# alu_issue_stage

==> alu_issue_stage/m1.png <==
Drawn at 6 px/um.
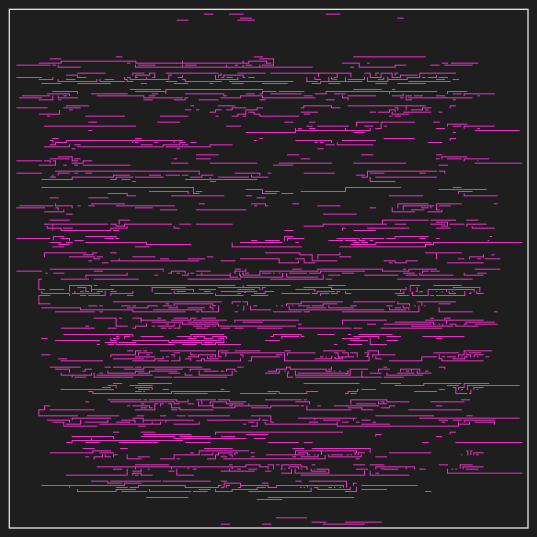

### src/rtl/alu_issue_stage.sv
// alu_issue_stage: decodes one RV32I instruction per accepted beat into an
// ALU select code plus operands, and holds the result in a one-entry issue
// register under a valid/ready handshake. A flush drops the held entry and
// any beat offered in the same cycle.
module alu_issue_stage (
  input  logic        clk,
  input  logic        rst,
  input  logic        in_valid,
  output logic        in_ready,
  input  logic [31:0] instr,
  input  logic [31:0] pc,
  input  logic [31:0] rs1_data,
  input  logic [31:0] rs2_data,
  input  logic        flush,
  output logic        out_valid,
  input  logic        out_ready,
  output logic [3:0]  alu_sel,
  output logic [31:0] operand_a,
  output logic [31:0] operand_b,
  output logic [4:0]  rd,
  output logic        illegal
);

  localparam logic [3:0] SEL_ADD  = 4'b0000;
  localparam logic [3:0] SEL_SUB  = 4'b0001;
  localparam logic [3:0] SEL_SLL  = 4'b0010;
  localparam logic [3:0] SEL_SLT  = 4'b0011;
  localparam logic [3:0] SEL_SLTU = 4'b0100;
  localparam logic [3:0] SEL_XOR  = 4'b0101;
  localparam logic [3:0] SEL_SRL  = 4'b0110;
  localparam logic [3:0] SEL_SRA  = 4'b0111;
  localparam logic [3:0] SEL_OR   = 4'b1000;
  localparam logic [3:0] SEL_AND  = 4'b1001;
  localparam logic [3:0] SEL_PASS = 4'b1111;

  localparam logic [6:0] OPC_OP     = 7'b0110011;
  localparam logic [6:0] OPC_OP_IMM = 7'b0010011;
  localparam logic [6:0] OPC_LUI    = 7'b0110111;
  localparam logic [6:0] OPC_AUIPC  = 7'b0010111;
  localparam logic [6:0] OPC_LOAD   = 7'b0000011;
  localparam logic [6:0] OPC_STORE  = 7'b0100011;
  localparam logic [6:0] OPC_JAL    = 7'b1101111;
  localparam logic [6:0] OPC_JALR   = 7'b1100111;
  localparam logic [6:0] OPC_BRANCH = 7'b1100011;

  localparam logic [6:0] F7_BASE = 7'b0000000;
  localparam logic [6:0] F7_ALT  = 7'b0100000;

  logic [6:0]  opcode;
  logic [2:0]  funct3;
  logic [6:0]  funct7;
  logic [31:0] imm_i;
  logic [31:0] imm_s;
  logic [31:0] imm_u;

  logic [3:0]  dec_sel;
  logic [31:0] dec_a;
  logic [31:0] dec_b;
  logic [4:0]  dec_rd;
  logic        dec_illegal;

  logic        accept;

  assign opcode = instr[6:0];
  assign funct3 = instr[14:12];
  assign funct7 = instr[31:25];

  // All immediates sign-extend from instr[31]; the U form has no extension
  // because bit 31 already sits in place.
  assign imm_i = {{20{instr[31]}}, instr[31:20]};
  assign imm_s = {{20{instr[31]}}, instr[31:25], instr[11:7]};
  assign imm_u = {instr[31:12], 12'b0};

  // in_ready depends only on the register state, never on in_valid.
  assign in_ready = !out_valid || out_ready;
  assign accept   = in_valid && in_ready && !flush;

  // Decode: opcode selects operand sources, funct fields pick the ALU op.
  always_comb begin
    dec_sel     = SEL_ADD;
    dec_a       = rs1_data;
    dec_b       = imm_i;
    dec_rd      = instr[11:7];
    dec_illegal = 1'b0;

    unique case (opcode)
      OPC_OP: begin
        dec_a = rs1_data;
        dec_b = rs2_data;
        if (funct7 == F7_BASE) begin
          unique case (funct3)
            3'b000: dec_sel = SEL_ADD;
            3'b001: dec_sel = SEL_SLL;
            3'b010: dec_sel = SEL_SLT;
            3'b011: dec_sel = SEL_SLTU;
            3'b100: dec_sel = SEL_XOR;
            3'b101: dec_sel = SEL_SRL;
            3'b110: dec_sel = SEL_OR;
            3'b111: dec_sel = SEL_AND;
            default: dec_illegal = 1'b1;
          endcase
        end else if (funct7 == F7_ALT) begin
          if (funct3 == 3'b000) begin
            dec_sel = SEL_SUB;
          end else if (funct3 == 3'b101) begin
            dec_sel = SEL_SRA;
          end else begin
            dec_illegal = 1'b1;
          end
        end else begin
          dec_illegal = 1'b1;
        end
      end

      // Only the shifts carry a funct7; for the other OP-IMM forms those
      // bits are the upper immediate and are not constrained. The shift
      // amount lands in operand_b[4:0] through the I-immediate.
      OPC_OP_IMM: begin
        dec_a = rs1_data;
        dec_b = imm_i;
        unique case (funct3)
          3'b000: dec_sel = SEL_ADD;
          3'b010: dec_sel = SEL_SLT;
          3'b011: dec_sel = SEL_SLTU;
          3'b100: dec_sel = SEL_XOR;
          3'b110: dec_sel = SEL_OR;
          3'b111: dec_sel = SEL_AND;
          3'b001: begin
            dec_sel = SEL_SLL;
            if (funct7 != F7_BASE) dec_illegal = 1'b1;
          end
          3'b101: begin
            if (funct7 == F7_BASE) begin
              dec_sel = SEL_SRL;
            end else if (funct7 == F7_ALT) begin
              dec_sel = SEL_SRA;
            end else begin
              dec_illegal = 1'b1;
            end
          end
          default: dec_illegal = 1'b1;
        endcase
      end

      OPC_LUI: begin
        dec_sel = SEL_PASS;
        dec_a   = 32'd0;
        dec_b   = imm_u;
      end

      OPC_AUIPC: begin
        dec_sel = SEL_ADD;
        dec_a   = pc;
        dec_b   = imm_u;
      end

      OPC_LOAD: begin
        dec_sel = SEL_ADD;
        dec_a   = rs1_data;
        dec_b   = imm_i;
      end

      OPC_STORE: begin
        dec_sel = SEL_ADD;
        dec_a   = rs1_data;
        dec_b   = imm_s;
        dec_rd  = 5'd0;
      end

      // Jumps compute the link value pc+4; the target is resolved elsewhere.
      OPC_JAL, OPC_JALR: begin
        dec_sel = SEL_ADD;
        dec_a   = pc;
        dec_b   = 32'd4;
      end

      OPC_BRANCH: begin
        dec_sel = SEL_SUB;
        dec_a   = rs1_data;
        dec_b   = rs2_data;
        dec_rd  = 5'd0;
      end

      default: dec_illegal = 1'b1;
    endcase

    // Any illegal encoding, whether from opcode or funct, issues a clean
    // zeroed entry so EX never sees partially decoded operands.
    if (dec_illegal) begin
      dec_sel = SEL_ADD;
      dec_a   = 32'd0;
      dec_b   = 32'd0;
      dec_rd  = 5'd0;
    end
  end

  // Valid flag: flush wins over accept, accept wins over consume.
  always_ff @(posedge clk or posedge rst) begin
    if (rst) begin
      out_valid <= 1'b0;
    end else if (flush) begin
      out_valid <= 1'b0;
    end else if (accept) begin
      out_valid <= 1'b1;
    end else if (out_ready) begin
      out_valid <= 1'b0;
    end
  end

  // Payload register loads only on accept, so it holds during a stall and
  // keeps stale contents after a flush or consume.
  always_ff @(posedge clk or posedge rst) begin
    if (rst) begin
      alu_sel   <= SEL_ADD;
      operand_a <= 32'd0;
      operand_b <= 32'd0;
      rd        <= 5'd0;
      illegal   <= 1'b0;
    end else if (accept) begin
      alu_sel   <= dec_sel;
      operand_a <= dec_a;
      operand_b <= dec_b;
      rd        <= dec_rd;
      illegal   <= dec_illegal;
    end
  end

endmodule

### config.mk
export PLATFORM = sky130hd
export DESIGN_NAME = alu_issue_stage
export DESIGN_NICKNAME = d
export VERILOG_FILES = /design/src/rtl/alu_issue_stage.sv
export SDC_FILE = /design/constraint.sdc
export NUM_CORES = 1
export LEC_CHECK = 0
export CAP_MARGIN = 20
export CORE_MARGIN = 5
export CORE_UTILIZATION = 65
export CTS_BUF_LIST = sky130_fd_sc_hd__clkbuf_16
export DETAILED_ROUTE_END_ITERATION = 8
export DONT_BUFFER_PORTS = 1
export PLACE_DENSITY = 0.81
export SYNTH_ARGS = -nofsm -noshare
export SYNTH_HDL_FRONTEND = slang
export SYNTH_SLANG_ARGS = --single-unit
### constraint.sdc
create_clock -name clk -period 6.9 [get_ports clk]
set_input_delay 1.725 -clock clk [delete_from_list [all_inputs] [get_ports clk]]
set_output_delay 1.725 -clock clk [all_outputs]
set_load 0.01 [all_outputs]
# nv_nvdla_cdma_dc_fifo_arb

## src/rtl/cdma_dc_arb_pkg.sv

```systemverilog
// Shared constants and helpers for the CDMA DC fifo arbiters.
package cdma_dc_arb_pkg;

   localparam int DC_DW         = 6;
   localparam int DC_FIFO_DEPTH = 128;

   typedef enum logic {
      ST_ARB  = 1'b0,
      ST_LOCK = 1'b1
   } arb_state_e;

   function automatic int clog2(input int value);
      int res;
      res = 0;
      while ((1 << res) < value) res++;
      return res;
   endfunction

endpackage

```

## src/rtl/nv_nvdla_cdma_rr_pick.sv

```systemverilog
// Rotate-priority one-hot picker: first set bit of eligible scanning from rr_ptr upward, wrapping.
module nv_nvdla_cdma_rr_pick
   import cdma_dc_arb_pkg::*;
#(
   parameter int N  = 4,
   parameter int SW = clog2(N)
) (
   input  logic [N-1:0]  eligible,
   input  logic [SW-1:0] rr_ptr,
   output logic [N-1:0]  onehot,
   output logic [SW-1:0] index,
   output logic          found
);

   logic [N-1:0] rot;
   logic [SW:0]  sum;

   assign rot   = N'({eligible, eligible} >> rr_ptr);
   assign found = |eligible;

   // Scan high to low so the lowest rotated position wins.
   always_comb begin
      sum = '0;
      for (int j = N-1; j >= 0; j--) begin
         if (rot[j]) sum = {1'b0, rr_ptr} + (SW+1)'(j);
      end
      if (sum >= (SW+1)'(N)) sum = sum - (SW+1)'(N);
      index = sum[SW-1:0];
   end

   always_comb begin
      onehot = '0;
      for (int i = 0; i < N; i++) begin
         onehot[i] = found && (index == SW'(i));
      end
   end

endmodule

```

## src/rtl/nv_nvdla_cdma_dc_fifo_arb.sv

```systemverilog
// Round-robin arbiter with per-requester occupancy quota in front of the shared CDMA DC fifo.
//  state   | meaning
//  ST_ARB  | free to pick the next eligible requester round-robin
//  ST_LOCK | fifo stalled a push; grant held on lk_idx until it is accepted
module nv_nvdla_cdma_dc_fifo_arb
   import cdma_dc_arb_pkg::*;
#(
   parameter int NREQ  = 4,
   parameter int DW    = DC_DW,
   parameter int QUOTA = 32,
   parameter int SRCW  = clog2(NREQ),
   parameter int CW    = clog2(QUOTA+1)
) (
   input  logic               clk,
   input  logic               reset_,
   input  logic [NREQ-1:0]    req_vld,
   input  logic [NREQ*DW-1:0] req_data,
   output logic [NREQ-1:0]    req_rdy,
   output logic               fifo_wr_req,
   output logic [DW-1:0]      fifo_wr_data,
   input  logic               fifo_wr_ready,
   input  logic               done_vld,
   input  logic [SRCW-1:0]    done_src,
   output logic               quota_err,
   output logic               idle
);

   arb_state_e      state, state_nxt;
   logic [SRCW-1:0] rr_ptr, rr_ptr_nxt, lk_idx, lk_idx_nxt, pick_idx, gnt_idx;
   logic [NREQ-1:0] eligible, pick_oh, lk_oh, push_vec, done_vec;
   logic [CW-1:0]   cnt [NREQ];
   logic            pick_found, push, err_q, err_set, src_bad, all_zero;

   always_comb begin
      for (int i = 0; i < NREQ; i++) begin
         eligible[i] = req_vld[i] && (cnt[i] < CW'(QUOTA));
         lk_oh[i]    = (lk_idx == SRCW'(i));
         done_vec[i] = done_vld && ({1'b0, done_src} == (SRCW+1)'(i));
      end
   end

   nv_nvdla_cdma_rr_pick #(.N(NREQ), .SW(SRCW)) u_pick (
      .eligible (eligible),
      .rr_ptr   (rr_ptr),
      .onehot   (pick_oh),
      .index    (pick_idx),
      .found    (pick_found)
   );

   // Outputs are gated by reset_ so they read quiet while reset is held, not only after the edge.
   always_comb begin
      state_nxt   = state;
      rr_ptr_nxt  = rr_ptr;
      lk_idx_nxt  = lk_idx;
      req_rdy     = '0;
      gnt_idx     = (state == ST_LOCK) ? lk_idx : pick_idx;
      fifo_wr_req = reset_ && ((state == ST_LOCK) || pick_found);
      push        = fifo_wr_req && fifo_wr_ready;
      if (push) begin
         req_rdy   = (state == ST_LOCK) ? lk_oh : pick_oh;
         state_nxt = ST_ARB;
         if (gnt_idx == SRCW'(NREQ-1)) rr_ptr_nxt = '0;
         else                          rr_ptr_nxt = gnt_idx + SRCW'(1);
      end else if (fifo_wr_req) begin
         state_nxt  = ST_LOCK;
         lk_idx_nxt = gnt_idx;
      end
   end

   always_comb begin
      fifo_wr_data = '0;
      if (fifo_wr_req) begin
         for (int i = 0; i < NREQ; i++) begin
            if (gnt_idx == SRCW'(i)) fifo_wr_data = req_data[i*DW +: DW];
         end
      end
   end

   assign push_vec = req_rdy;
   assign src_bad  = done_vld && ({1'b0, done_src} >= (SRCW+1)'(NREQ));

   always_comb begin
      err_set  = src_bad;
      all_zero = 1'b1;
      for (int i = 0; i < NREQ; i++) begin
         if (done_vec[i] && !push_vec[i] && (cnt[i] == '0)) err_set = 1'b1;
         if (cnt[i] != '0) all_zero = 1'b0;
      end
   end

   assign quota_err = reset_ && err_q;
   assign idle      = !reset_ || (all_zero && !(|req_vld));

   always_ff @(posedge clk) begin
      if (!reset_) begin
         state  <= ST_ARB;
         rr_ptr <= '0;
         lk_idx <= '0;
         err_q  <= 1'b0;
         for (int i = 0; i < NREQ; i++) cnt[i] <= '0;
      end else begin
         state  <= state_nxt;
         rr_ptr <= rr_ptr_nxt;
         lk_idx <= lk_idx_nxt;
         if (err_set) err_q <= 1'b1;
         for (int i = 0; i < NREQ; i++) begin
            if (push_vec[i] && !done_vec[i])
               cnt[i] <= cnt[i] + CW'(1);
            else if (done_vec[i] && !push_vec[i] && (cnt[i] != '0))
               cnt[i] <= cnt[i] - CW'(1);
         end
      end
   end

endmodule

```

## config.mk

```make
export PLATFORM = sky130hd
export DESIGN_NAME = nv_nvdla_cdma_dc_fifo_arb
export DESIGN_NICKNAME = d
export VERILOG_FILES = /design/src/rtl/cdma_dc_arb_pkg.sv /design/src/rtl/nv_nvdla_cdma_rr_pick.sv /design/src/rtl/nv_nvdla_cdma_dc_fifo_arb.sv
export SDC_FILE = /design/constraint.sdc
export NUM_CORES = 1
export LEC_CHECK = 0
export ABC_AREA = 1
export ABC_CLOCK_PERIOD_IN_PS = 3500
export CAP_MARGIN = 10
export CELL_PAD_IN_SITES_DETAIL_PLACEMENT = 1
export CELL_PAD_IN_SITES_GLOBAL_PLACEMENT = 1
export CORE_UTILIZATION = 24
export CTS_CLUSTER_SIZE = 40
export DETAILED_ROUTE_END_ITERATION = 12
export PLACE_DENSITY = 0.65
export SYNTH_ARGS = -nofsm -noshare
export SYNTH_HDL_FRONTEND = slang
export SYNTH_SLANG_ARGS = --single-unit
```

## constraint.sdc

```tcl
create_clock -name clk -period 3.5 [get_ports clk]
set_input_delay 0.525 -clock clk [delete_from_list [all_inputs] [get_ports clk]]
set_output_delay 0.525 -clock clk [all_outputs]
set_load 0.01 [all_outputs]
```

# calc_core

[config.mk]
export PLATFORM = sky130hd
export DESIGN_NAME = calc_core
export DESIGN_NICKNAME = d
export VERILOG_FILES = /design/src/rtl/calc_pkg.sv /design/src/rtl/bin2bcd_seq.sv /design/src/rtl/calc_core.sv
export SDC_FILE = /design/constraint.sdc
export NUM_CORES = 1
export LEC_CHECK = 0
export ABC_AREA = 1
export CAP_MARGIN = 20
export CORE_ASPECT_RATIO = 1.1
export CORE_UTILIZATION = 61
export DETAILED_ROUTE_END_ITERATION = 12
export GPL_ROUTABILITY_DRIVEN = 0
export GPL_TIMING_DRIVEN = 1
export PLACE_DENSITY_LB_ADDON = 0.15
export SLEW_MARGIN = 10
export SYNTH_ARGS = -nofsm -noshare
export SYNTH_HDL_FRONTEND = slang
export SYNTH_HIERARCHICAL = 1
export SYNTH_SLANG_ARGS = --single-unit
[constraint.sdc]
create_clock -name clk -period 4.2 [get_ports clk]
set_clock_uncertainty 0.2 [all_clocks]
set_input_delay 0.42 -clock clk [delete_from_list [all_inputs] [get_ports clk]]
set_output_delay 0.42 -clock clk [all_outputs]
set_load 0.03 [all_outputs]
[src/rtl/calc_pkg.sv]
// Shared types and constants for the keypad calculator core.
package calc_pkg;

  localparam int unsigned NDIG_DEF = 4;
  localparam int unsigned W_DEF    = 14;

  typedef enum logic [1:0] {
    OP_ADD = 2'b00,
    OP_SUB = 2'b01,
    OP_MUL = 2'b10,
    OP_CLR = 2'b11
  } calcOpE;

  typedef enum logic [2:0] {
    ENTER_A,
    ENTER_B,
    CALC,
    CONV,
    SHOW,
    ERR
  } calcStateE;

  function automatic longint unsigned pow10(input int unsigned n);
    longint unsigned p;
    p = 1;
    for (int unsigned i = 0; i < n; i++) p = p * 10;
    return p;
  endfunction

  // Largest displayable result for the default digit count
  localparam longint unsigned MAX_VAL = pow10(NDIG_DEF) - 1;

endpackage

[src/rtl/bin2bcd_seq.sv]
// Serial double-dabble converter: one binary bit per cycle, done pulses
// for one cycle W cycles after start, with bcd then holding the result.
module bin2bcd_seq
  import calc_pkg::*;
#(
  parameter int unsigned NDIG = NDIG_DEF,
  parameter int unsigned W    = W_DEF
) (
  input  logic              clk,
  input  logic              rst,
  input  logic              start,
  input  logic [W-1:0]      bin,
  output logic [4*NDIG-1:0] bcd,
  output logic              done
);

  localparam int unsigned CW = $clog2(W + 1);

  logic [W-1:0]      binSr;
  logic [4*NDIG-1:0] bcdSr;
  logic [4*NDIG-1:0] bcdAdj;
  logic [CW-1:0]     bitCnt;
  logic              doneR;

  // Add 3 to every nibble that would overflow past 9 on the next shift
  always_comb begin
    bcdAdj = bcdSr;
    for (int i = 0; i < int'(NDIG); i++) begin
      if (bcdSr[4*i +: 4] >= 4'd5) bcdAdj[4*i +: 4] = bcdSr[4*i +: 4] + 4'd3;
    end
  end

  always_ff @(posedge clk or posedge rst) begin
    if (rst) begin
      binSr  <= '0;
      bcdSr  <= '0;
      bitCnt <= '0;
      doneR  <= 1'b0;
    end else if (start) begin
      binSr  <= bin;
      bcdSr  <= '0;
      bitCnt <= CW'(W);
      doneR  <= 1'b0;
    end else if (bitCnt != '0) begin
      binSr  <= {binSr[W-2:0], 1'b0};
      bcdSr  <= {bcdAdj[4*NDIG-2:0], binSr[W-1]};
      bitCnt <= bitCnt - CW'(1);
      doneR  <= (bitCnt == CW'(1));
    end else begin
      doneR  <= 1'b0;
    end
  end

  assign bcd  = bcdSr;
  assign done = doneR;

endmodule

[src/rtl/calc_core.sv]
// Keypad calculator core: operand entry, one-cycle arithmetic, serial BCD
// display conversion. Define CALC_MUL_EN to enable the multiply operation.
module calc_core
  import calc_pkg::*;
#(
  parameter int unsigned NDIG = NDIG_DEF,
  parameter int unsigned W    = W_DEF
) (
  input  logic              clk,
  input  logic              rst,
  input  logic              digit_pulse,
  input  logic [3:0]        digit,
  input  logic              op_pulse,
  input  logic [1:0]        op,
  input  logic              eq_pulse,
  output logic [4*NDIG-1:0] disp_bcd,
  output logic              disp_valid,
  output logic              busy,
  output logic              err
);

`ifdef CALC_MUL_EN
  localparam int unsigned RW = 2 * W;
`else
  localparam int unsigned RW = W + 1;
`endif
  localparam int unsigned CW = $clog2(NDIG + 1);
  localparam longint unsigned MaxV = (NDIG == NDIG_DEF) ? MAX_VAL : pow10(NDIG) - 1;

  calcStateE         state, stateNext;
  calcOpE            opReg, opNext;
  logic [W-1:0]      opA, aNext;
  logic [W-1:0]      opB, bNext;
  logic [W-1:0]      resLow, resNext;
  logic [CW-1:0]     digCnt, cntNext;
  logic [4*NDIG-1:0] dispBcd, dispNext;
  logic              dispValidR, validNext;
  logic              busyR, errR;
  logic [RW-1:0]     calcRes;
  logic              convStart;
  logic              convDone;
  logic [4*NDIG-1:0] convBcd;

  logic              clrEv, opEv, digKey, digOk;
  logic [4*NDIG-1:0] dispShift;

  assign clrEv = op_pulse && (op == OP_CLR);
`ifdef CALC_MUL_EN
  assign opEv  = op_pulse && (op != OP_CLR);
`else
  assign opEv  = op_pulse && (op != OP_CLR) && (op != OP_MUL);
`endif
  assign digKey    = digit_pulse && (digit <= 4'd9);
  assign digOk     = digKey && (digCnt < CW'(NDIG));
  assign dispShift = {dispBcd[4*NDIG-5:0], digit};

  // Next-state and datapath: priority clear > eq > op > digit
  always_comb begin
    stateNext = state;
    opNext    = opReg;
    aNext     = opA;
    bNext     = opB;
    resNext   = resLow;
    cntNext   = digCnt;
    dispNext  = dispBcd;
    validNext = 1'b0;
    convStart = 1'b0;
    calcRes   = '0;

    if (clrEv) begin
      stateNext = ENTER_A;
      aNext     = '0;
      bNext     = '0;
      cntNext   = '0;
      dispNext  = '0;
    end else begin
      case (state)
        ENTER_A, ENTER_B: begin
          if (eq_pulse) begin
            if (state == ENTER_B) stateNext = CALC;
          end else if (opEv) begin
            opNext = calcOpE'(op);
            if (state == ENTER_A) begin
              bNext     = '0;
              cntNext   = '0;
              dispNext  = '0;
              stateNext = ENTER_B;
            end
          end else if (digOk) begin
            if (state == ENTER_A) aNext = W'(opA * W'(10)) + W'(digit);
            else                  bNext = W'(opB * W'(10)) + W'(digit);
            dispNext = dispShift;
            cntNext  = digCnt + CW'(1);
          end
        end

        CALC: begin
          case (opReg)
            OP_ADD: calcRes = RW'(opA) + RW'(opB);
            OP_SUB: calcRes = RW'(opA - opB);
`ifdef CALC_MUL_EN
            OP_MUL: calcRes = RW'(opA) * RW'(opB);
`endif
            default: calcRes = '0;
          endcase
          if (((opReg == OP_SUB) && (opA < opB)) || (calcRes > RW'(MaxV))) begin
            stateNext = ERR;
            dispNext  = '1;
          end else begin
            convStart = 1'b1;
            resNext   = calcRes[W-1:0];
            stateNext = CONV;
          end
        end

        CONV: begin
          if (convDone) begin
            dispNext  = convBcd;
            validNext = 1'b1;
            aNext     = resLow;
            stateNext = SHOW;
          end
        end

        SHOW: begin
          if (eq_pulse) begin
            stateNext = SHOW;
          end else if (opEv) begin
            opNext    = calcOpE'(op);
            bNext     = '0;
            cntNext   = '0;
            dispNext  = '0;
            stateNext = ENTER_B;
          end else if (digKey) begin
            aNext     = W'(digit);
            cntNext   = CW'(1);
            dispNext  = (4*NDIG)'(digit);
            stateNext = ENTER_A;
          end
        end

        ERR:     stateNext = ERR;
        default: stateNext = ENTER_A;
      endcase
    end
  end

  always_ff @(posedge clk or posedge rst) begin
    if (rst) begin
      state      <= ENTER_A;
      opReg      <= OP_ADD;
      opA        <= '0;
      opB        <= '0;
      resLow     <= '0;
      digCnt     <= '0;
      dispBcd    <= '0;
      dispValidR <= 1'b0;
      busyR      <= 1'b0;
      errR       <= 1'b0;
    end else begin
      state      <= stateNext;
      opReg      <= opNext;
      opA        <= aNext;
      opB        <= bNext;
      resLow     <= resNext;
      digCnt     <= cntNext;
      dispBcd    <= dispNext;
      dispValidR <= validNext;
      busyR      <= (stateNext == CALC) || (stateNext == CONV);
      errR       <= (stateNext == ERR);
    end
  end

  bin2bcd_seq #(.NDIG(NDIG), .W(W)) uConv (
    .clk   (clk),
    .rst   (rst),
    .start (convStart),
    .bin   (calcRes[W-1:0]),
    .bcd   (convBcd),
    .done  (convDone)
  );

  assign disp_bcd   = dispBcd;
  assign disp_valid = dispValidR;
  assign busy       = busyR;
  assign err        = errR;

endmodule


==> gallery <==
Track usage over the die.
panel A
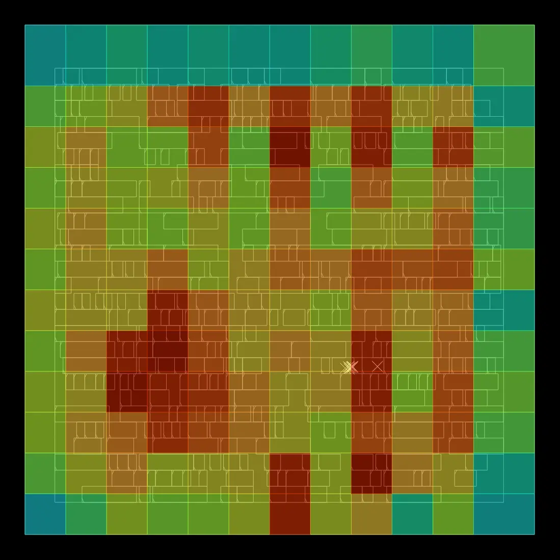
panel B
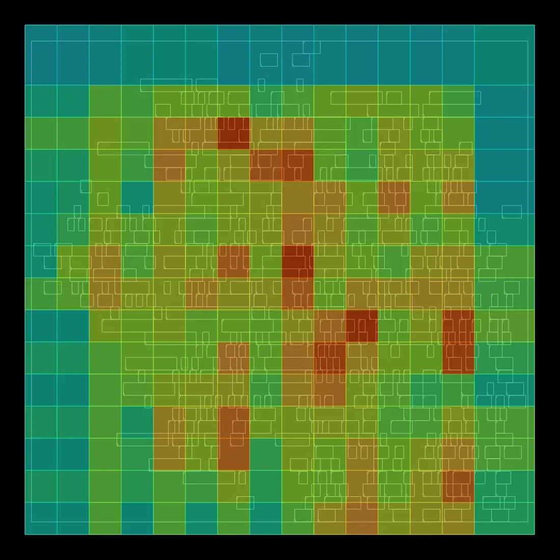
panel C
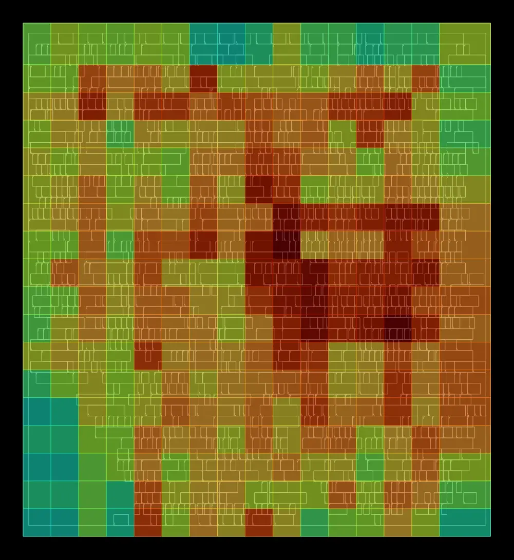
Panel B comes from nv_nvdla_cdma_dc_fifo_arb.
Panel C comes from calc_core.
Panel A comes from alu_issue_stage.
The one with the lowest track usage is panel B.
The one with the lowest utilization is panel B.

==> nv_nvdla_cdma_dc_fifo_arb/class_map.png <==
Drawn at 3 px/um.
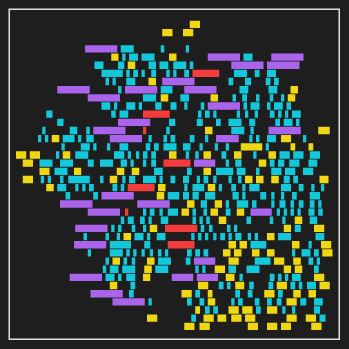
Key: clock drivers and dummy loads = red [cells 8]; remaining buffers and delay cells = yellow [cells 104]; remaining logic cells = cyan [cells 329]; registers = purple [cells 30]

==> reports/summary.txt, nv_nvdla_cdma_dc_fifo_arb <==
Reg area = 842 um^2
CP dominant cell by count = nand2_2
status = finished clean
Hold Crit Depth = 2
ys cells = 364
slew of the pin with the lowest slew margin = 0.543 ns
Non-clk invs = 58
Site Rows = 38
seq pwr = 456 uW
largest net degree at the start of global routing = 14
Place WS = -0.484 ns
clock latency (worst-skew pair) = 0.28 ns
Yosys warnings = 0
Final Total Pwr = 1580 uW
reg2reg setup slack = 0.34 ns
adder-cell share of the synthesized area = 0.107
worst path cell trace = dlygate4sd2_1 -> nand3_1 -> nand3_2 -> nand2_2 -> nand2_2 -> nand2_1 -> nand2_2 -> nand2_2 -> buf_4 -> nand2_1 -> nand2_2 -> inv_2 -> ha_1 -> inv_2 -> or2_2 -> a21oi_2 -> nor2_1 -> dlygate4sd2_1
Sw Share = 0.328
CP top delay family = simple AND/OR/NAND/NOR gates
==> nv_nvdla_cdma_dc_fifo_arb: synth_stat cells, types with 4 or more instances <==
cell type	number	area [um^2]
inv_1	48	180
o21ai_0	21	105
a21oi_2	4	35.0
nand2_2	12	75.1
nand2_1	55	206
a21oi_1	26	130
nand3_2	10	100
inv_2	8	30.0
or2_2	6	37.5
dfxtp_1	6	120
nor3_1	8	40.0
nor2_1	36	135
nand3_1	24	120
xor2_1	15	131
edfxtp_1	24	721
ha_1	19	238
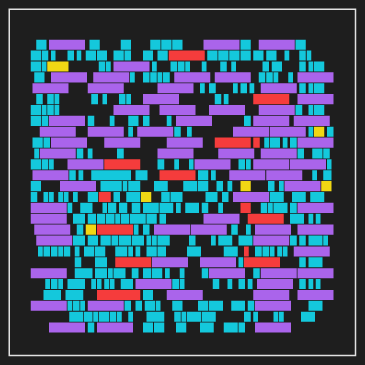
(alu_issue_stage/class_map.png)
Drawn at 4 px/um.
Key: registers = purple [cells 75]; clock drivers and dummy loads = red [cells 14]; remaining buffers and delay cells = yellow [cells 6]; remaining logic cells = cyan [cells 292]

## Picture notes: alu_issue_stage/m1.png
477 nets have wire on it. The layer holds 36% of the routed length.

==> reports/summary.txt, alu_issue_stage <==
Max Clk Rate = 0.260 GHz
Commonest Layout Cell = nand2_1
crit path kind = input port to flip-flop
antenna fix cells = 0
share of cells above drive strength 1 = 0.0698
residual DRC count = 17
met1 WL = 3990 um
initial antenna violation count = 0
FP Core Util = 0.677
hold wc startpoint = operand_a[20]
internal power of the cells = 761 uW
met1 usage = 0.376
clock latency (worst-skew pair) = 0.32 ns
yosys simple share = 0.144
Leak = 0.00176 uW
CTS H-tree depth = 3
chip area = 0.00743 mm^2
status = finished, violations left
Slew Limit Headroom = 0.382
Comb group = 72.0 uW
number of enable flip-flop cells = 0
Place WS = 2.69 ns
failing checks = DRC
Max Root-Sink Buffers = 2
synth cell count leaders = nand2_1, dfrtp_1, o21ai_0, a22oi_1, clkbuf_1
post-layout minimum cycle time = 3.84 ns
vias in the first global route = 3129
RSZ-0062 raised after global routing = false
Crit Reg-Reg Endpoint = operand_a[16]
Mapped Nets = 540
Yosys warnings = 0
met2 Track Usage GR = 0.456
Hold Crit Depth = 2
Slowest cell on crit path = buf_4
DR WL met2 = 5340 um
Final Cycle Share = 0.557
final net count = 521
ys cells = 403
clk sink count = 75
met3 Use GR = 0.126
==> alu_issue_stage: flip-flops by register name (all words and copies together) (netlist names) <==
register	flops
operand_a	32
rd	5
alu_sel	4
illegal	1
operand_b	32
out_valid	1
==> alu_issue_stage: cell type report <==
| class | instances | area [um^2] |
|---|---|---|
| clock inverters | 5 | 55.1 |
| well taps | 72 | 90.1 |
| inverters | 10 | 38.8 |
| fillers | 427 | 1530 |
| repair buffers | 6 | 52.6 |
| multi-input cells | 282 | 1710 |
| clock buffers | 9 | 225 |
| flip-flops and latches | 75 | 1880 |
==> calc_core/m1.png <==
Drawn at 4 px/um.
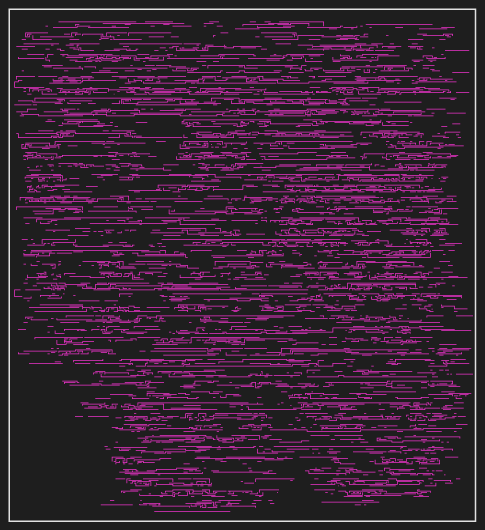
1306 nets have wire on it. The layer carries 9910 um of wire.

==> reports/summary.txt, calc_core <==
crit path kind = flip-flop to flip-flop
Crit Reg-Reg Endpoint = uConv/binSr[7]
total grt overflow = 0
Inst Count DP = 1467
Flops = 104
vias in the first global route = 7815
YS chip area = 0.00875 mm^2
OpenROAD warning count = 45
final wirelength = 22900 um
Worst Setup End Kind = flip-flop
Seq pwr share = 0.228
ys async rst share = 1.00
Mapped Nets = 1374
synth cell count leaders = nand2_1, inv_1, nand3_1, dfrtp_1, nor2_1
met1 WL = 9910 um
endpoints failing setup = 0
met2 Track Usage GR = 0.550
antenna fix cells = 0
status = finished clean
Final Util = 0.678
Commonest flop = dfrtp_1
worst path cell trace = ha_1 -> inv_1 -> fa_1 -> inv_1 -> nand2_1 -> nand2_1 -> nand3_1 -> nand2_1 -> nand2_1 -> nand3_1 -> nand2_1 -> nor2_1 -> nand2_1 -> nand3_1 -> nand2_1 -> nand2_2 -> nand3_4 -> inv_1 -> inv_2 -> nand2_8 -> inv_6 -> nand2_1 -> nand3_2
Die Span Y = 128 um
residual DRC count = 0
Max Cap Violations = 0
Psw = 4290 uW
Non-clk invs = 181
First-pass DRT Iterations = 6
clock latency (worst-skew pair) = 0.37 ns
main area contributors = dfrtp_1, nand2_1, ha_1
adder-cell share of the synthesized area = 0.132
# IOs = 30
Multi-Input Combinational = 956
Non-clock buffers, area share = 0.0379
## calc_core: power groups by stage
stage	clock, uW	combinational, uW	sequential, uW
final	858	5300	1820
after CTS	867	5230	1810
after global routing	905	5980	1870
after detailed placement	0	5200	1830
after global placement	0	5120	1820
after floorplan	0	3950	1810
## calc_core: worst max-delay path, delay by kind of cell (launching register included)
family / cells / cell delay, ns
buffers and inverters: 5 / 0.73
DFF: 1 / 0.43
adders and majority gates: 2 / 0.62
and+or+nand+nor: 16 / 1.46

# mic1_bus_sequencer

==> mic1_bus_sequencer/congestion_map.png <==
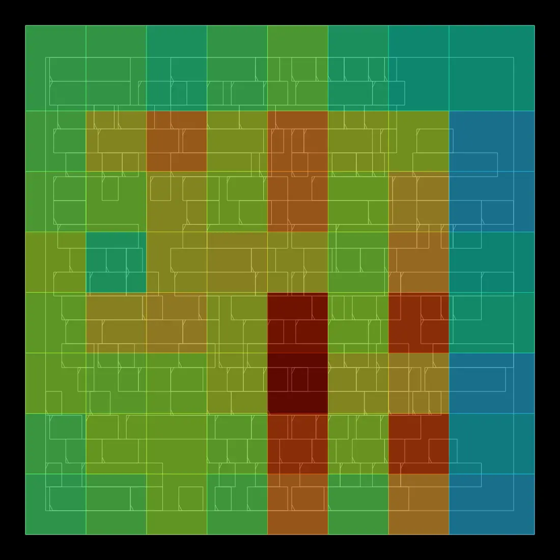

<file path="config.mk">
export PLATFORM = sky130hd
export DESIGN_NAME = mic1_bus_sequencer
export DESIGN_NICKNAME = d
export VERILOG_FILES = /design/src/rtl/mic1_pkg.sv /design/src/rtl/mic1_bus_sequencer_bsel.sv /design/src/rtl/mic1_bus_sequencer.sv
export SDC_FILE = /design/constraint.sdc
export NUM_CORES = 1
export LEC_CHECK = 0
export ABC_CLOCK_PERIOD_IN_PS = 1800
export CORE_MARGIN = 2
export CORE_UTILIZATION = 44
export DETAILED_ROUTE_END_ITERATION = 6
export HOLD_SLACK_MARGIN = 0.02
export PLACE_DENSITY = 0.79
export SYNTH_ARGS = -nofsm -noshare
export SYNTH_HDL_FRONTEND = slang
export SYNTH_SLANG_ARGS = --single-unit
</file>
<file path="constraint.sdc">
create_clock -name clock -period 1.8 [get_ports clock]
set_input_delay 0.27 -clock clock [delete_from_list [all_inputs] [get_ports clock]]
set_output_delay 0.27 -clock clock [all_outputs]
set_load 0.02 [all_outputs]
</file>
<file path="src/rtl/mic1_pkg.sv">
// Shared definitions for the MIC-1 bus sequencer: FSM state encoding,
// B-bus source codes, C-bus destination bit positions and mem_op bit indices.
package mic1_pkg;

    localparam int DEF_NUM_B       = 9;
    localparam int DEF_NUM_C       = 9;
    localparam int DEF_MEM_TIMEOUT = 16;

    typedef enum logic [1:0] {
        ST_IDLE  = 2'd0,
        ST_DRIVE = 2'd1,
        ST_WRITE = 2'd2,
        ST_MEM   = 2'd3
    } state_e;

    // B-bus source codes
    localparam logic [3:0] B_MDR  = 4'd0;
    localparam logic [3:0] B_PC   = 4'd1;
    localparam logic [3:0] B_MBR  = 4'd2;
    localparam logic [3:0] B_MBRU = 4'd3;
    localparam logic [3:0] B_SP   = 4'd4;
    localparam logic [3:0] B_LV   = 4'd5;
    localparam logic [3:0] B_CPP  = 4'd6;
    localparam logic [3:0] B_TOS  = 4'd7;
    localparam logic [3:0] B_OPC  = 4'd8;

    // C-bus destination mask bit positions
    localparam int C_H   = 0;
    localparam int C_OPC = 1;
    localparam int C_TOS = 2;
    localparam int C_CPP = 3;
    localparam int C_LV  = 4;
    localparam int C_SP  = 5;
    localparam int C_PC  = 6;
    localparam int C_MDR = 7;
    localparam int C_MAR = 8;

    // mem_op bit indices
    localparam int MEM_WR    = 0;
    localparam int MEM_RD    = 1;
    localparam int MEM_FETCH = 2;

    // Read and write share the MDR path, so asking for both is meaningless.
    function automatic logic mem_op_conflict(input logic [2:0] op);
        return op[MEM_WR] & op[MEM_RD];
    endfunction

endpackage

</file>
<file path="src/rtl/mic1_bus_sequencer_bsel.sv">
// B-bus source decoder: 4-bit code to one-hot outEnable plus invalid flag.
module mic1_bsel_decoder
    import mic1_pkg::*;
#(
    parameter int NUM_B = DEF_NUM_B
) (
    input  logic [3:0]       code,
    output logic [NUM_B-1:0] onehot,
    output logic             invalid
);

    // One-hot decode; codes beyond the source count leave the bus undriven.
    always_comb begin
        onehot = '0;
        for (int i = 0; i < NUM_B; i++) begin
            if (code == 4'(i)) onehot[i] = 1'b1;
        end
        invalid = (onehot == '0);
    end

endmodule

</file>
<file path="src/rtl/mic1_bus_sequencer.sv">
// MIC-1 microinstruction bus sequencer: drives B/C bus enables and the
// memory read/write/fetch handshake for one microinstruction at a time.
//
//   state    | meaning
//   ---------+-------------------------------------------------------------
//   IDLE     | ready for fields; buses floating
//   DRIVE    | B-bus source enabled onto the ALU input
//   WRITE    | B-bus held, C-bus destinations enabled (capture at exit edge)
//   MEM      | memory strobes active until mem_ready or timeout
module mic1_bus_sequencer
    import mic1_pkg::*;
#(
    parameter int NUM_B       = DEF_NUM_B,
    parameter int NUM_C       = DEF_NUM_C,
    parameter int MEM_TIMEOUT = DEF_MEM_TIMEOUT
) (
    input  logic             clock,
    input  logic             reset_n,
    input  logic             uinstr_valid,
    output logic             uinstr_ready,
    input  logic [3:0]       b_sel,
    input  logic [NUM_C-1:0] c_mask,
    input  logic [2:0]       mem_op,
    output logic [NUM_B-1:0] out_en,
    output logic [NUM_C-1:0] in_en,
    output logic             mem_write,
    output logic             mem_read,
    output logic             mem_fetch,
    input  logic             mem_ready,
    output logic             mdr_load,
    output logic             mbr_load,
    output logic             busy,
    output logic             bus_err,
    input  logic             err_clr
);

    localparam int CNT_W = $clog2(MEM_TIMEOUT + 1);
    localparam logic [CNT_W-1:0] CNT_LAST = CNT_W'(MEM_TIMEOUT - 1);

    state_e             state_q, state_d;
    logic [3:0]         b_sel_q, b_sel_d;
    logic [NUM_C-1:0]   c_mask_q, c_mask_d;
    logic [2:0]         mem_op_q, mem_op_d;
    logic [CNT_W-1:0]   cnt_q, cnt_d;
    logic               bus_err_q, bus_err_d;
    logic               err_set;
    logic [NUM_B-1:0]   b_onehot;
    logic               b_invalid;
    logic               in_mem;

    mic1_bsel_decoder #(.NUM_B(NUM_B)) u_bsel (
        .code    (b_sel_q),
        .onehot  (b_onehot),
        .invalid (b_invalid)
    );

    // Next-state, field latch, timeout counter and sticky error computation.
    always_comb begin
        state_d  = state_q;
        b_sel_d  = b_sel_q;
        c_mask_d = c_mask_q;
        mem_op_d = mem_op_q;
        cnt_d    = cnt_q;
        err_set  = 1'b0;
        unique case (state_q)
            ST_IDLE: begin
                if (uinstr_valid) begin
                    b_sel_d  = b_sel;
                    c_mask_d = c_mask;
                    mem_op_d = mem_op;
                    state_d  = ST_DRIVE;
                end
            end
            ST_DRIVE: begin
                if (b_invalid) err_set = 1'b1;
                state_d = ST_WRITE;
            end
            ST_WRITE: begin
                if (mem_op_conflict(mem_op_q)) begin
                    err_set = 1'b1;
                    state_d = ST_IDLE;
                end else if (mem_op_q != 3'b000) begin
                    cnt_d   = '0;
                    state_d = ST_MEM;
                end else begin
                    state_d = ST_IDLE;
                end
            end
            ST_MEM: begin
                cnt_d = cnt_q + 1'b1;
                if (mem_ready) begin
                    state_d = ST_IDLE;
                end else if (cnt_q == CNT_LAST) begin
                    err_set = 1'b1;
                    state_d = ST_IDLE;
                end
            end
            default: state_d = ST_IDLE;
        endcase
        // A new error wins over a clear arriving in the same cycle.
        if (err_set)      bus_err_d = 1'b1;
        else if (err_clr) bus_err_d = 1'b0;
        else              bus_err_d = bus_err_q;
    end

    // All sequencer state; reset forces IDLE so every enable drops at once.
    always_ff @(posedge clock or negedge reset_n) begin
        if (!reset_n) begin
            state_q   <= ST_IDLE;
            b_sel_q   <= '0;
            c_mask_q  <= '0;
            mem_op_q  <= '0;
            cnt_q     <= '0;
            bus_err_q <= 1'b0;
        end else begin
            state_q   <= state_d;
            b_sel_q   <= b_sel_d;
            c_mask_q  <= c_mask_d;
            mem_op_q  <= mem_op_d;
            cnt_q     <= cnt_d;
            bus_err_q <= bus_err_d;
        end
    end

    assign in_mem       = (state_q == ST_MEM);
    assign out_en       = (state_q == ST_DRIVE || state_q == ST_WRITE) ? b_onehot : '0;
    assign in_en        = (state_q == ST_WRITE) ? c_mask_q : '0;
    assign mem_write    = in_mem & mem_op_q[MEM_WR];
    assign mem_read     = in_mem & mem_op_q[MEM_RD];
    assign mem_fetch    = in_mem & mem_op_q[MEM_FETCH];
    assign mdr_load     = in_mem & mem_ready & mem_op_q[MEM_RD];
    assign mbr_load     = in_mem & mem_ready & mem_op_q[MEM_FETCH];
    assign uinstr_ready = (state_q == ST_IDLE);
    assign busy         = (state_q != ST_IDLE);
    assign bus_err      = bus_err_q;

endmodule

</file>
# popcount_frame_scheduler

**config.mk**
```make
export PLATFORM = sky130hd
export DESIGN_NAME = popcount_frame_scheduler
export DESIGN_NICKNAME = d
export VERILOG_FILES = /design/src/rtl/popcount_frame_scheduler.sv
export SDC_FILE = /design/constraint.sdc
export NUM_CORES = 1
export LEC_CHECK = 0
export CAP_MARGIN = 40
export CORE_MARGIN = 5
export CORE_UTILIZATION = 45
export CTS_BUF_LIST = sky130_fd_sc_hd__clkbuf_4 sky130_fd_sc_hd__clkbuf_8
export DETAILED_ROUTE_END_ITERATION = 10
export PLACE_DENSITY = 0.72
export SETUP_SLACK_MARGIN = 0.3
export SLEW_MARGIN = 20
export SYNTH_ARGS = -nofsm -noshare
export SYNTH_HDL_FRONTEND = slang
export SYNTH_SLANG_ARGS = --single-unit
```
**constraint.sdc**
```tcl
create_clock -name clk -period 13.1 [get_ports clk]
set_clock_uncertainty 0.15 [all_clocks]
set_input_delay 1.31 -clock clk [delete_from_list [all_inputs] [get_ports clk]]
set_output_delay 1.31 -clock clk [all_outputs]
set_load 0.005 [all_outputs]
```
**src/rtl/popcount_frame_scheduler.sv**
```systemverilog
// Two-requester round-robin scheduler feeding 4-word frames through a weighted
// popcount accumulator; one tagged result is returned per frame.

module number_of_ones (
  input  logic [15:0] i_data,
  output logic [4:0]  o_count
);
  always_comb begin
    o_count = '0;
    for (int unsigned i = 0; i < 16; i++) begin
      o_count = o_count + 5'(i_data[i]);
    end
  end
endmodule

module carry_lookahead_adder #(
  parameter int WIDTH = 8
) (
  input  logic [WIDTH-1:0] i_a,
  input  logic [WIDTH-1:0] i_b,
  input  logic             i_cin,
  output logic [WIDTH-1:0] o_sum
);
  logic [WIDTH-1:0] w_g;
  logic [WIDTH-1:0] w_p;
  logic [WIDTH-1:0] w_c;

  assign w_g = i_a & i_b;
  assign w_p = i_a ^ i_b;

  // Each carry is expanded independently from generate/propagate terms so no
  // carry depends on a previously computed carry signal.
  always_comb begin
    logic v_carry;
    v_carry = 1'b0;
    w_c     = '0;
    w_c[0]  = i_cin;
    for (int unsigned i = 1; i < WIDTH; i++) begin
      v_carry = i_cin;
      for (int unsigned j = 0; j < i; j++) begin
        v_carry = w_g[j] | (w_p[j] & v_carry);
      end
      w_c[i] = v_carry;
    end
  end

  assign o_sum = w_p ^ w_c;
endmodule

module popcount_frame_scheduler #(
  parameter int WIDTH = 8
) (
  input  logic             clk,
  input  logic             rst,
  input  logic             req0_valid,
  input  logic [15:0]      req0_data,
  output logic             req0_ready,
  input  logic             req1_valid,
  input  logic [15:0]      req1_data,
  output logic             req1_ready,
  output logic [1:0]       grant,
  output logic             busy,
  output logic             res_valid,
  input  logic             res_ready,
  output logic [WIDTH-1:0] res_data,
  output logic             res_id
);
  typedef enum logic [1:0] {
    S_IDLE,
    S_RUN,
    S_FLUSH,
    S_RESULT
  } state_t;

  state_t           r_state;
  state_t           w_state_nxt;
  logic [1:0]       r_grant;
  logic [1:0]       r_idx;
  logic [1:0]       r_word_idx;
  logic [15:0]      r_word;
  logic             r_word_vld;
  logic             r_last;
  logic             r_res_id;
  logic [WIDTH-1:0] r_acc;

  logic             w_any_req;
  logic             w_pick1;
  logic             w_beat;
  logic [15:0]      w_in_data;
  logic [4:0]       w_ones;
  logic [7:0]       w_term;
  logic [WIDTH-1:0] w_addend;
  logic [WIDTH-1:0] w_sum;

  assign w_any_req = req0_valid | req1_valid;
  // On a tie the requester not served last wins.
  assign w_pick1   = req1_valid & (~req0_valid | ~r_last);
  assign w_beat    = (r_state == S_RUN) &
                     ((r_grant[0] & req0_valid) | (r_grant[1] & req1_valid));
  assign w_in_data = r_grant[1] ? req1_data : req0_data;

  number_of_ones u_ones (
    .i_data  (r_word),
    .o_count (w_ones)
  );

  assign w_term   = {3'b000, w_ones} << r_word_idx;
  assign w_addend = WIDTH'(w_term);

  carry_lookahead_adder #(.WIDTH(WIDTH)) u_add (
    .i_a   (r_acc),
    .i_b   (w_addend),
    .i_cin (1'b0),
    .o_sum (w_sum)
  );

  always_comb begin
    w_state_nxt = r_state;
    case (r_state)
      S_IDLE:   if (w_any_req) w_state_nxt = S_RUN;
      S_RUN:    if (w_beat && (r_idx == 2'd3)) w_state_nxt = S_FLUSH;
      S_FLUSH:  w_state_nxt = S_RESULT;
      S_RESULT: if (res_ready) w_state_nxt = S_IDLE;
      default:  w_state_nxt = S_IDLE;
    endcase
  end

  always_ff @(posedge clk or posedge rst) begin
    if (rst) begin
      r_state    <= S_IDLE;
      r_grant    <= '0;
      r_idx      <= '0;
      r_word_idx <= '0;
      r_word     <= '0;
      r_word_vld <= 1'b0;
      r_last     <= 1'b1;
      r_res_id   <= 1'b0;
      r_acc      <= '0;
    end else begin
      r_state    <= w_state_nxt;
      r_word_vld <= w_beat;
      if (w_beat) begin
        r_word     <= w_in_data;
        r_word_idx <= r_idx;
        r_idx      <= r_idx + 2'd1;
      end
      if (r_state == S_IDLE) begin
        r_acc <= '0;
        r_idx <= '0;
        if (w_any_req) r_grant <= w_pick1 ? 2'b10 : 2'b01;
      end else if (r_word_vld) begin
        r_acc <= w_sum;
      end
      if (r_state == S_FLUSH) r_res_id <= r_grant[1];
      if ((r_state == S_RESULT) && res_ready) begin
        r_grant <= '0;
        r_last  <= r_grant[1];
      end
    end
  end

  assign req0_ready = (r_state == S_RUN) & r_grant[0];
  assign req1_ready = (r_state == S_RUN) & r_grant[1];
  assign grant      = r_grant;
  assign busy       = (r_state != S_IDLE);
  assign res_valid  = (r_state == S_RESULT);
  assign res_data   = r_acc;
  assign res_id     = r_res_id;
endmodule

```
# cnt_ctrl

[src/rtl/cnt_ctrl.sv]
// Sequencing controller for the loadable up-counter: runs a programmed number of
// rounds of a programmed length, then emits a one-cycle done pulse.
module cnt_ctrl #(
    parameter int N = 6,
    parameter int R = 4
) (
    input  logic         clk,
    input  logic         rst,
    input  logic         start,
    input  logic [N-1:0] len,
    input  logic [R-1:0] reps,
    input  logic         hold,
    input  logic         abort,
    input  logic         co,
    output logic         ld,
    output logic [N-1:0] initld,
    output logic         en,
    output logic         busy,
    output logic         done,
    output logic [R-1:0] rounds_left
);

    typedef enum logic [1:0] {
        IDLE,
        LOAD,
        RUN,
        DONE
    } state_t;

    state_t       state;
    state_t       nextState;
    logic [N-1:0] len_q;
    logic [R-1:0] roundsNext;
    logic         lenLatch;

    // State, latched length and round count; everything else is decoded from these.
    always_ff @(posedge clk or posedge rst) begin
        if (rst) begin
            state       <= IDLE;
            len_q       <= '0;
            rounds_left <= '0;
        end else begin
            state       <= nextState;
            rounds_left <= roundsNext;
            if (lenLatch) begin
                len_q <= len;
            end
        end
    end

    // Next-state and output decode; abort overrides every other transition out of a busy state.
    always_comb begin
        nextState  = state;
        roundsNext = rounds_left;
        lenLatch   = 1'b0;
        ld         = 1'b0;
        en         = 1'b0;
        busy       = 1'b1;
        done       = 1'b0;
        case (state)
            IDLE: begin
                busy = 1'b0;
                if (start) begin
                    if (reps != '0) begin
                        lenLatch   = 1'b1;
                        roundsNext = reps;
                        nextState  = LOAD;
                    end else begin
                        nextState = DONE;
                    end
                end
            end
            LOAD: begin
                ld        = 1'b1;
                nextState = RUN;
            end
            RUN: begin
                en = ~hold;
                if (co) begin
                    if (rounds_left > R'(1)) begin
                        roundsNext = rounds_left - R'(1);
                        nextState  = LOAD;
                    end else begin
                        roundsNext = '0;
                        nextState  = DONE;
                    end
                end
            end
            DONE: begin
                done      = 1'b1;
                nextState = IDLE;
            end
            default: begin
                nextState = IDLE;
            end
        endcase
        if (abort && (state != IDLE)) begin
            nextState  = IDLE;
            roundsNext = '0;
        end
    end

    // Loading the two's complement makes the counter hit all-ones after exactly len_q
    // increments; len_q = 0 wraps to a full 2^N-cycle round.
    assign initld = -len_q;

endmodule

[config.mk]
export PLATFORM = sky130hd
export DESIGN_NAME = cnt_ctrl
export DESIGN_NICKNAME = d
export VERILOG_FILES = /design/src/rtl/cnt_ctrl.sv
export SDC_FILE = /design/constraint.sdc
export NUM_CORES = 1
export LEC_CHECK = 0
export ABC_AREA = 1
export CAP_MARGIN = 10
export CORE_UTILIZATION = 39
export DETAILED_ROUTE_END_ITERATION = 6
export PLACE_DENSITY_LB_ADDON = 0.15
export SLEW_MARGIN = 20
export SYNTH_ARGS = -nofsm -noshare
export SYNTH_HDL_FRONTEND = slang
export SYNTH_SLANG_ARGS = --single-unit
[constraint.sdc]
create_clock -name clk -period 1.2 [get_ports clk]
set_clock_uncertainty 0.1 [all_clocks]
set_input_delay 0.12 -clock clk [delete_from_list [all_inputs] [get_ports clk]]
set_output_delay 0.12 -clock clk [all_outputs]
set_load 0.02 [all_outputs]
# cache_miss_handler

`config.mk`:
```
export PLATFORM = sky130hd
export DESIGN_NAME = cache_miss_handler
export DESIGN_NICKNAME = d
export VERILOG_FILES = /design/src/rtl/cache_miss_handler.sv
export SDC_FILE = /design/constraint.sdc
export NUM_CORES = 1
export LEC_CHECK = 0
export CORE_MARGIN = 1.5
export CORE_UTILIZATION = 46
export CTS_BUF_LIST = sky130_fd_sc_hd__clkbuf_8
export DETAILED_ROUTE_END_ITERATION = 8
export GPL_ROUTABILITY_DRIVEN = 0
export PLACE_DENSITY = 0.86
export SYNTH_ARGS = -nofsm -noshare
export SYNTH_HDL_FRONTEND = slang
export SYNTH_SLANG_ARGS = --single-unit
```
`constraint.sdc`:
```
create_clock -name clk -period 2.55 [get_ports clk]
set_input_delay 0.6375 -clock clk [delete_from_list [all_inputs] [get_ports clk]]
set_output_delay 0.6375 -clock clk [all_outputs]
set_load 0.01 [all_outputs]
```
`src/rtl/cache_miss_handler.sv`:
```
// Miss sequencer between the 4-way data cache and data memory: optional dirty
// writeback, then a word fetch for loads, with saturating miss/writeback counters.
module cache_miss_handler #(
    parameter int ADDR_W = 32,
    parameter int DATA_W = 32,
    parameter int CNT_W  = 16
) (
    input  logic              clk,
    input  logic              rst_n,
    input  logic              cpu_valid,
    input  logic              cpu_write,
    input  logic [ADDR_W-1:0] cpu_addr,
    input  logic              cache_hit,
    input  logic              victim_dirty,
    input  logic [ADDR_W-1:0] victim_addr,
    input  logic [DATA_W-1:0] victim_data,
    output logic              stall,
    output logic              fill_valid,
    output logic [DATA_W-1:0] fill_data,
    output logic              mem_req,
    output logic              mem_we,
    output logic [ADDR_W-1:0] mem_addr,
    output logic [DATA_W-1:0] mem_wdata,
    input  logic              mem_ready,
    input  logic [DATA_W-1:0] mem_rdata,
    output logic [CNT_W-1:0]  miss_cnt,
    output logic [CNT_W-1:0]  wb_cnt
);

    localparam logic [1:0] IDLE = 2'd0;
    localparam logic [1:0] WB   = 2'd1;
    localparam logic [1:0] FILL = 2'd2;
    localparam logic [1:0] DONE = 2'd3;

    localparam logic [ADDR_W-1:0] ALIGN_MASK = ~ADDR_W'(3);

    logic [1:0]        state_q, state_d;
    logic              req_q, req_d;
    logic              we_q, we_d;
    logic [ADDR_W-1:0] maddr_q, maddr_d;
    logic [DATA_W-1:0] wdata_q, wdata_d;
    logic [DATA_W-1:0] fill_q, fill_d;
    logic [ADDR_W-1:0] caddr_q, caddr_d;
    logic              wr_q, wr_d;
    logic [CNT_W-1:0]  miss_q, miss_d;
    logic [CNT_W-1:0]  wbc_q, wbc_d;
    logic              miss;

    function automatic logic [CNT_W-1:0] sat_inc(input logic [CNT_W-1:0] c);
        return (c == {CNT_W{1'b1}}) ? c : c + 1'b1;
    endfunction

    assign miss = (state_q == IDLE) & cpu_valid & ~cache_hit;

    // The miss cycle itself is stalled combinationally so the CPU never advances past it.
    assign stall      = (state_q != IDLE) | miss;
    assign fill_valid = (state_q == DONE) & ~wr_q;
    assign fill_data  = fill_q;
    assign mem_req    = req_q;
    assign mem_we     = we_q;
    assign mem_addr   = maddr_q;
    assign mem_wdata  = wdata_q;
    assign miss_cnt   = miss_q;
    assign wb_cnt     = wbc_q;

    always_comb begin
        state_d = state_q;
        req_d   = req_q;
        we_d    = we_q;
        maddr_d = maddr_q;
        wdata_d = wdata_q;
        fill_d  = fill_q;
        caddr_d = caddr_q;
        wr_d    = wr_q;
        miss_d  = miss_q;
        wbc_d   = wbc_q;
        case (state_q)
            IDLE: begin
                if (miss) begin
                    caddr_d = cpu_addr & ALIGN_MASK;
                    wr_d    = cpu_write;
                    miss_d  = sat_inc(miss_q);
                    // The victim is captured straight into the request registers.
                    if (victim_dirty) begin
                        state_d = WB;
                        req_d   = 1'b1;
                        we_d    = 1'b1;
                        maddr_d = victim_addr;
                        wdata_d = victim_data;
                    end else if (!cpu_write) begin
                        state_d = FILL;
                        req_d   = 1'b1;
                        we_d    = 1'b0;
                        maddr_d = cpu_addr & ALIGN_MASK;
                    end else begin
                        state_d = DONE;
                    end
                end
            end
            WB: begin
                if (mem_ready) begin
                    wbc_d = sat_inc(wbc_q);
                    we_d  = 1'b0;
                    if (!wr_q) begin
                        state_d = FILL;
                        maddr_d = caddr_q;
                    end else begin
                        state_d = DONE;
                        req_d   = 1'b0;
                    end
                end
            end
            FILL: begin
                if (mem_ready) begin
                    fill_d  = mem_rdata;
                    req_d   = 1'b0;
                    state_d = DONE;
                end
            end
            DONE: state_d = IDLE;
            default: state_d = IDLE;
        endcase
    end

    always_ff @(posedge clk or negedge rst_n) begin
        if (!rst_n) begin
            state_q <= IDLE;
            req_q   <= 1'b0;
            we_q    <= 1'b0;
            maddr_q <= '0;
            wdata_q <= '0;
            fill_q  <= '0;
            caddr_q <= '0;
            wr_q    <= 1'b0;
            miss_q  <= '0;
            wbc_q   <= '0;
        end else begin
            state_q <= state_d;
            req_q   <= req_d;
            we_q    <= we_d;
            maddr_q <= maddr_d;
            wdata_q <= wdata_d;
            fill_q  <= fill_d;
            caddr_q <= caddr_d;
            wr_q    <= wr_d;
            miss_q  <= miss_d;
            wbc_q   <= wbc_d;
        end
    end

endmodule

```

==> gallery <==
Track usage over the die.
picture 1
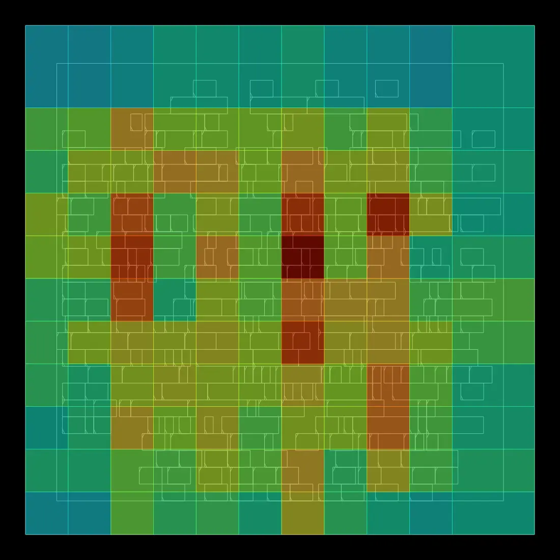
picture 2
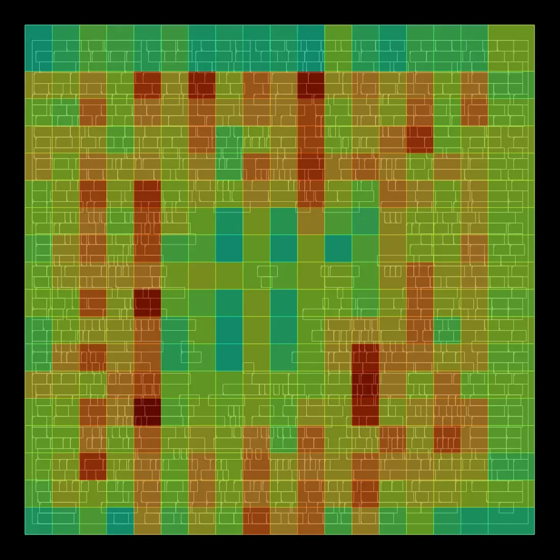
picture 3
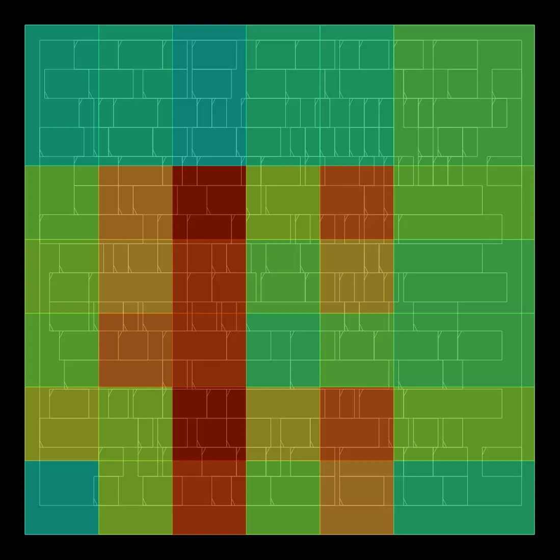
- lowest track usage: picture 1
- highest utilization: picture 3
Picture 2 comes from cache_miss_handler.
Picture 3 comes from cnt_ctrl.
Picture 1 comes from popcount_frame_scheduler.

==> mic1_bus_sequencer/closeup.png <==
Window x 2 to 27, y 31 to 56 um. Cells in gray, sequential cells in the stronger gray; small squares are vias.
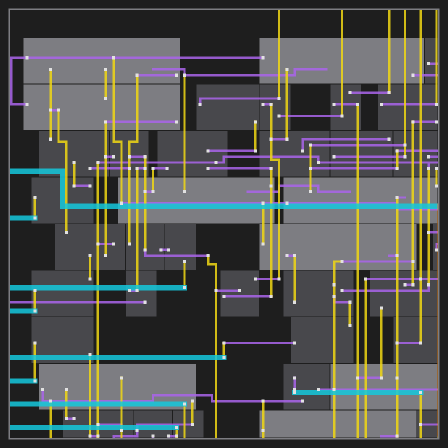
Key: M3 = cyan; M1 = purple; M2 = yellow; M4 = orange
Sequential cells in the window: 9. 35 logic cells have their middle in the window. Netlist names of flops here include c_mask_q (5), b_sel_q (3). Most frequent: mux2_2 (8), dfrtp_1 (8), clkdlybuf4s50_1 (8).

## Picture notes: mic1_bus_sequencer/congestion_map.png
met1 usage: 0.245
Total GRT Usage: 0.203

==> reports/summary.txt, mic1_bus_sequencer <==
Syn Area/Cell = 11.0 um^2
Inst Count DP = 200
endpoints failing setup = 2
post-cts resize count = 97
final net count = 203
register share after synthesis = 0.467
post-synthesis cell type count = 32
reg2reg setup slack = 0.08 ns
Non-clk invs = 7
Synth flops = 24
CP top delay family = flip-flops
share of cells above drive strength 1 = 0.417
fin worst setup slack = -0.0182 ns
final std cells w/o fill = 206
status = finished, violations left
Multi-Input Combinational = 82
busiest grt layer = met2
residual DRC count = 0
Flops = 24
Final Util = 0.704
CP Max Fanout = 4
largest net degree at the start of global routing = 25
Max Cap Violations = 0
Area Overhead vs Synth = 51.0%
Hold Vio Cnt, Final = 0
clock network contribution to total cell area = 0.0271
Seq/total area = 0.311
final instance area = 0.00194 mm^2
OpenROAD warning count = 31
Placer Congestion = 0.811
Slowest cell on crit path = dfrtp_1
failing checks = setup timing
Post-CTS Setup Repair Bufs = 2
mic1_bus_sequencer: how the worst max path moves through the flow:
stage | cells past startpoint | startpoint | end | slack (ns)
6_report | 5 | state_q[1] | out_en[2] | -0.02
5_1_grt | 5 | state_q[1] | out_en[8] | -0.10
4_1_cts | 5 | state_q[1] | out_en[8] | -0.02
3_5_place_dp | 5 | state_q[1] | out_en[8] | -0.19
3_3_place_gp | 5 | state_q[0] | out_en[8] | -0.16
2_1_floorplan | 4 | state_q[0] | out_en[0] | 0.05
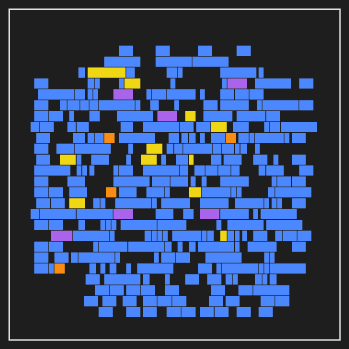
(popcount_frame_scheduler/sizing.png)
Drawn at 4 px/um.
Key: x2 = yellow [cells 11]; x3 and x4 = orange [cells 4]; x1 and smaller = blue [cells 263]; x6 and larger = purple [cells 6]

==> reports/summary.txt, popcount_frame_scheduler <==
mux contribution to synthesized area = 0.144
clock network contribution to total cell area = 0.0294
Hold Buf Count CTS = 0
OpenROAD warning count = 29
Placer Congestion = 0.839
main area contributors = dfrtp_1, fa_1, mux2i_1
# IOs = 52
total grt overflow = 0
fill cell count = 452
worst path cell trace = ha_1 -> inv_1 -> fa_1 -> fa_1 -> fa_1 -> fa_1 -> fa_1 -> fa_1 -> xor2_1 -> mux2i_1 -> o21a_1 -> fa_1 -> fa_1 -> fa_1 -> fa_1 -> inv_1 -> fa_1 -> nand2_1 -> mux2i_1 -> mux2_2
Final Util = 0.592
launching point of the worst reg2reg path = r_word[0]
Non-clock buffers, area share = 0.179
final instance area = 0.00302 mm^2
DRT iter0 DRCs = 72
DR top layer = met4
DR vias/cell = 4.96
status = finished clean
DR WL met2 = 2210 um
slew of the pin with the lowest slew margin = 0.574 ns
First-pass DRT Iterations = 4
Reg area = 877 um^2
Worst Setup End Kind = flip-flop
Commonest flop = dfrtp_1
Final Max Slew Viols = 0
ys async rst share = 1.00
popcount_frame_scheduler: sequential cells by signal (all words and copies together), names as in the netlist:
register    count
r_word         16
r_idx           2
res_id          1
r_word_idx      2
r_last          1
res_data        8
r_word_vld      1
r_state         2
grant           2
popcount_frame_scheduler: worst paths after layout:
path | end | slack [ns] | depth (start not counted)
setup / recovery | res_data[7] | 6.50 | 20
hold / removal | r_word[10] | 0.33 | 2
setup reg to reg | res_data[7] | 6.50 | 20
hold reg to reg | r_word[10] | 0.33 | 2
max in group asynchronous | r_last | 11.19 | 3
min in group asynchronous | r_state[1] | 1.26 | 3
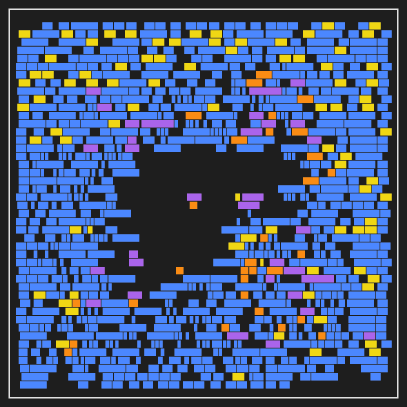
(cache_miss_handler/sizing.png)
Drawn at 3 px/um.
Key: x2 = yellow [cells 83]; x3 and x4 = orange [cells 30]; x1 and smaller = blue [cells 768]; x6 and larger = purple [cells 32]

==> reports/summary.txt, cache_miss_handler <==
Crit path required time = 1.91 ns
met1 WL = 7880 um
DP Wirelength = 13400 um
Area Overhead vs Synth = 46.8%
largest net degree at the start of global routing = 46
met3 Use GR = 0.0599
register share after synthesis = 0.558
post-route ant nets = 0
Mapped Nets = 767
clock latency (worst-skew pair) = 0.44 ns
Clock buffer cells = 20
yosys simple share = 0.127
RSZ-0062 raised after global routing = false
status = finished clean
clock network contribution to total cell area = 0.0397
cache_miss_handler: placed cells by master (no fill, tap or decap), drive strengths merged, types with 5 or more instances in the layout:
cell type      instances
clkdlybuf4s50        261
dfrtp                163
nand2                137
mux2                 101
o21ai                 39
mux2i                 32
buf                   24
clkbuf                20
xnor2                 15
inv                   14
nand3                 13
nor2                  11
nand4                 10
ha                     6
o21a                   5
nor3                   5
==> cnt_ctrl/class_map.png <==
Drawn at 8 px/um.
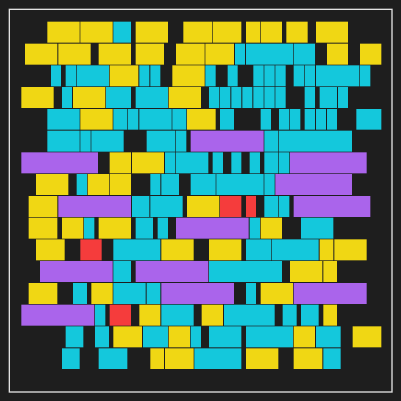
Key: remaining logic cells = cyan [cells 98]; clock drivers and dummy loads = red [cells 4]; registers = purple [cells 12]; remaining buffers and delay cells = yellow [cells 56]

==> cnt_ctrl/sizing.png <==
Drawn at 8 px/um.
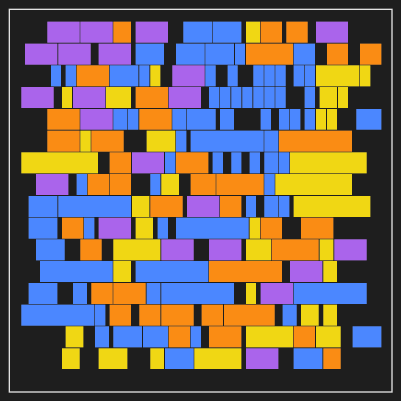
Key: x1 and smaller = blue [cells 75]; x2 = yellow [cells 35]; x6 and larger = purple [cells 22]; x3 and x4 = orange [cells 38]

==> reports/summary.txt, cnt_ctrl <==
CTS H-tree depth = 1
RSZ-0062 raised after global routing = true
yosys simple share = 0.345
Yosys warnings = 0
logic share of the area = 0.390
antenna fix cells = 0
Non-clk invs = 17
Root Buffer = clkbuf_4
clock latency (worst-skew pair) = 0.27 ns
total grt overflow = 0
launching point of the worst reg2reg path = state[0]
Final Util = 0.804
Final Cycle Share = 1.33
post-layout minimum cycle time = 1.59 ns
drt wl/cell = 13.1 um
aoi share = 0.0846
post-cts resize count = 103
DR WL met2 = 1440 um
post-synthesis cell type count = 22
OpenROAD warning count = 30
fill cell count = 141
status = finished, violations left
largest net degree at the start of global routing = 13
Gate Area = 616 um^2
met1 usage = 0.265
Syn Inst Count = 112
TritonCTS Buffers = 3
fin worst setup slack = -0.394 ns
most frequently placed logic cells in the final layout = nand2_1, buf_6, clkdlybuf4s50_1
Max Root-Sink Buffers = 2
final instance area = 0.00158 mm^2
residual DRC count = 0
failing checks = setup timing
DP Wirelength = 1560 um
endpoints failing setup = 21
met2 Track Usage GR = 0.397
chip area = 0.00227 mm^2
Slowest cell on crit path = dfrtp_1
-- cnt_ctrl: sequential cells by signal (all words and copies together) (netlist names) --
register,cells
len_q,6
rounds_left,4
state,2
-- cnt_ctrl: synth_stat cells, drive strengths merged --
master   n  area (um^2)
a21oi    1         8.76
buf      2         18.8
dfrtp   12          300
ha       3         37.5
inv     17         63.8
nand2   40          168
nand3    4         20.0
nand3b   1         7.51
nor2    12         57.6
nor3     2         21.3
o21ai   12         60.1
or2      1         6.26
xnor2    1         8.76
xor2     4         35.0

# vmem_sequencer

==> vmem_sequencer/congestion_map.png <==
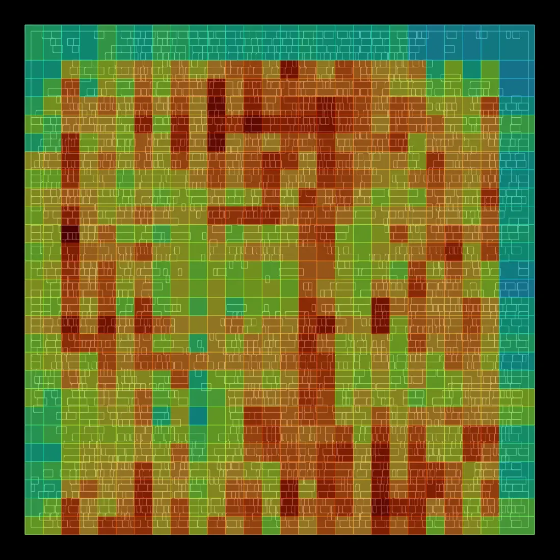

## src/rtl/vmem_sequencer.sv

```systemverilog
// Vector load/store sequencer between issue, the 3x8-lane vector register file and data memory.
// Stores walk the register-file element counter; loads gather lanes and commit with one VRegWrite.
module vmem_sequencer #(
  parameter int unsigned DW   = 32,
  parameter int unsigned VMAX = 8
) (
  input  logic                clk,
  input  logic                rst_n,
  input  logic                start,
  input  logic                op_store,
  input  logic [1:0]          vreg,
  input  logic [31:0]         base_addr,
  input  logic [31:0]         vlen,
  output logic                busy,
  output logic                done,
  output logic                err,
  output logic [4:0]          rf_read_addr2,
  output logic [4:0]          rf_cnt,
  input  logic [DW-1:0]       rf_sw_data,
  output logic                mem_req,
  output logic                mem_we,
  output logic [31:0]         mem_addr,
  output logic [DW-1:0]       mem_wdata,
  input  logic                mem_ready,
  input  logic                mem_rvalid,
  input  logic [DW-1:0]       mem_rdata,
  output logic                vrf_write,
  output logic [4:0]          vrf_waddr,
  output logic [VMAX*DW-1:0]  vrf_wdata
);

  localparam int unsigned IW = $clog2(VMAX);
  localparam int unsigned NW = IW + 1;

  typedef enum logic [2:0] {
    StIdle,
    StSRd,
    StSWait,
    StSMem,
    StLReq,
    StLWait,
    StLWb,
    StDone
  } state_e;

  state_e          state_q, state_d;
  logic [1:0]      vreg_q, vreg_d;
  logic [31:0]     base_q, base_d;
  logic [NW-1:0]   n_q, n_d;
  logic [IW-1:0]   idx_q, idx_d;
  logic [DW-1:0]   wdata_q, wdata_d;
  logic [DW-1:0]   lane_q [VMAX];
  logic [DW-1:0]   lane_d [VMAX];

  logic [NW-1:0]   n_clamp;
  logic            last_elem;
  logic            store_phase;

  // Lengths of VMAX or more saturate; below that only the low bits matter.
  assign n_clamp     = (vlen >= 32'(VMAX)) ? NW'(VMAX) : vlen[NW-1:0];
  assign last_elem   = ({1'b0, idx_q} == (n_q - NW'(1)));
  assign store_phase = (state_q == StSRd) || (state_q == StSWait) || (state_q == StSMem);

  always_ff @(posedge clk) begin
    if (!rst_n) begin
      state_q <= StIdle;
      vreg_q  <= '0;
      base_q  <= '0;
      n_q     <= '0;
      idx_q   <= '0;
      wdata_q <= '0;
      for (int k = 0; k < int'(VMAX); k++) begin
        lane_q[k] <= '0;
      end
    end else begin
      state_q <= state_d;
      vreg_q  <= vreg_d;
      base_q  <= base_d;
      n_q     <= n_d;
      idx_q   <= idx_d;
      wdata_q <= wdata_d;
      lane_q  <= lane_d;
    end
  end

  always_comb begin
    state_d = state_q;
    vreg_d  = vreg_q;
    base_d  = base_q;
    n_d     = n_q;
    idx_d   = idx_q;
    wdata_d = wdata_q;
    lane_d  = lane_q;

    case (state_q)
      StIdle: begin
        if (start) begin
          vreg_d = vreg;
          base_d = base_addr;
          n_d    = n_clamp;
          idx_d  = '0;
          for (int k = 0; k < int'(VMAX); k++) begin
            lane_d[k] = '0;
          end
          if (vreg == 2'd3) begin
            state_d = StDone;
          end else if (n_clamp == '0) begin
            state_d = StDone;
          end else if (op_store) begin
            state_d = StSRd;
          end else begin
            state_d = StLReq;
          end
        end
      end
      StSRd: begin
        state_d = StSWait;
      end
      StSWait: begin
        // Register file output is valid one cycle after rf_cnt was presented.
        wdata_d = rf_sw_data;
        state_d = StSMem;
      end
      StSMem: begin
        if (mem_ready) begin
          idx_d   = idx_q + IW'(1);
          state_d = last_elem ? StDone : StSRd;
        end
      end
      StLReq: begin
        if (mem_ready) begin
          state_d = StLWait;
        end
      end
      StLWait: begin
        if (mem_rvalid) begin
          lane_d[idx_q] = mem_rdata;
          if (last_elem) begin
            state_d = StLWb;
          end else begin
            idx_d   = idx_q + IW'(1);
            state_d = StLReq;
          end
        end
      end
      StLWb: begin
        state_d = StDone;
      end
      StDone: begin
        state_d = StIdle;
      end
      default: begin
        state_d = StIdle;
      end
    endcase
  end

  always_comb begin
    busy          = (state_q != StIdle) && (state_q != StDone);
    done          = (state_q == StDone);
    err           = (state_q == StDone) && (vreg_q == 2'd3);
    rf_read_addr2 = '0;
    rf_cnt        = '0;
    mem_req       = 1'b0;
    mem_we        = 1'b0;
    mem_addr      = '0;
    mem_wdata     = '0;
    vrf_write     = 1'b0;
    vrf_waddr     = '0;
    vrf_wdata     = '0;

    if (store_phase) begin
      rf_read_addr2 = 5'd8 + {vreg_q, 3'b000};
      rf_cnt        = 5'(idx_q) + 5'd1;
    end

    if ((state_q == StSMem) || (state_q == StLReq)) begin
      mem_req  = 1'b1;
      mem_we   = (state_q == StSMem);
      mem_addr = base_q + (32'(idx_q) << 2);
    end

    if (state_q == StSMem) begin
      mem_wdata = wdata_q;
    end

    if (state_q == StLWb) begin
      vrf_write = 1'b1;
      vrf_waddr = {3'b000, vreg_q};
      for (int k = 0; k < int'(VMAX); k++) begin
        vrf_wdata[k*DW +: DW] = lane_q[k];
      end
    end
  end

endmodule

```

## config.mk

```make
export PLATFORM = sky130hd
export DESIGN_NAME = vmem_sequencer
export DESIGN_NICKNAME = d
export VERILOG_FILES = /design/src/rtl/vmem_sequencer.sv
export SDC_FILE = /design/constraint.sdc
export NUM_CORES = 1
export LEC_CHECK = 0
export CORE_MARGIN = 2
export CORE_UTILIZATION = 45
export DETAILED_ROUTE_END_ITERATION = 10
export GPL_ROUTABILITY_DRIVEN = 0
export GPL_TIMING_DRIVEN = 0
export MAX_ROUTING_LAYER = met4
export PLACE_DENSITY = 0.79
export SYNTH_ARGS = -nofsm -noshare
export SYNTH_HDL_FRONTEND = slang
export SYNTH_SLANG_ARGS = --single-unit
```

## constraint.sdc

```tcl
create_clock -name clk -period 4.84 [get_ports clk]
set_input_delay 0.726 -clock clk [delete_from_list [all_inputs] [get_ports clk]]
set_output_delay 0.726 -clock clk [all_outputs]
set_load 0.01 [all_outputs]
```

# a_compare_seq_flat

File: config.mk
export PLATFORM = sky130hd
export DESIGN_NAME = a_compare_seq_flat
export DESIGN_NICKNAME = d
export VERILOG_FILES = /design/src/rtl/a_compare_pkg.sv /design/src/rtl/a_compare_seq_if.sv /design/src/rtl/a_compare_exp_mem.sv /design/src/rtl/a_compare_seq.sv /design/src/flat_wrapper.sv
export SDC_FILE = /design/constraint.sdc
export NUM_CORES = 1
export LEC_CHECK = 0
export CORE_MARGIN = 8
export CORE_UTILIZATION = 58
export DETAILED_ROUTE_END_ITERATION = 7
export MAX_ROUTING_LAYER = met4
export PLACE_DENSITY = 0.8
export SLEW_MARGIN = 10
export SYNTH_ARGS = -nofsm -noshare
export SYNTH_HDL_FRONTEND = slang
export SYNTH_HIERARCHICAL = 1
export SYNTH_SLANG_ARGS = --single-unit
File: constraint.sdc
create_clock -name clk_ref -period 4.9 [get_ports clk_ref]
set_clock_uncertainty 0.2 [all_clocks]
set_input_delay 0.49 -clock clk_ref [delete_from_list [all_inputs] [get_ports clk_ref]]
set_output_delay 0.49 -clock clk_ref [all_outputs]
set_load 0.005 [all_outputs]
File: src/rtl/a_compare_pkg.sv
// Shared types and helpers for the a_compare_seq stream checker.
package a_compare_pkg;

    typedef enum logic [1:0] {
        ST_IDLE  = 2'd0,
        ST_RUN   = 2'd1,
        ST_FLUSH = 2'd2,
        ST_DONE  = 2'd3
    } state_e;

    // Index width for a table of the given depth; never narrower than one bit.
    function automatic int unsigned idx_w(input int unsigned depth);
        return (depth < 2) ? 1 : $clog2(depth);
    endfunction

endpackage

File: src/rtl/a_compare_seq_if.sv
// Control, expected-table load, data stream and result signals of a_compare_seq.
interface a_compare_seq_if #(
    parameter int unsigned DATA_W = 18,
    parameter int unsigned DEPTH  = 8,
    parameter int unsigned CNT_W  = 8
);
    import a_compare_pkg::*;

    localparam int unsigned IDX_W = idx_w(DEPTH);

    logic              exp_wr;
    logic [IDX_W-1:0]  exp_addr;
    logic [DATA_W-1:0] exp_data;
    logic [IDX_W:0]    seq_len;
    logic [DATA_W-1:0] comp_mask;
    logic              start;
    logic              abort;
    logic              enable;
    logic              data_valid;
    logic [DATA_W-1:0] data;
    logic              busy;
    logic              flag;
    logic              error;
    logic              timeout;
    logic [CNT_W-1:0]  err_count;
    logic [IDX_W-1:0]  first_err_idx;

    modport master (
        output exp_wr, exp_addr, exp_data, seq_len, comp_mask,
        output start, abort, enable, data_valid, data,
        input  busy, flag, error, timeout, err_count, first_err_idx
    );

    modport slave (
        input  exp_wr, exp_addr, exp_data, seq_len, comp_mask,
        input  start, abort, enable, data_valid, data,
        output busy, flag, error, timeout, err_count, first_err_idx
    );

endinterface

File: src/rtl/a_compare_exp_mem.sv
// Expected-word table: synchronous write, asynchronous read, deliberately not reset.
module a_compare_exp_mem
    import a_compare_pkg::*;
#(
    parameter int unsigned DATA_W = 18,
    parameter int unsigned DEPTH  = 8
) (
    input  logic                       clk_ref,
    input  logic                       wr_en,
    input  logic [idx_w(DEPTH)-1:0]    wr_addr,
    input  logic [DATA_W-1:0]          wr_data,
    input  logic [idx_w(DEPTH)-1:0]    rd_addr,
    output logic [DATA_W-1:0]          rd_data_c
);

    logic [DATA_W-1:0] mem_q [DEPTH];
    logic [DATA_W-1:0] mem_d [DEPTH];

    always_comb begin
        mem_d = mem_q;
        if (wr_en) begin
            mem_d[wr_addr] = wr_data;
        end
    end

    always_ff @(posedge clk_ref) begin
        mem_q <= mem_d;
    end

    assign rd_data_c = mem_q[rd_addr];

endmodule

File: src/rtl/a_compare_seq.sv
// Checks a data_valid stream against a masked expected table; reports pass,
// mismatch, timeout, saturating mismatch count and first failing index.
module a_compare_seq
    import a_compare_pkg::*;
#(
    parameter int unsigned DATA_W      = 18,
    parameter int unsigned DEPTH       = 8,
    parameter int unsigned TIMEOUT     = 65535,
    parameter int unsigned STOP_ON_ERR = 1,
    parameter int unsigned CNT_W       = 8
) (
    input  logic           clk_ref,
    input  logic           rst,
    a_compare_seq_if.slave bus
);

    localparam int unsigned     IDX_W   = idx_w(DEPTH);
    localparam int unsigned     LEN_W   = IDX_W + 1;
    localparam int unsigned     TO_W    = (TIMEOUT < 2) ? 1 : $clog2(TIMEOUT);
    localparam bit              TO_EN   = (TIMEOUT != 0);
    localparam bit              STOP    = (STOP_ON_ERR != 0);
    localparam logic [TO_W-1:0] TO_LAST = TO_EN ? TO_W'(TIMEOUT - 1) : '0;
    localparam logic [LEN_W-1:0] LEN_MAX = LEN_W'(DEPTH);

    state_e            state_q,     state_d;
    logic              busy_q,      busy_d;
    logic              flag_q,      flag_d;
    logic              error_q,     error_d;
    logic              timeout_q,   timeout_d;
    logic [CNT_W-1:0]  err_cnt_q,   err_cnt_d;
    logic [IDX_W-1:0]  first_idx_q, first_idx_d;
    logic [IDX_W-1:0]  last_idx_q,  last_idx_d;
    logic [DATA_W-1:0] mask_q,      mask_d;
    logic [IDX_W-1:0]  wr_idx_q,    wr_idx_d;
    logic [TO_W-1:0]   to_cnt_q,    to_cnt_d;
    logic              s1_vld_q,    s1_vld_d;
    logic [DATA_W-1:0] s1_data_q,   s1_data_d;
    logic [IDX_W-1:0]  s1_idx_q,    s1_idx_d;

    logic [DATA_W-1:0] exp_word_c;
    logic [LEN_W-1:0]  len_eff_c;
    logic              mismatch_c;
    logic              timeout_hit_c;
    logic              stop_c;
    logic              accept_c;
    logic              mem_wr_c;

    a_compare_exp_mem #(
        .DATA_W (DATA_W),
        .DEPTH  (DEPTH)
    ) u_exp_mem (
        .clk_ref   (clk_ref),
        .wr_en     (mem_wr_c),
        .wr_addr   (bus.exp_addr),
        .wr_data   (bus.exp_data),
        .rd_addr   (s1_idx_q),
        .rd_data_c (exp_word_c)
    );

    // Per-cycle qualifiers; timeout only fires on an idle-enabled cycle, so it
    // is checked ahead of accept in the state update.
    always_comb begin
        len_eff_c     = bus.seq_len;
        if (bus.seq_len == '0 || bus.seq_len > LEN_MAX) begin
            len_eff_c = LEN_MAX;
        end
        mismatch_c    = s1_vld_q && (|((s1_data_q ^ exp_word_c) & mask_q));
        timeout_hit_c = TO_EN && (state_q == ST_RUN) && bus.enable &&
                        !bus.data_valid && (to_cnt_q == TO_LAST);
        stop_c        = STOP && mismatch_c;
        accept_c      = (state_q == ST_RUN) && bus.data_valid && bus.enable &&
                        !timeout_hit_c && !stop_c;
        mem_wr_c      = bus.exp_wr && (state_q == ST_IDLE || state_q == ST_DONE);
    end

    always_comb begin
        state_d     = state_q;
        busy_d      = 1'b0;
        flag_d      = flag_q;
        error_d     = error_q;
        timeout_d   = timeout_q;
        err_cnt_d   = err_cnt_q;
        first_idx_d = first_idx_q;
        last_idx_d  = last_idx_q;
        mask_d      = mask_q;
        wr_idx_d    = wr_idx_q;
        to_cnt_d    = to_cnt_q;
        s1_vld_d    = 1'b0;
        s1_data_d   = s1_data_q;
        s1_idx_d    = s1_idx_q;

        // Stage 2: fold the stage-1 compare into the run statistics.
        if (mismatch_c) begin
            err_cnt_d = (&err_cnt_q) ? err_cnt_q : err_cnt_q + CNT_W'(1);
            if (err_cnt_q == '0) begin
                first_idx_d = s1_idx_q;
            end
        end

        case (state_q)
            ST_IDLE, ST_DONE: begin
                if (bus.start) begin
                    state_d     = ST_RUN;
                    flag_d      = 1'b0;
                    error_d     = 1'b0;
                    timeout_d   = 1'b0;
                    err_cnt_d   = '0;
                    first_idx_d = '0;
                    wr_idx_d    = '0;
                    to_cnt_d    = '0;
                    last_idx_d  = IDX_W'(len_eff_c - LEN_W'(1));
                    mask_d      = bus.comp_mask;
                end
            end
            ST_RUN: begin
                if (timeout_hit_c) begin
                    state_d   = ST_DONE;
                    error_d   = 1'b1;
                    timeout_d = 1'b1;
                end else if (stop_c) begin
                    state_d = ST_DONE;
                    error_d = 1'b1;
                end else if (accept_c) begin
                    s1_vld_d  = 1'b1;
                    s1_data_d = bus.data;
                    s1_idx_d  = wr_idx_q;
                    wr_idx_d  = wr_idx_q + IDX_W'(1);
                    to_cnt_d  = '0;
                    if (wr_idx_q == last_idx_q) begin
                        state_d = ST_FLUSH;
                    end
                end else if (TO_EN && bus.enable && !bus.data_valid) begin
                    to_cnt_d = to_cnt_q + TO_W'(1);
                end
            end
            ST_FLUSH: begin
                state_d = ST_DONE;
                if (err_cnt_q != '0 || mismatch_c) begin
                    error_d = 1'b1;
                end else begin
                    flag_d = 1'b1;
                end
            end
            default: state_d = ST_IDLE;
        endcase

        if (bus.abort) begin
            state_d     = ST_IDLE;
            flag_d      = 1'b0;
            error_d     = 1'b0;
            timeout_d   = 1'b0;
            err_cnt_d   = '0;
            first_idx_d = '0;
            wr_idx_d    = '0;
            to_cnt_d    = '0;
            s1_vld_d    = 1'b0;
        end

        busy_d = (state_d == ST_RUN) || (state_d == ST_FLUSH);
    end

    always_ff @(posedge clk_ref or posedge rst) begin
        if (rst) begin
            state_q     <= ST_IDLE;
            busy_q      <= 1'b0;
            flag_q      <= 1'b0;
            error_q     <= 1'b0;
            timeout_q   <= 1'b0;
            err_cnt_q   <= '0;
            first_idx_q <= '0;
            last_idx_q  <= '0;
            mask_q      <= '0;
            wr_idx_q    <= '0;
            to_cnt_q    <= '0;
            s1_vld_q    <= 1'b0;
            s1_data_q   <= '0;
            s1_idx_q    <= '0;
        end else begin
            state_q     <= state_d;
            busy_q      <= busy_d;
            flag_q      <= flag_d;
            error_q     <= error_d;
            timeout_q   <= timeout_d;
            err_cnt_q   <= err_cnt_d;
            first_idx_q <= first_idx_d;
            last_idx_q  <= last_idx_d;
            mask_q      <= mask_d;
            wr_idx_q    <= wr_idx_d;
            to_cnt_q    <= to_cnt_d;
            s1_vld_q    <= s1_vld_d;
            s1_data_q   <= s1_data_d;
            s1_idx_q    <= s1_idx_d;
        end
    end

    assign bus.busy          = busy_q;
    assign bus.flag          = flag_q;
    assign bus.error         = error_q;
    assign bus.timeout       = timeout_q;
    assign bus.err_count     = err_cnt_q;
    assign bus.first_err_idx = first_idx_q;

endmodule

File: src/flat_wrapper.sv
// flat-port wrapper written by rule: the top's interface ports become plain ports
module a_compare_seq_flat import a_compare_pkg::*;
#(
    parameter int unsigned DATA_W      = 18,
    parameter int unsigned DEPTH       = 8,
    parameter int unsigned TIMEOUT     = 65535,
    parameter int unsigned STOP_ON_ERR = 1,
    parameter int unsigned CNT_W       = 8
)
  (clk_ref, rst, bus_exp_wr, bus_exp_addr, bus_exp_data, bus_seq_len, bus_comp_mask, bus_start, bus_abort, bus_enable, bus_data_valid, bus_data, bus_busy, bus_flag, bus_error, bus_timeout, bus_err_count, bus_first_err_idx);
  a_compare_seq_if #(.DATA_W(DATA_W), .DEPTH(DEPTH), .CNT_W(CNT_W)) bus_i ();
  input  logic clk_ref;
  input  logic rst;
  input wire logic [$bits(bus_i.exp_wr)-1:0] bus_exp_wr;
  input wire logic [$bits(bus_i.exp_addr)-1:0] bus_exp_addr;
  input wire logic [$bits(bus_i.exp_data)-1:0] bus_exp_data;
  input wire logic [$bits(bus_i.seq_len)-1:0] bus_seq_len;
  input wire logic [$bits(bus_i.comp_mask)-1:0] bus_comp_mask;
  input wire logic [$bits(bus_i.start)-1:0] bus_start;
  input wire logic [$bits(bus_i.abort)-1:0] bus_abort;
  input wire logic [$bits(bus_i.enable)-1:0] bus_enable;
  input wire logic [$bits(bus_i.data_valid)-1:0] bus_data_valid;
  input wire logic [$bits(bus_i.data)-1:0] bus_data;
  output wire logic [$bits(bus_i.busy)-1:0] bus_busy;
  output wire logic [$bits(bus_i.flag)-1:0] bus_flag;
  output wire logic [$bits(bus_i.error)-1:0] bus_error;
  output wire logic [$bits(bus_i.timeout)-1:0] bus_timeout;
  output wire logic [$bits(bus_i.err_count)-1:0] bus_err_count;
  output wire logic [$bits(bus_i.first_err_idx)-1:0] bus_first_err_idx;
  assign bus_i.exp_wr = bus_exp_wr;
  assign bus_i.exp_addr = bus_exp_addr;
  assign bus_i.exp_data = bus_exp_data;
  assign bus_i.seq_len = bus_seq_len;
  assign bus_i.comp_mask = bus_comp_mask;
  assign bus_i.start = bus_start;
  assign bus_i.abort = bus_abort;
  assign bus_i.enable = bus_enable;
  assign bus_i.data_valid = bus_data_valid;
  assign bus_i.data = bus_data;
  assign bus_busy = bus_i.busy;
  assign bus_flag = bus_i.flag;
  assign bus_error = bus_i.error;
  assign bus_timeout = bus_i.timeout;
  assign bus_err_count = bus_i.err_count;
  assign bus_first_err_idx = bus_i.first_err_idx;
  a_compare_seq #(.DATA_W(DATA_W), .DEPTH(DEPTH), .TIMEOUT(TIMEOUT), .STOP_ON_ERR(STOP_ON_ERR), .CNT_W(CNT_W)) u_core (.clk_ref(clk_ref), .rst(rst), .bus(bus_i));
endmodule
# simon_seq_player

## src/rtl/simon_pkg.sv

```systemverilog
// Shared Simon definitions: colour codes, colour-to-LED mapping and the
// playback state encoding. The game FSM and the debug display use these too.
package simon_pkg;

  localparam logic [1:0] COL_U = 2'd0;
  localparam logic [1:0] COL_L = 2'd1;
  localparam logic [1:0] COL_R = 2'd2;
  localparam logic [1:0] COL_D = 2'd3;

  typedef enum logic [2:0] {
    ST_IDLE,
    ST_FETCH,
    ST_LATCH,
    ST_ON,
    ST_GAP,
    ST_DONE
  } player_state_e;

  // One-hot LED pattern for a colour: LD0 = up, LD1 = left, LD2 = right, LD3 = down.
  function automatic logic [3:0] colour_led(input logic [1:0] colour);
    logic [3:0] led;
    led = 4'b0000;
    case (colour)
      COL_U:   led = 4'b0001;
      COL_L:   led = 4'b0010;
      COL_R:   led = 4'b0100;
      COL_D:   led = 4'b1000;
      default: led = 4'b0000;
    endcase
    return led;
  endfunction

endpackage

```

## src/rtl/simon_dwell_timer.sv

```systemverilog
// Loadable down-counter used for both the LED on-time and the dark gap.
// expired is high whenever the count has reached zero; it never wraps.
module simon_dwell_timer #(
  parameter int W = 6
) (
  input  logic         btn_clk,
  input  logic         reset,
  input  logic         load,
  input  logic [W-1:0] load_value,
  input  logic         en,
  output logic         expired
);

  logic [W-1:0] count;

  // Count register: load has priority, otherwise decrement and hold at zero.
  // NOTE: sequential state uses non-blocking assignments so every flop samples pre-edge values.
  always_ff @(posedge btn_clk or posedge reset) begin
    if (reset) begin
      count <= '0;
    end else if (load) begin
      count <= load_value;
    end else if (en && (count != '0)) begin
      count <= count - W'(1);
    end
  end

  assign expired = (count == '0);

endmodule

```

## src/rtl/simon_seq_player.sv

```systemverilog
// Plays the stored Simon colour sequence on LD0-LD3: for each step it reads
// the colour from the store, lights its LED for ON_TICKS cycles, then leaves
// the LEDs dark for OFF_TICKS cycles. Pulses done once the sequence is shown.
module simon_seq_player
  import simon_pkg::*;
#(
  parameter int DEPTH     = 16,
  parameter int ADDR_W    = 4,
  parameter int ON_TICKS  = 48,
  parameter int OFF_TICKS = 24
) (
  input  logic              btn_clk,
  input  logic              reset,
  input  logic              start,
  input  logic [ADDR_W:0]   length,
  input  logic              abort,
  output logic [ADDR_W-1:0] rd_addr,
  input  logic [1:0]        rd_data,
  output logic [3:0]        led,
  output logic              busy,
  output logic              done
);

  localparam int MAX_TICKS = (ON_TICKS > OFF_TICKS) ? ON_TICKS : OFF_TICKS;
  localparam int CNT_W     = (MAX_TICKS > 1) ? $clog2(MAX_TICKS) : 1;

  player_state_e     state, state_n;
  logic [ADDR_W-1:0] idx, idx_n;
  logic [ADDR_W:0]   len, len_n;
  logic [1:0]        colour, colour_n;
  logic [3:0]        led_n;
  logic              tmr_load, tmr_en, tmr_expired;
  logic [CNT_W-1:0]  tmr_value;
  logic              last_step;

  simon_dwell_timer #(.W(CNT_W)) u_dwell (
    .btn_clk    (btn_clk),
    .reset      (reset),
    .load       (tmr_load),
    .load_value (tmr_value),
    .en         (tmr_en),
    .expired    (tmr_expired)
  );

  assign last_step = ({1'b0, idx} == (len - (ADDR_W+1)'(1)));

  // Next-state and datapath decode for the playback sequence.
  // NOTE: every signal gets a default first so no path leaves it unassigned (no latches).
  always_comb begin
    state_n   = state;
    idx_n     = idx;
    len_n     = len;
    colour_n  = colour;
    led_n     = led;
    tmr_load  = 1'b0;
    tmr_en    = 1'b0;
    tmr_value = '0;

    case (state)
      ST_IDLE: begin
        if (start && !abort) begin
          if (length == '0) begin
            state_n = ST_DONE;
          end else begin
            len_n   = (length > (ADDR_W+1)'(DEPTH)) ? (ADDR_W+1)'(DEPTH) : length;
            idx_n   = '0;
            state_n = ST_FETCH;
          end
        end
      end
      ST_FETCH: begin
        state_n = ST_LATCH;
      end
      ST_LATCH: begin
        colour_n  = rd_data;
        led_n     = colour_led(rd_data);
        tmr_load  = 1'b1;
        tmr_value = CNT_W'(ON_TICKS - 1);
        state_n   = ST_ON;
      end
      ST_ON: begin
        tmr_en = 1'b1;
        led_n  = colour_led(colour);
        if (tmr_expired) begin
          led_n     = 4'b0000;
          tmr_load  = 1'b1;
          tmr_value = CNT_W'(OFF_TICKS - 1);
          state_n   = ST_GAP;
        end
      end
      ST_GAP: begin
        tmr_en = 1'b1;
        led_n  = 4'b0000;
        if (tmr_expired) begin
          if (last_step) begin
            state_n = ST_DONE;
          end else begin
            idx_n   = idx + ADDR_W'(1);
            state_n = ST_FETCH;
          end
        end
      end
      ST_DONE: begin
        led_n   = 4'b0000;
        state_n = ST_IDLE;
      end
      default: begin
        led_n   = 4'b0000;
        state_n = ST_IDLE;
      end
    endcase

    // Cancel from any active state; idle ignores abort.
    if (abort && (state != ST_IDLE)) begin
      led_n   = 4'b0000;
      state_n = ST_IDLE;
    end
  end

  // State and datapath registers.
  always_ff @(posedge btn_clk or posedge reset) begin
    if (reset) begin
      state  <= ST_IDLE;
      idx    <= '0;
      len    <= '0;
      colour <= '0;
      led    <= 4'b0000;
    end else begin
      state  <= state_n;
      idx    <= idx_n;
      len    <= len_n;
      colour <= colour_n;
      led    <= led_n;
    end
  end

  assign rd_addr = idx;
  assign busy    = (state != ST_IDLE);
  assign done    = (state == ST_DONE);

endmodule

```

## config.mk

```make
export PLATFORM = sky130hd
export DESIGN_NAME = simon_seq_player
export DESIGN_NICKNAME = d
export VERILOG_FILES = /design/src/rtl/simon_pkg.sv /design/src/rtl/simon_dwell_timer.sv /design/src/rtl/simon_seq_player.sv
export SDC_FILE = /design/constraint.sdc
export NUM_CORES = 1
export LEC_CHECK = 0
export CORE_AREA = 2 2 72 61
export DETAILED_ROUTE_END_ITERATION = 6
export DIE_AREA = 0 0 74 63
export SETUP_SLACK_MARGIN = 0.3
export SLEW_MARGIN = 30
export SYNTH_ARGS = -nofsm -noshare
export SYNTH_HDL_FRONTEND = slang
export SYNTH_HIERARCHICAL = 1
export SYNTH_SLANG_ARGS = --single-unit
```

## constraint.sdc

```tcl
create_clock -name btn_clk -period 2.6 [get_ports btn_clk]
set_input_delay 0.39 -clock btn_clk [delete_from_list [all_inputs] [get_ports btn_clk]]
set_output_delay 0.39 -clock btn_clk [all_outputs]
set_load 0.02 [all_outputs]
```

# decrypt_core

### config.mk
export PLATFORM = sky130hd
export DESIGN_NAME = decrypt_core
export DESIGN_NICKNAME = d
export VERILOG_FILES = /design/src/rtl/encrypt_config.sv /design/src/rtl/decrypt_round.sv /design/src/rtl/decrypt_core.sv
export SDC_FILE = /design/constraint.sdc
export NUM_CORES = 1
export LEC_CHECK = 0
export ABC_AREA = 1
export CAP_MARGIN = 20
export CORE_ASPECT_RATIO = 0.75
export CORE_MARGIN = 2
export CORE_UTILIZATION = 45
export CTS_CLUSTER_DIAMETER = 150
export DETAILED_ROUTE_END_ITERATION = 8
export HOLD_SLACK_MARGIN = 0.05
export PLACE_DENSITY_LB_ADDON = 0.15
export SLEW_MARGIN = 20
export SYNTH_ARGS = -nofsm -noshare
export SYNTH_HDL_FRONTEND = slang
export SYNTH_SLANG_ARGS = --single-unit
### constraint.sdc
create_clock -name clk -period 1.17 [get_ports clk]
set_input_delay 0.234 -clock clk [delete_from_list [all_inputs] [get_ports clk]]
set_output_delay 0.234 -clock clk [all_outputs]
set_load 0.03 [all_outputs]
### src/rtl/encrypt_config.sv
// Shared constants and round functions for the 3-round XOR/bit-permutation
// cipher, so the encrypter and decrypter use one definition.
package encrypt_config;

    // Forward permutation: out[i] = in[PERM[i]] (entry 0 is the rightmost)
    localparam logic [7:0][2:0] PERM = {3'd4, 3'd3, 3'd7, 3'd6, 3'd5, 3'd2, 3'd1, 3'd0};
    // Inverse permutation: out[j] = in[INV[j]], so PERM[INV[j]] == j
    localparam logic [7:0][2:0] INV  = {3'd5, 3'd4, 3'd3, 3'd7, 3'd6, 3'd2, 3'd1, 3'd0};

    localparam logic [7:0] K1_DEFAULT = 8'h67;
    localparam logic [7:0] K2_DEFAULT = 8'd167;
    localparam logic [7:0] K3_DEFAULT = 8'd221;

    typedef logic [1:0] key_idx_t;

    typedef enum logic [1:0] {
        ST_IDLE = 2'd0,
        ST_RUN  = 2'd1,
        ST_DONE = 2'd2
    } dec_state_t;

    function automatic logic [7:0] perm_fwd(input logic [7:0] x);
        logic [7:0] y;
        y = '0;
        for (int i = 0; i < 8; i++) y[i] = x[PERM[i]];
        return y;
    endfunction

    function automatic logic [7:0] perm_inv(input logic [7:0] x);
        logic [7:0] y;
        y = '0;
        for (int i = 0; i < 8; i++) y[i] = x[INV[i]];
        return y;
    endfunction

    // One encrypt round: x = P(x ^ K)
    function automatic logic [7:0] enc_round(input logic [7:0] x, input logic [7:0] key);
        return perm_fwd(x ^ key);
    endfunction

    // One decrypt round: x = Pinv(x) ^ K
    function automatic logic [7:0] dec_round(input logic [7:0] x, input logic [7:0] key);
        return perm_inv(x) ^ key;
    endfunction

endpackage

### src/rtl/decrypt_round.sv
// Combinational decrypt round: y = Pinv(x) ^ key. Pure wiring plus an XOR.
module decrypt_round
    import encrypt_config::*;
(
    input  logic [7:0] x,
    input  logic [7:0] key,
    output logic [7:0] y
);

    assign y = dec_round(x, key);

endmodule

### src/rtl/decrypt_core.sv
// Streaming 8-bit decrypter. HP_MODE=1: three-stage stall-chain pipeline,
// one byte per cycle. HP_MODE=0: one shared round unit stepped by a small FSM.
module decrypt_core
    import encrypt_config::*;
#(
    parameter int HP_MODE = 1
) (
    input  logic       clk,
    input  logic       reset,
    input  logic       in_valid,
    output logic       in_ready,
    input  logic [7:0] in_data,
    output logic       out_valid,
    input  logic       out_ready,
    output logic [7:0] out_data,
    input  logic       cfg_we,
    input  logic [1:0] cfg_sel,
    input  logic [7:0] cfg_data,
    output logic       idle
);

    logic [7:0] k1_q, k1_d, k2_q, k2_d, k3_q, k3_d;

    // Key writes land only when nothing is in flight and nothing is arriving
    always_comb begin
        k1_d = k1_q;
        k2_d = k2_q;
        k3_d = k3_q;
        if (cfg_we && idle && !in_valid) begin
            case (key_idx_t'(cfg_sel))
                2'd1:    k1_d = cfg_data;
                2'd2:    k2_d = cfg_data;
                2'd3:    k3_d = cfg_data;
                default: ;
            endcase
        end
    end

    // Key registers, restored to package defaults on reset
    always_ff @(posedge clk) begin
        if (reset) begin
            k1_q <= K1_DEFAULT;
            k2_q <= K2_DEFAULT;
            k3_q <= K3_DEFAULT;
        end else begin
            k1_q <= k1_d;
            k2_q <= k2_d;
            k3_q <= k3_d;
        end
    end

    if (HP_MODE != 0) begin : g_pipe
        // Each stage register holds the byte after its round has been applied,
        // so out_data comes straight from the S1 register.
        logic [7:0] s3_q, s3_d, s2_q, s2_d, s1_q, s1_d;
        logic       v3_q, v3_d, v2_q, v2_d, v1_q, v1_d;
        logic [7:0] r3, r2, r1;
        logic       adv3, adv2, adv1;

        decrypt_round u_round3 (.x(in_data), .key(k3_q), .y(r3));
        decrypt_round u_round2 (.x(s3_q),    .key(k2_q), .y(r2));
        decrypt_round u_round1 (.x(s2_q),    .key(k1_q), .y(r1));

        // Stall chain: a stage moves when empty or when its successor moves
        always_comb begin
            adv1 = !v1_q || out_ready;
            adv2 = !v2_q || adv1;
            adv3 = !v3_q || adv2;
            s3_d = s3_q;
            s2_d = s2_q;
            s1_d = s1_q;
            v3_d = v3_q;
            v2_d = v2_q;
            v1_d = v1_q;
            if (adv3) begin
                v3_d = in_valid;
                if (in_valid) s3_d = r3;
            end
            if (adv2) begin
                v2_d = v3_q;
                if (v3_q) s2_d = r2;
            end
            if (adv1) begin
                v1_d = v2_q;
                if (v2_q) s1_d = r1;
            end
        end

        // Stage registers; reset drops every in-flight byte
        always_ff @(posedge clk) begin
            if (reset) begin
                s3_q <= '0;
                s2_q <= '0;
                s1_q <= '0;
                v3_q <= 1'b0;
                v2_q <= 1'b0;
                v1_q <= 1'b0;
            end else begin
                s3_q <= s3_d;
                s2_q <= s2_d;
                s1_q <= s1_d;
                v3_q <= v3_d;
                v2_q <= v2_d;
                v1_q <= v1_d;
            end
        end

        assign in_ready  = adv3;
        assign out_valid = v1_q;
        assign out_data  = s1_q;
        assign idle      = !(v1_q || v2_q || v3_q);

    end else begin : g_iter
        dec_state_t state_q, state_d;
        key_idx_t   cnt_q, cnt_d, rsel;
        logic [7:0] data_q, data_d;
        logic [7:0] rx, rk, ry;

        decrypt_round u_round (.x(rx), .key(rk), .y(ry));

        // Round 3 is applied while latching the input byte; RUN then applies
        // round cnt-1, so three rounds fit into accept + two RUN cycles.
        always_comb begin
            rsel = (state_q == ST_IDLE) ? key_idx_t'(2'd3) : key_idx_t'(cnt_q - 2'd1);
            rx   = (state_q == ST_IDLE) ? in_data : data_q;
            case (rsel)
                2'd1:    rk = k1_q;
                2'd2:    rk = k2_q;
                default: rk = k3_q;
            endcase
        end

        // Next-state logic: IDLE -> RUN (x2) -> DONE -> IDLE
        always_comb begin
            state_d = state_q;
            cnt_d   = cnt_q;
            data_d  = data_q;
            case (state_q)
                ST_IDLE: begin
                    if (in_valid) begin
                        data_d  = ry;
                        cnt_d   = 2'd3;
                        state_d = ST_RUN;
                    end
                end
                ST_RUN: begin
                    data_d = ry;
                    cnt_d  = cnt_q - 2'd1;
                    if (cnt_d == 2'd1) state_d = ST_DONE;
                end
                ST_DONE: begin
                    if (out_ready) state_d = ST_IDLE;
                end
                default: state_d = ST_IDLE;
            endcase
        end

        // State, round counter and data register
        always_ff @(posedge clk) begin
            if (reset) begin
                state_q <= ST_IDLE;
                cnt_q   <= '0;
                data_q  <= '0;
            end else begin
                state_q <= state_d;
                cnt_q   <= cnt_d;
                data_q  <= data_d;
            end
        end

        assign in_ready  = (state_q == ST_IDLE);
        assign out_valid = (state_q == ST_DONE);
        assign out_data  = data_q;
        assign idle      = (state_q == ST_IDLE);
    end

endmodule

==> vmem_sequencer/closeup.png <==
Window x 36 to 61, y 132 to 157 um. Cells in gray, sequential cells in the stronger gray; small squares are vias.
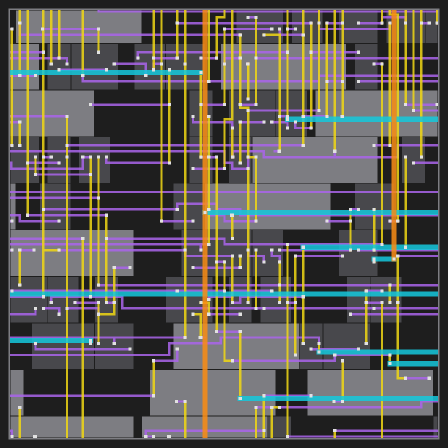
Key: M4 = orange; M1 = purple; M2 = yellow; M3 = cyan
47 logic cells have their middle in the window. Sequential cells in the window: 10. Most frequent: dfxtp_1 (10). Netlist names of flops here include lane_q (10).

Notes on vmem_sequencer/congestion_map.png above:
Final Util: 0.631
drt wl/cell: 20.0 um

==> reports/summary.txt, vmem_sequencer <==
Hold Buf Count CTS = 0
Core ar. = 0.0353 mm^2
Hold Crit Depth = 2
most frequently placed logic cells in the final layout = clkdlybuf4s50_1, nand2_1, dfxtp_1
status = finished clean
quantity of I/O buffers inserted on ports = 436
Main logic family = simple AND/OR/NAND/NOR gates
Gate Area = 0.00847 mm^2
seq pwr = 2960 uW
CTS H-tree depth = 2
vias in the first global route = 15300
Site Rows = 69
Total GRT Usage = 0.320
startpoint types = flip-flop
largest net degree at the start of global routing = 14
DRT iter0 DRCs = 1637
Final Max Slew Viols = 0
aoi share = 0.163
Slowest cell on crit path = clkbuf_1
CP top delay family = buffers and inverters
yosys simple share = 0.339
Commonest Layout Cell = clkdlybuf4s50_1
combinational group share of total power = 0.207
Final Cycle Share = 0.953
post-synthesis cell type count = 51
metal3 WL = 4540 um
Worst Setup End Kind = output port
Psw = 2350 uW
HP Class = flip-flop to flip-flop
reg2reg path depth = 7
Die Wd = 193 um
Top cell area share = 0.415
launching point of the worst reg2reg path = idx_q[0]
Hold Vio Cnt, Final = 0
clock power share = 0.397
largest reg by FF count = lane_q
vmem_sequencer: final cells by class:
class	count	share of cell area
clock inverter	10	0.00590
clock buffer	58	0.0515
tap	461	0.0259
antenna	1	0.000112
buffer	218	0.0403
timing repair buffer	436	0.196
inverter	10	0.00169
multi-input combinational	1493	0.380
sequential	332	0.298
vmem_sequencer: metal layers:
metal / up-vias / GRT usage
met5: - / -
met4: 0 / 0.134
met3: 148 / 0.0409
met2: 748 / 0.481
met1: 7921 / 0.433
li1: 7695 / -
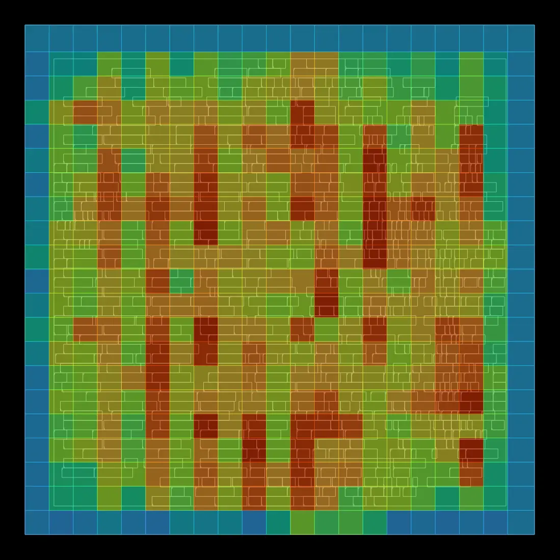
(a_compare_seq_flat/congestion_map.png)
drt wl/cell: 22.0 um
met1 usage: 0.242
busiest grt layer: met2
Final Util: 0.704

==> reports/summary.txt, a_compare_seq_flat <==
post-layout minimum cycle time = 4.42 ns
Worst Setup End Kind = flip-flop
number of enable flip-flop cells = 144
Core ar. = 0.0165 mm^2
post-cts resize count = 0
Setup TNS = 0 ns
largest net degree at the start of global routing = 52
Cell Area, Synth = 0.00975 mm^2
Pwr Density = 431 mW/mm^2
clock slew at reported path FFs = 0.06 ns
DRT iter0 DRCs = 463
Max Cap Violations = 0
maximum vdd drop = 0.325 mV
Max Clk Rate = 0.226 GHz
CTS H-tree depth = 1
Die Span Y = 146 um
Top Registers = u_core/u_exp_mem/mem_q (144), u_core/mask_q (18), u_core/s1_data_q (18)
worst path cell trace = buf_12 -> mux4_1 -> mux2_2 -> xor2_1 -> a22oi_1 -> nand4_1 -> o31ai_2 -> buf_4 -> nor4b_1 -> a21oi_1 -> nor3_1
Flops = 223
clk sink count = 223
First-pass DRT Iterations = 5
Synth flops = 223
status = finished clean
bufs w/o clock = 96
Placement Cell Area = 0.0108 mm^2
first-pass GRT wire length = 32500 um
logic share of the area = 0.282
# IOs = 83
share of cells above drive strength 1 = 0.172
YS chip area = 0.00975 mm^2
Hold Crit Depth = 1
a_compare_seq_flat: routing by layer:
layer	track usage	up-vias	part of all wire
li1	-	2574	-
met3	0.0358	41	0.054
met1	0.242	2869	0.41
met2	0.341	213	0.52
met4	0.0401	0	0.018
met5	-	-	0
a_compare_seq_flat: power breakdown:
group          switching [uW]  total [uW]  internal, uW  leakage [uW]
sequential                158        2410          2250       0.00232
combinational             419         813           394       0.00151
clock                     703        1790          1090      0.000391
==> decrypt_core/congestion_map.png <==
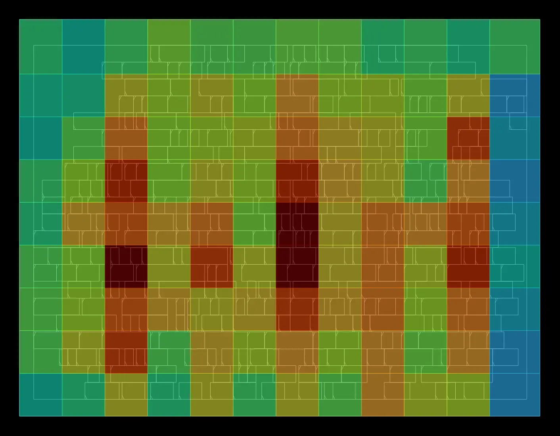
met1 usage: 0.285
met3 Use GR: 0.0426
busiest grt layer: met2
met2 Track Usage GR: 0.323

==> reports/summary.txt, decrypt_core <==
Yosys warnings = 0
slew of the pin with the lowest slew margin = 0.280 ns
status = finished, violations left
endpoints failing setup = 37
Hold Buf Count CTS = 0
Clock net power = 1460 uW
mux contribution to synthesized area = 0
Final Cycle Share = 1.19
number of enable flip-flop cells = 0
failing checks = setup timing
Non-clock buffers, area share = 0.221
Pwr Density = 1210 mW/mm^2
drt wl/cell = 14.5 um
Mapped Nets = 302
fin worst setup slack = -0.220 ns
launching point of the worst reg2reg path = out_valid
Cell Area, Synth = 0.00216 mm^2
First-pass DRT Iterations = 4
WHS Endpoint = out_valid
register share after synthesis = 0.472
Seq/total area = 0.306
final std cells w/o fill = 404
Die Span Y = 64.0 um
Leak = 0.00141 uW
Inst Count DP = 382
Largest stage delay, worst path = 0.38 ns
## decrypt_core: worst max-delay path: cells and delay by family (launching register included)
family | cells | cell delay, ns
buf+inv | 3 | 0.27
simple gates | 2 | 0.19
flops | 1 | 0.38
## decrypt_core: routing by layer
layer	vias to the layer above	routed length, um
met1	985	2710
li1	1044	-
met4	0	63
met2	42	2800
met5	-	0
met3	10	267
## decrypt_core: cell families (layout without fill, tap and decap cells)
kind of cell    Yosys count  after routing
simple gates            139            140
buf+inv                  29             96
compound gates           36             36
xor+xnor                 24             24
flops                    51             51
==> simon_seq_player/m1.png <==
Drawn at 6 px/um.
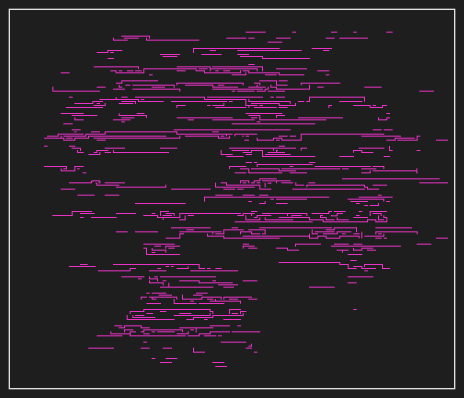
The layer holds 48% of the routed length. 191 nets have wire on it. The wires run mostly horizontal. The longest straight run is 20.7 um.

==> simon_seq_player/class_map.png <==
Drawn at 4 px/um.
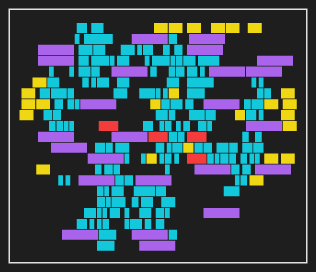
Key: remaining buffers and delay cells = yellow [cells 25]; remaining logic cells = cyan [cells 148]; registers = purple [cells 24]; clock drivers and dummy loads = red [cells 4]

==> reports/summary.txt, simon_seq_player <==
most common cell in the netlist = dfrtp_1
mux contribution to synthesized area = 0.0165
clock power share = 0.192
top cell category = multi-input combinational cells
Core ar. = 0.00397 mm^2
Critical Path Stages = 3
CTS tree = yes
Gate Area = 926 um^2
post-synthesis cell type count = 58
Site Rows = 21
CP arrival = 1.81 ns
combinational group share of total power = 0.383
met1 WL = 1640 um
Syn Area/Cell = 8.97 um^2
clock latency (worst-skew pair) = 0.27 ns
most frequently placed logic cells in the final layout = dfrtp_1, clkdlybuf4s50_1, nand2_1
status = finished clean
Seq pwr share = 0.424
final instance area = 0.00193 mm^2
residual DRC count = 0
Flops = 24
startpoint types = flip-flop
synth cell count leaders = dfrtp_1, nand2_1, nor2_1, a21oi_1, inv_1
Psw = 505 uW
Place WS = 0.329 ns
Clock buffer cells = 4
share of cells above drive strength 1 = 0.119
final net count = 217
RSZ-0062 raised after global routing = false
chip area = 0.00466 mm^2
worst path cell trace = buf_4 -> or3_4 -> clkdlybuf4s50_1
Slowest cell on crit path = clkdlybuf4s50_1
Seq/total area = 0.311
Worst Setup End Kind = output port
simon_seq_player: worst min-delay path by stage:
stage / cells after the start / to / startpoint / slack, ns
2_1_floorplan: 1 / u_dwell/count[0] / reset / 0.18
3_3_place_gp: 2 / led[0] / led[0] / 0.46
3_5_place_dp: 2 / led[0] / led[0] / 0.47
4_1_cts: 2 / u_dwell/count[1] / reset / 0.37
5_1_grt: 2 / u_dwell/count[1] / reset / 0.41
6_report: 2 / u_dwell/count[0] / reset / 0.37
simon_seq_player: state kept, by name, indices dropped and copies added (netlist names):
signal	cells
state	3
len	5
rd_addr	4
colour	2
u_dwell/count	6
led	4


## Gallery

M1 wires.
Plate I
Drawn at 6 px/um.
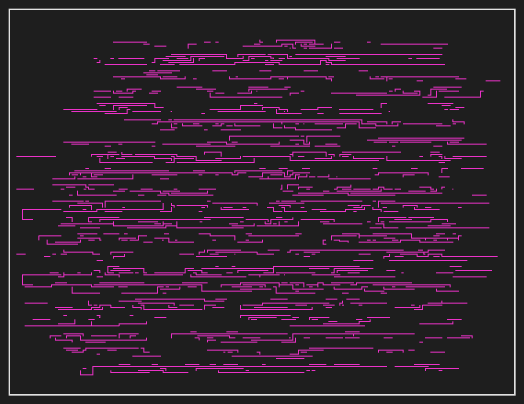
Plate II
Drawn at 2 px/um.
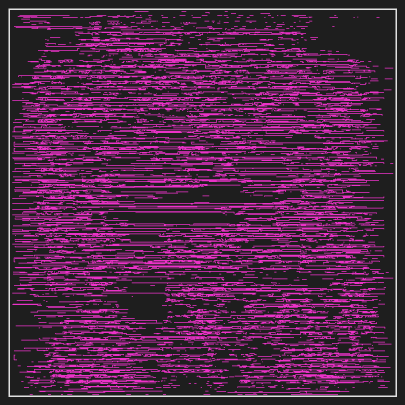
Plate III
Drawn at 10 px/um.
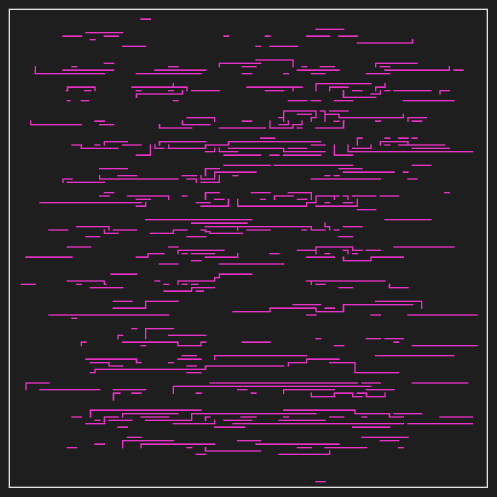
Plate IV
Drawn at 6 px/um.
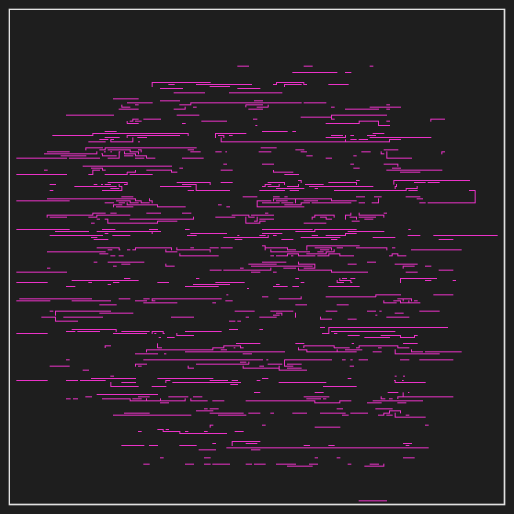
Plate V
Drawn at 8 px/um.
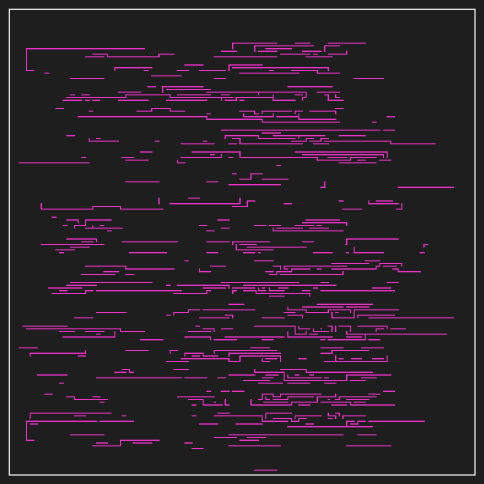
Plate VI
Drawn at 4 px/um.
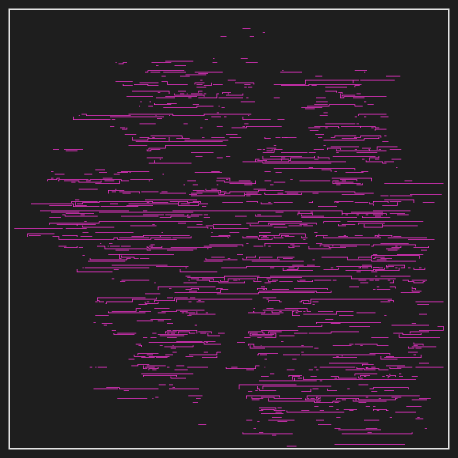
- decrypt_core = Plate I
- mic1_bus_sequencer = Plate V
- vmem_sequencer = Plate II
- nv_nvdla_cdma_dc_fifo_arb = Plate VI
- cnt_ctrl = Plate III
- popcount_frame_scheduler = Plate IV


## Gallery

Sizing map.
(a)
Drawn at 4 px/um.
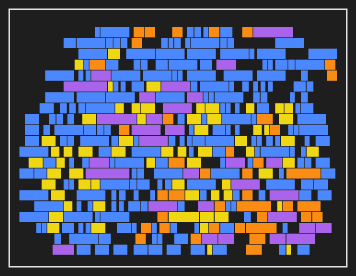
(b)
Drawn at 2 px/um.
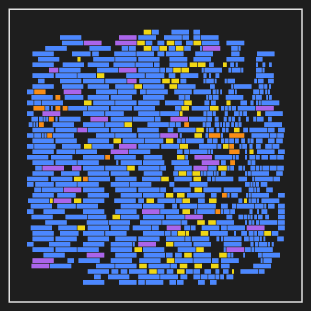
(c)
Drawn at 3 px/um.
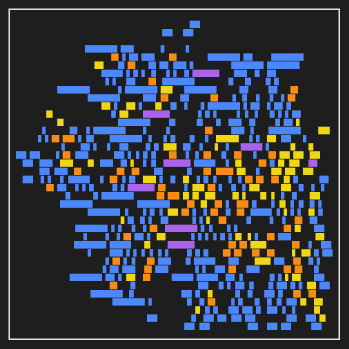
(d)
Drawn at 4 px/um.
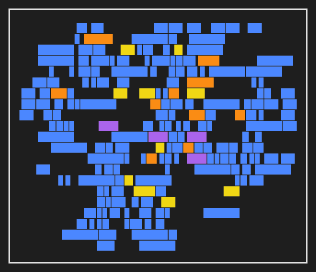
(e)
Drawn at 4 px/um.
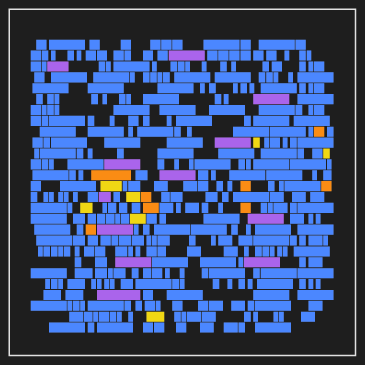
(f)
Drawn at 2 px/um.
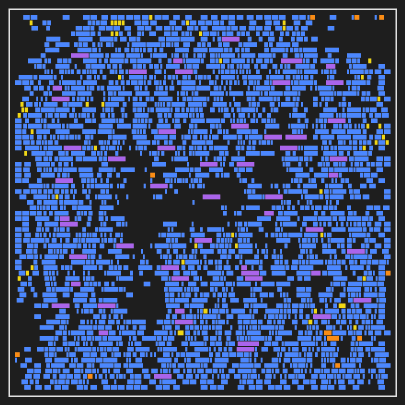
(e) comes from alu_issue_stage.
(f) comes from vmem_sequencer.
(b) comes from a_compare_seq_flat.
(c) comes from nv_nvdla_cdma_dc_fifo_arb.
(d) comes from simon_seq_player.
(a) comes from decrypt_core.
The one with the most cells is (f).
The one with the largest die is (f).

Key to (b):
Key: x6 and larger = purple [cells 32]; x1 and smaller = blue [cells 598]; x3 and x4 = orange [cells 18]; x2 = yellow [cells 74]

Power is estimated from default activity; no workload was simulated.
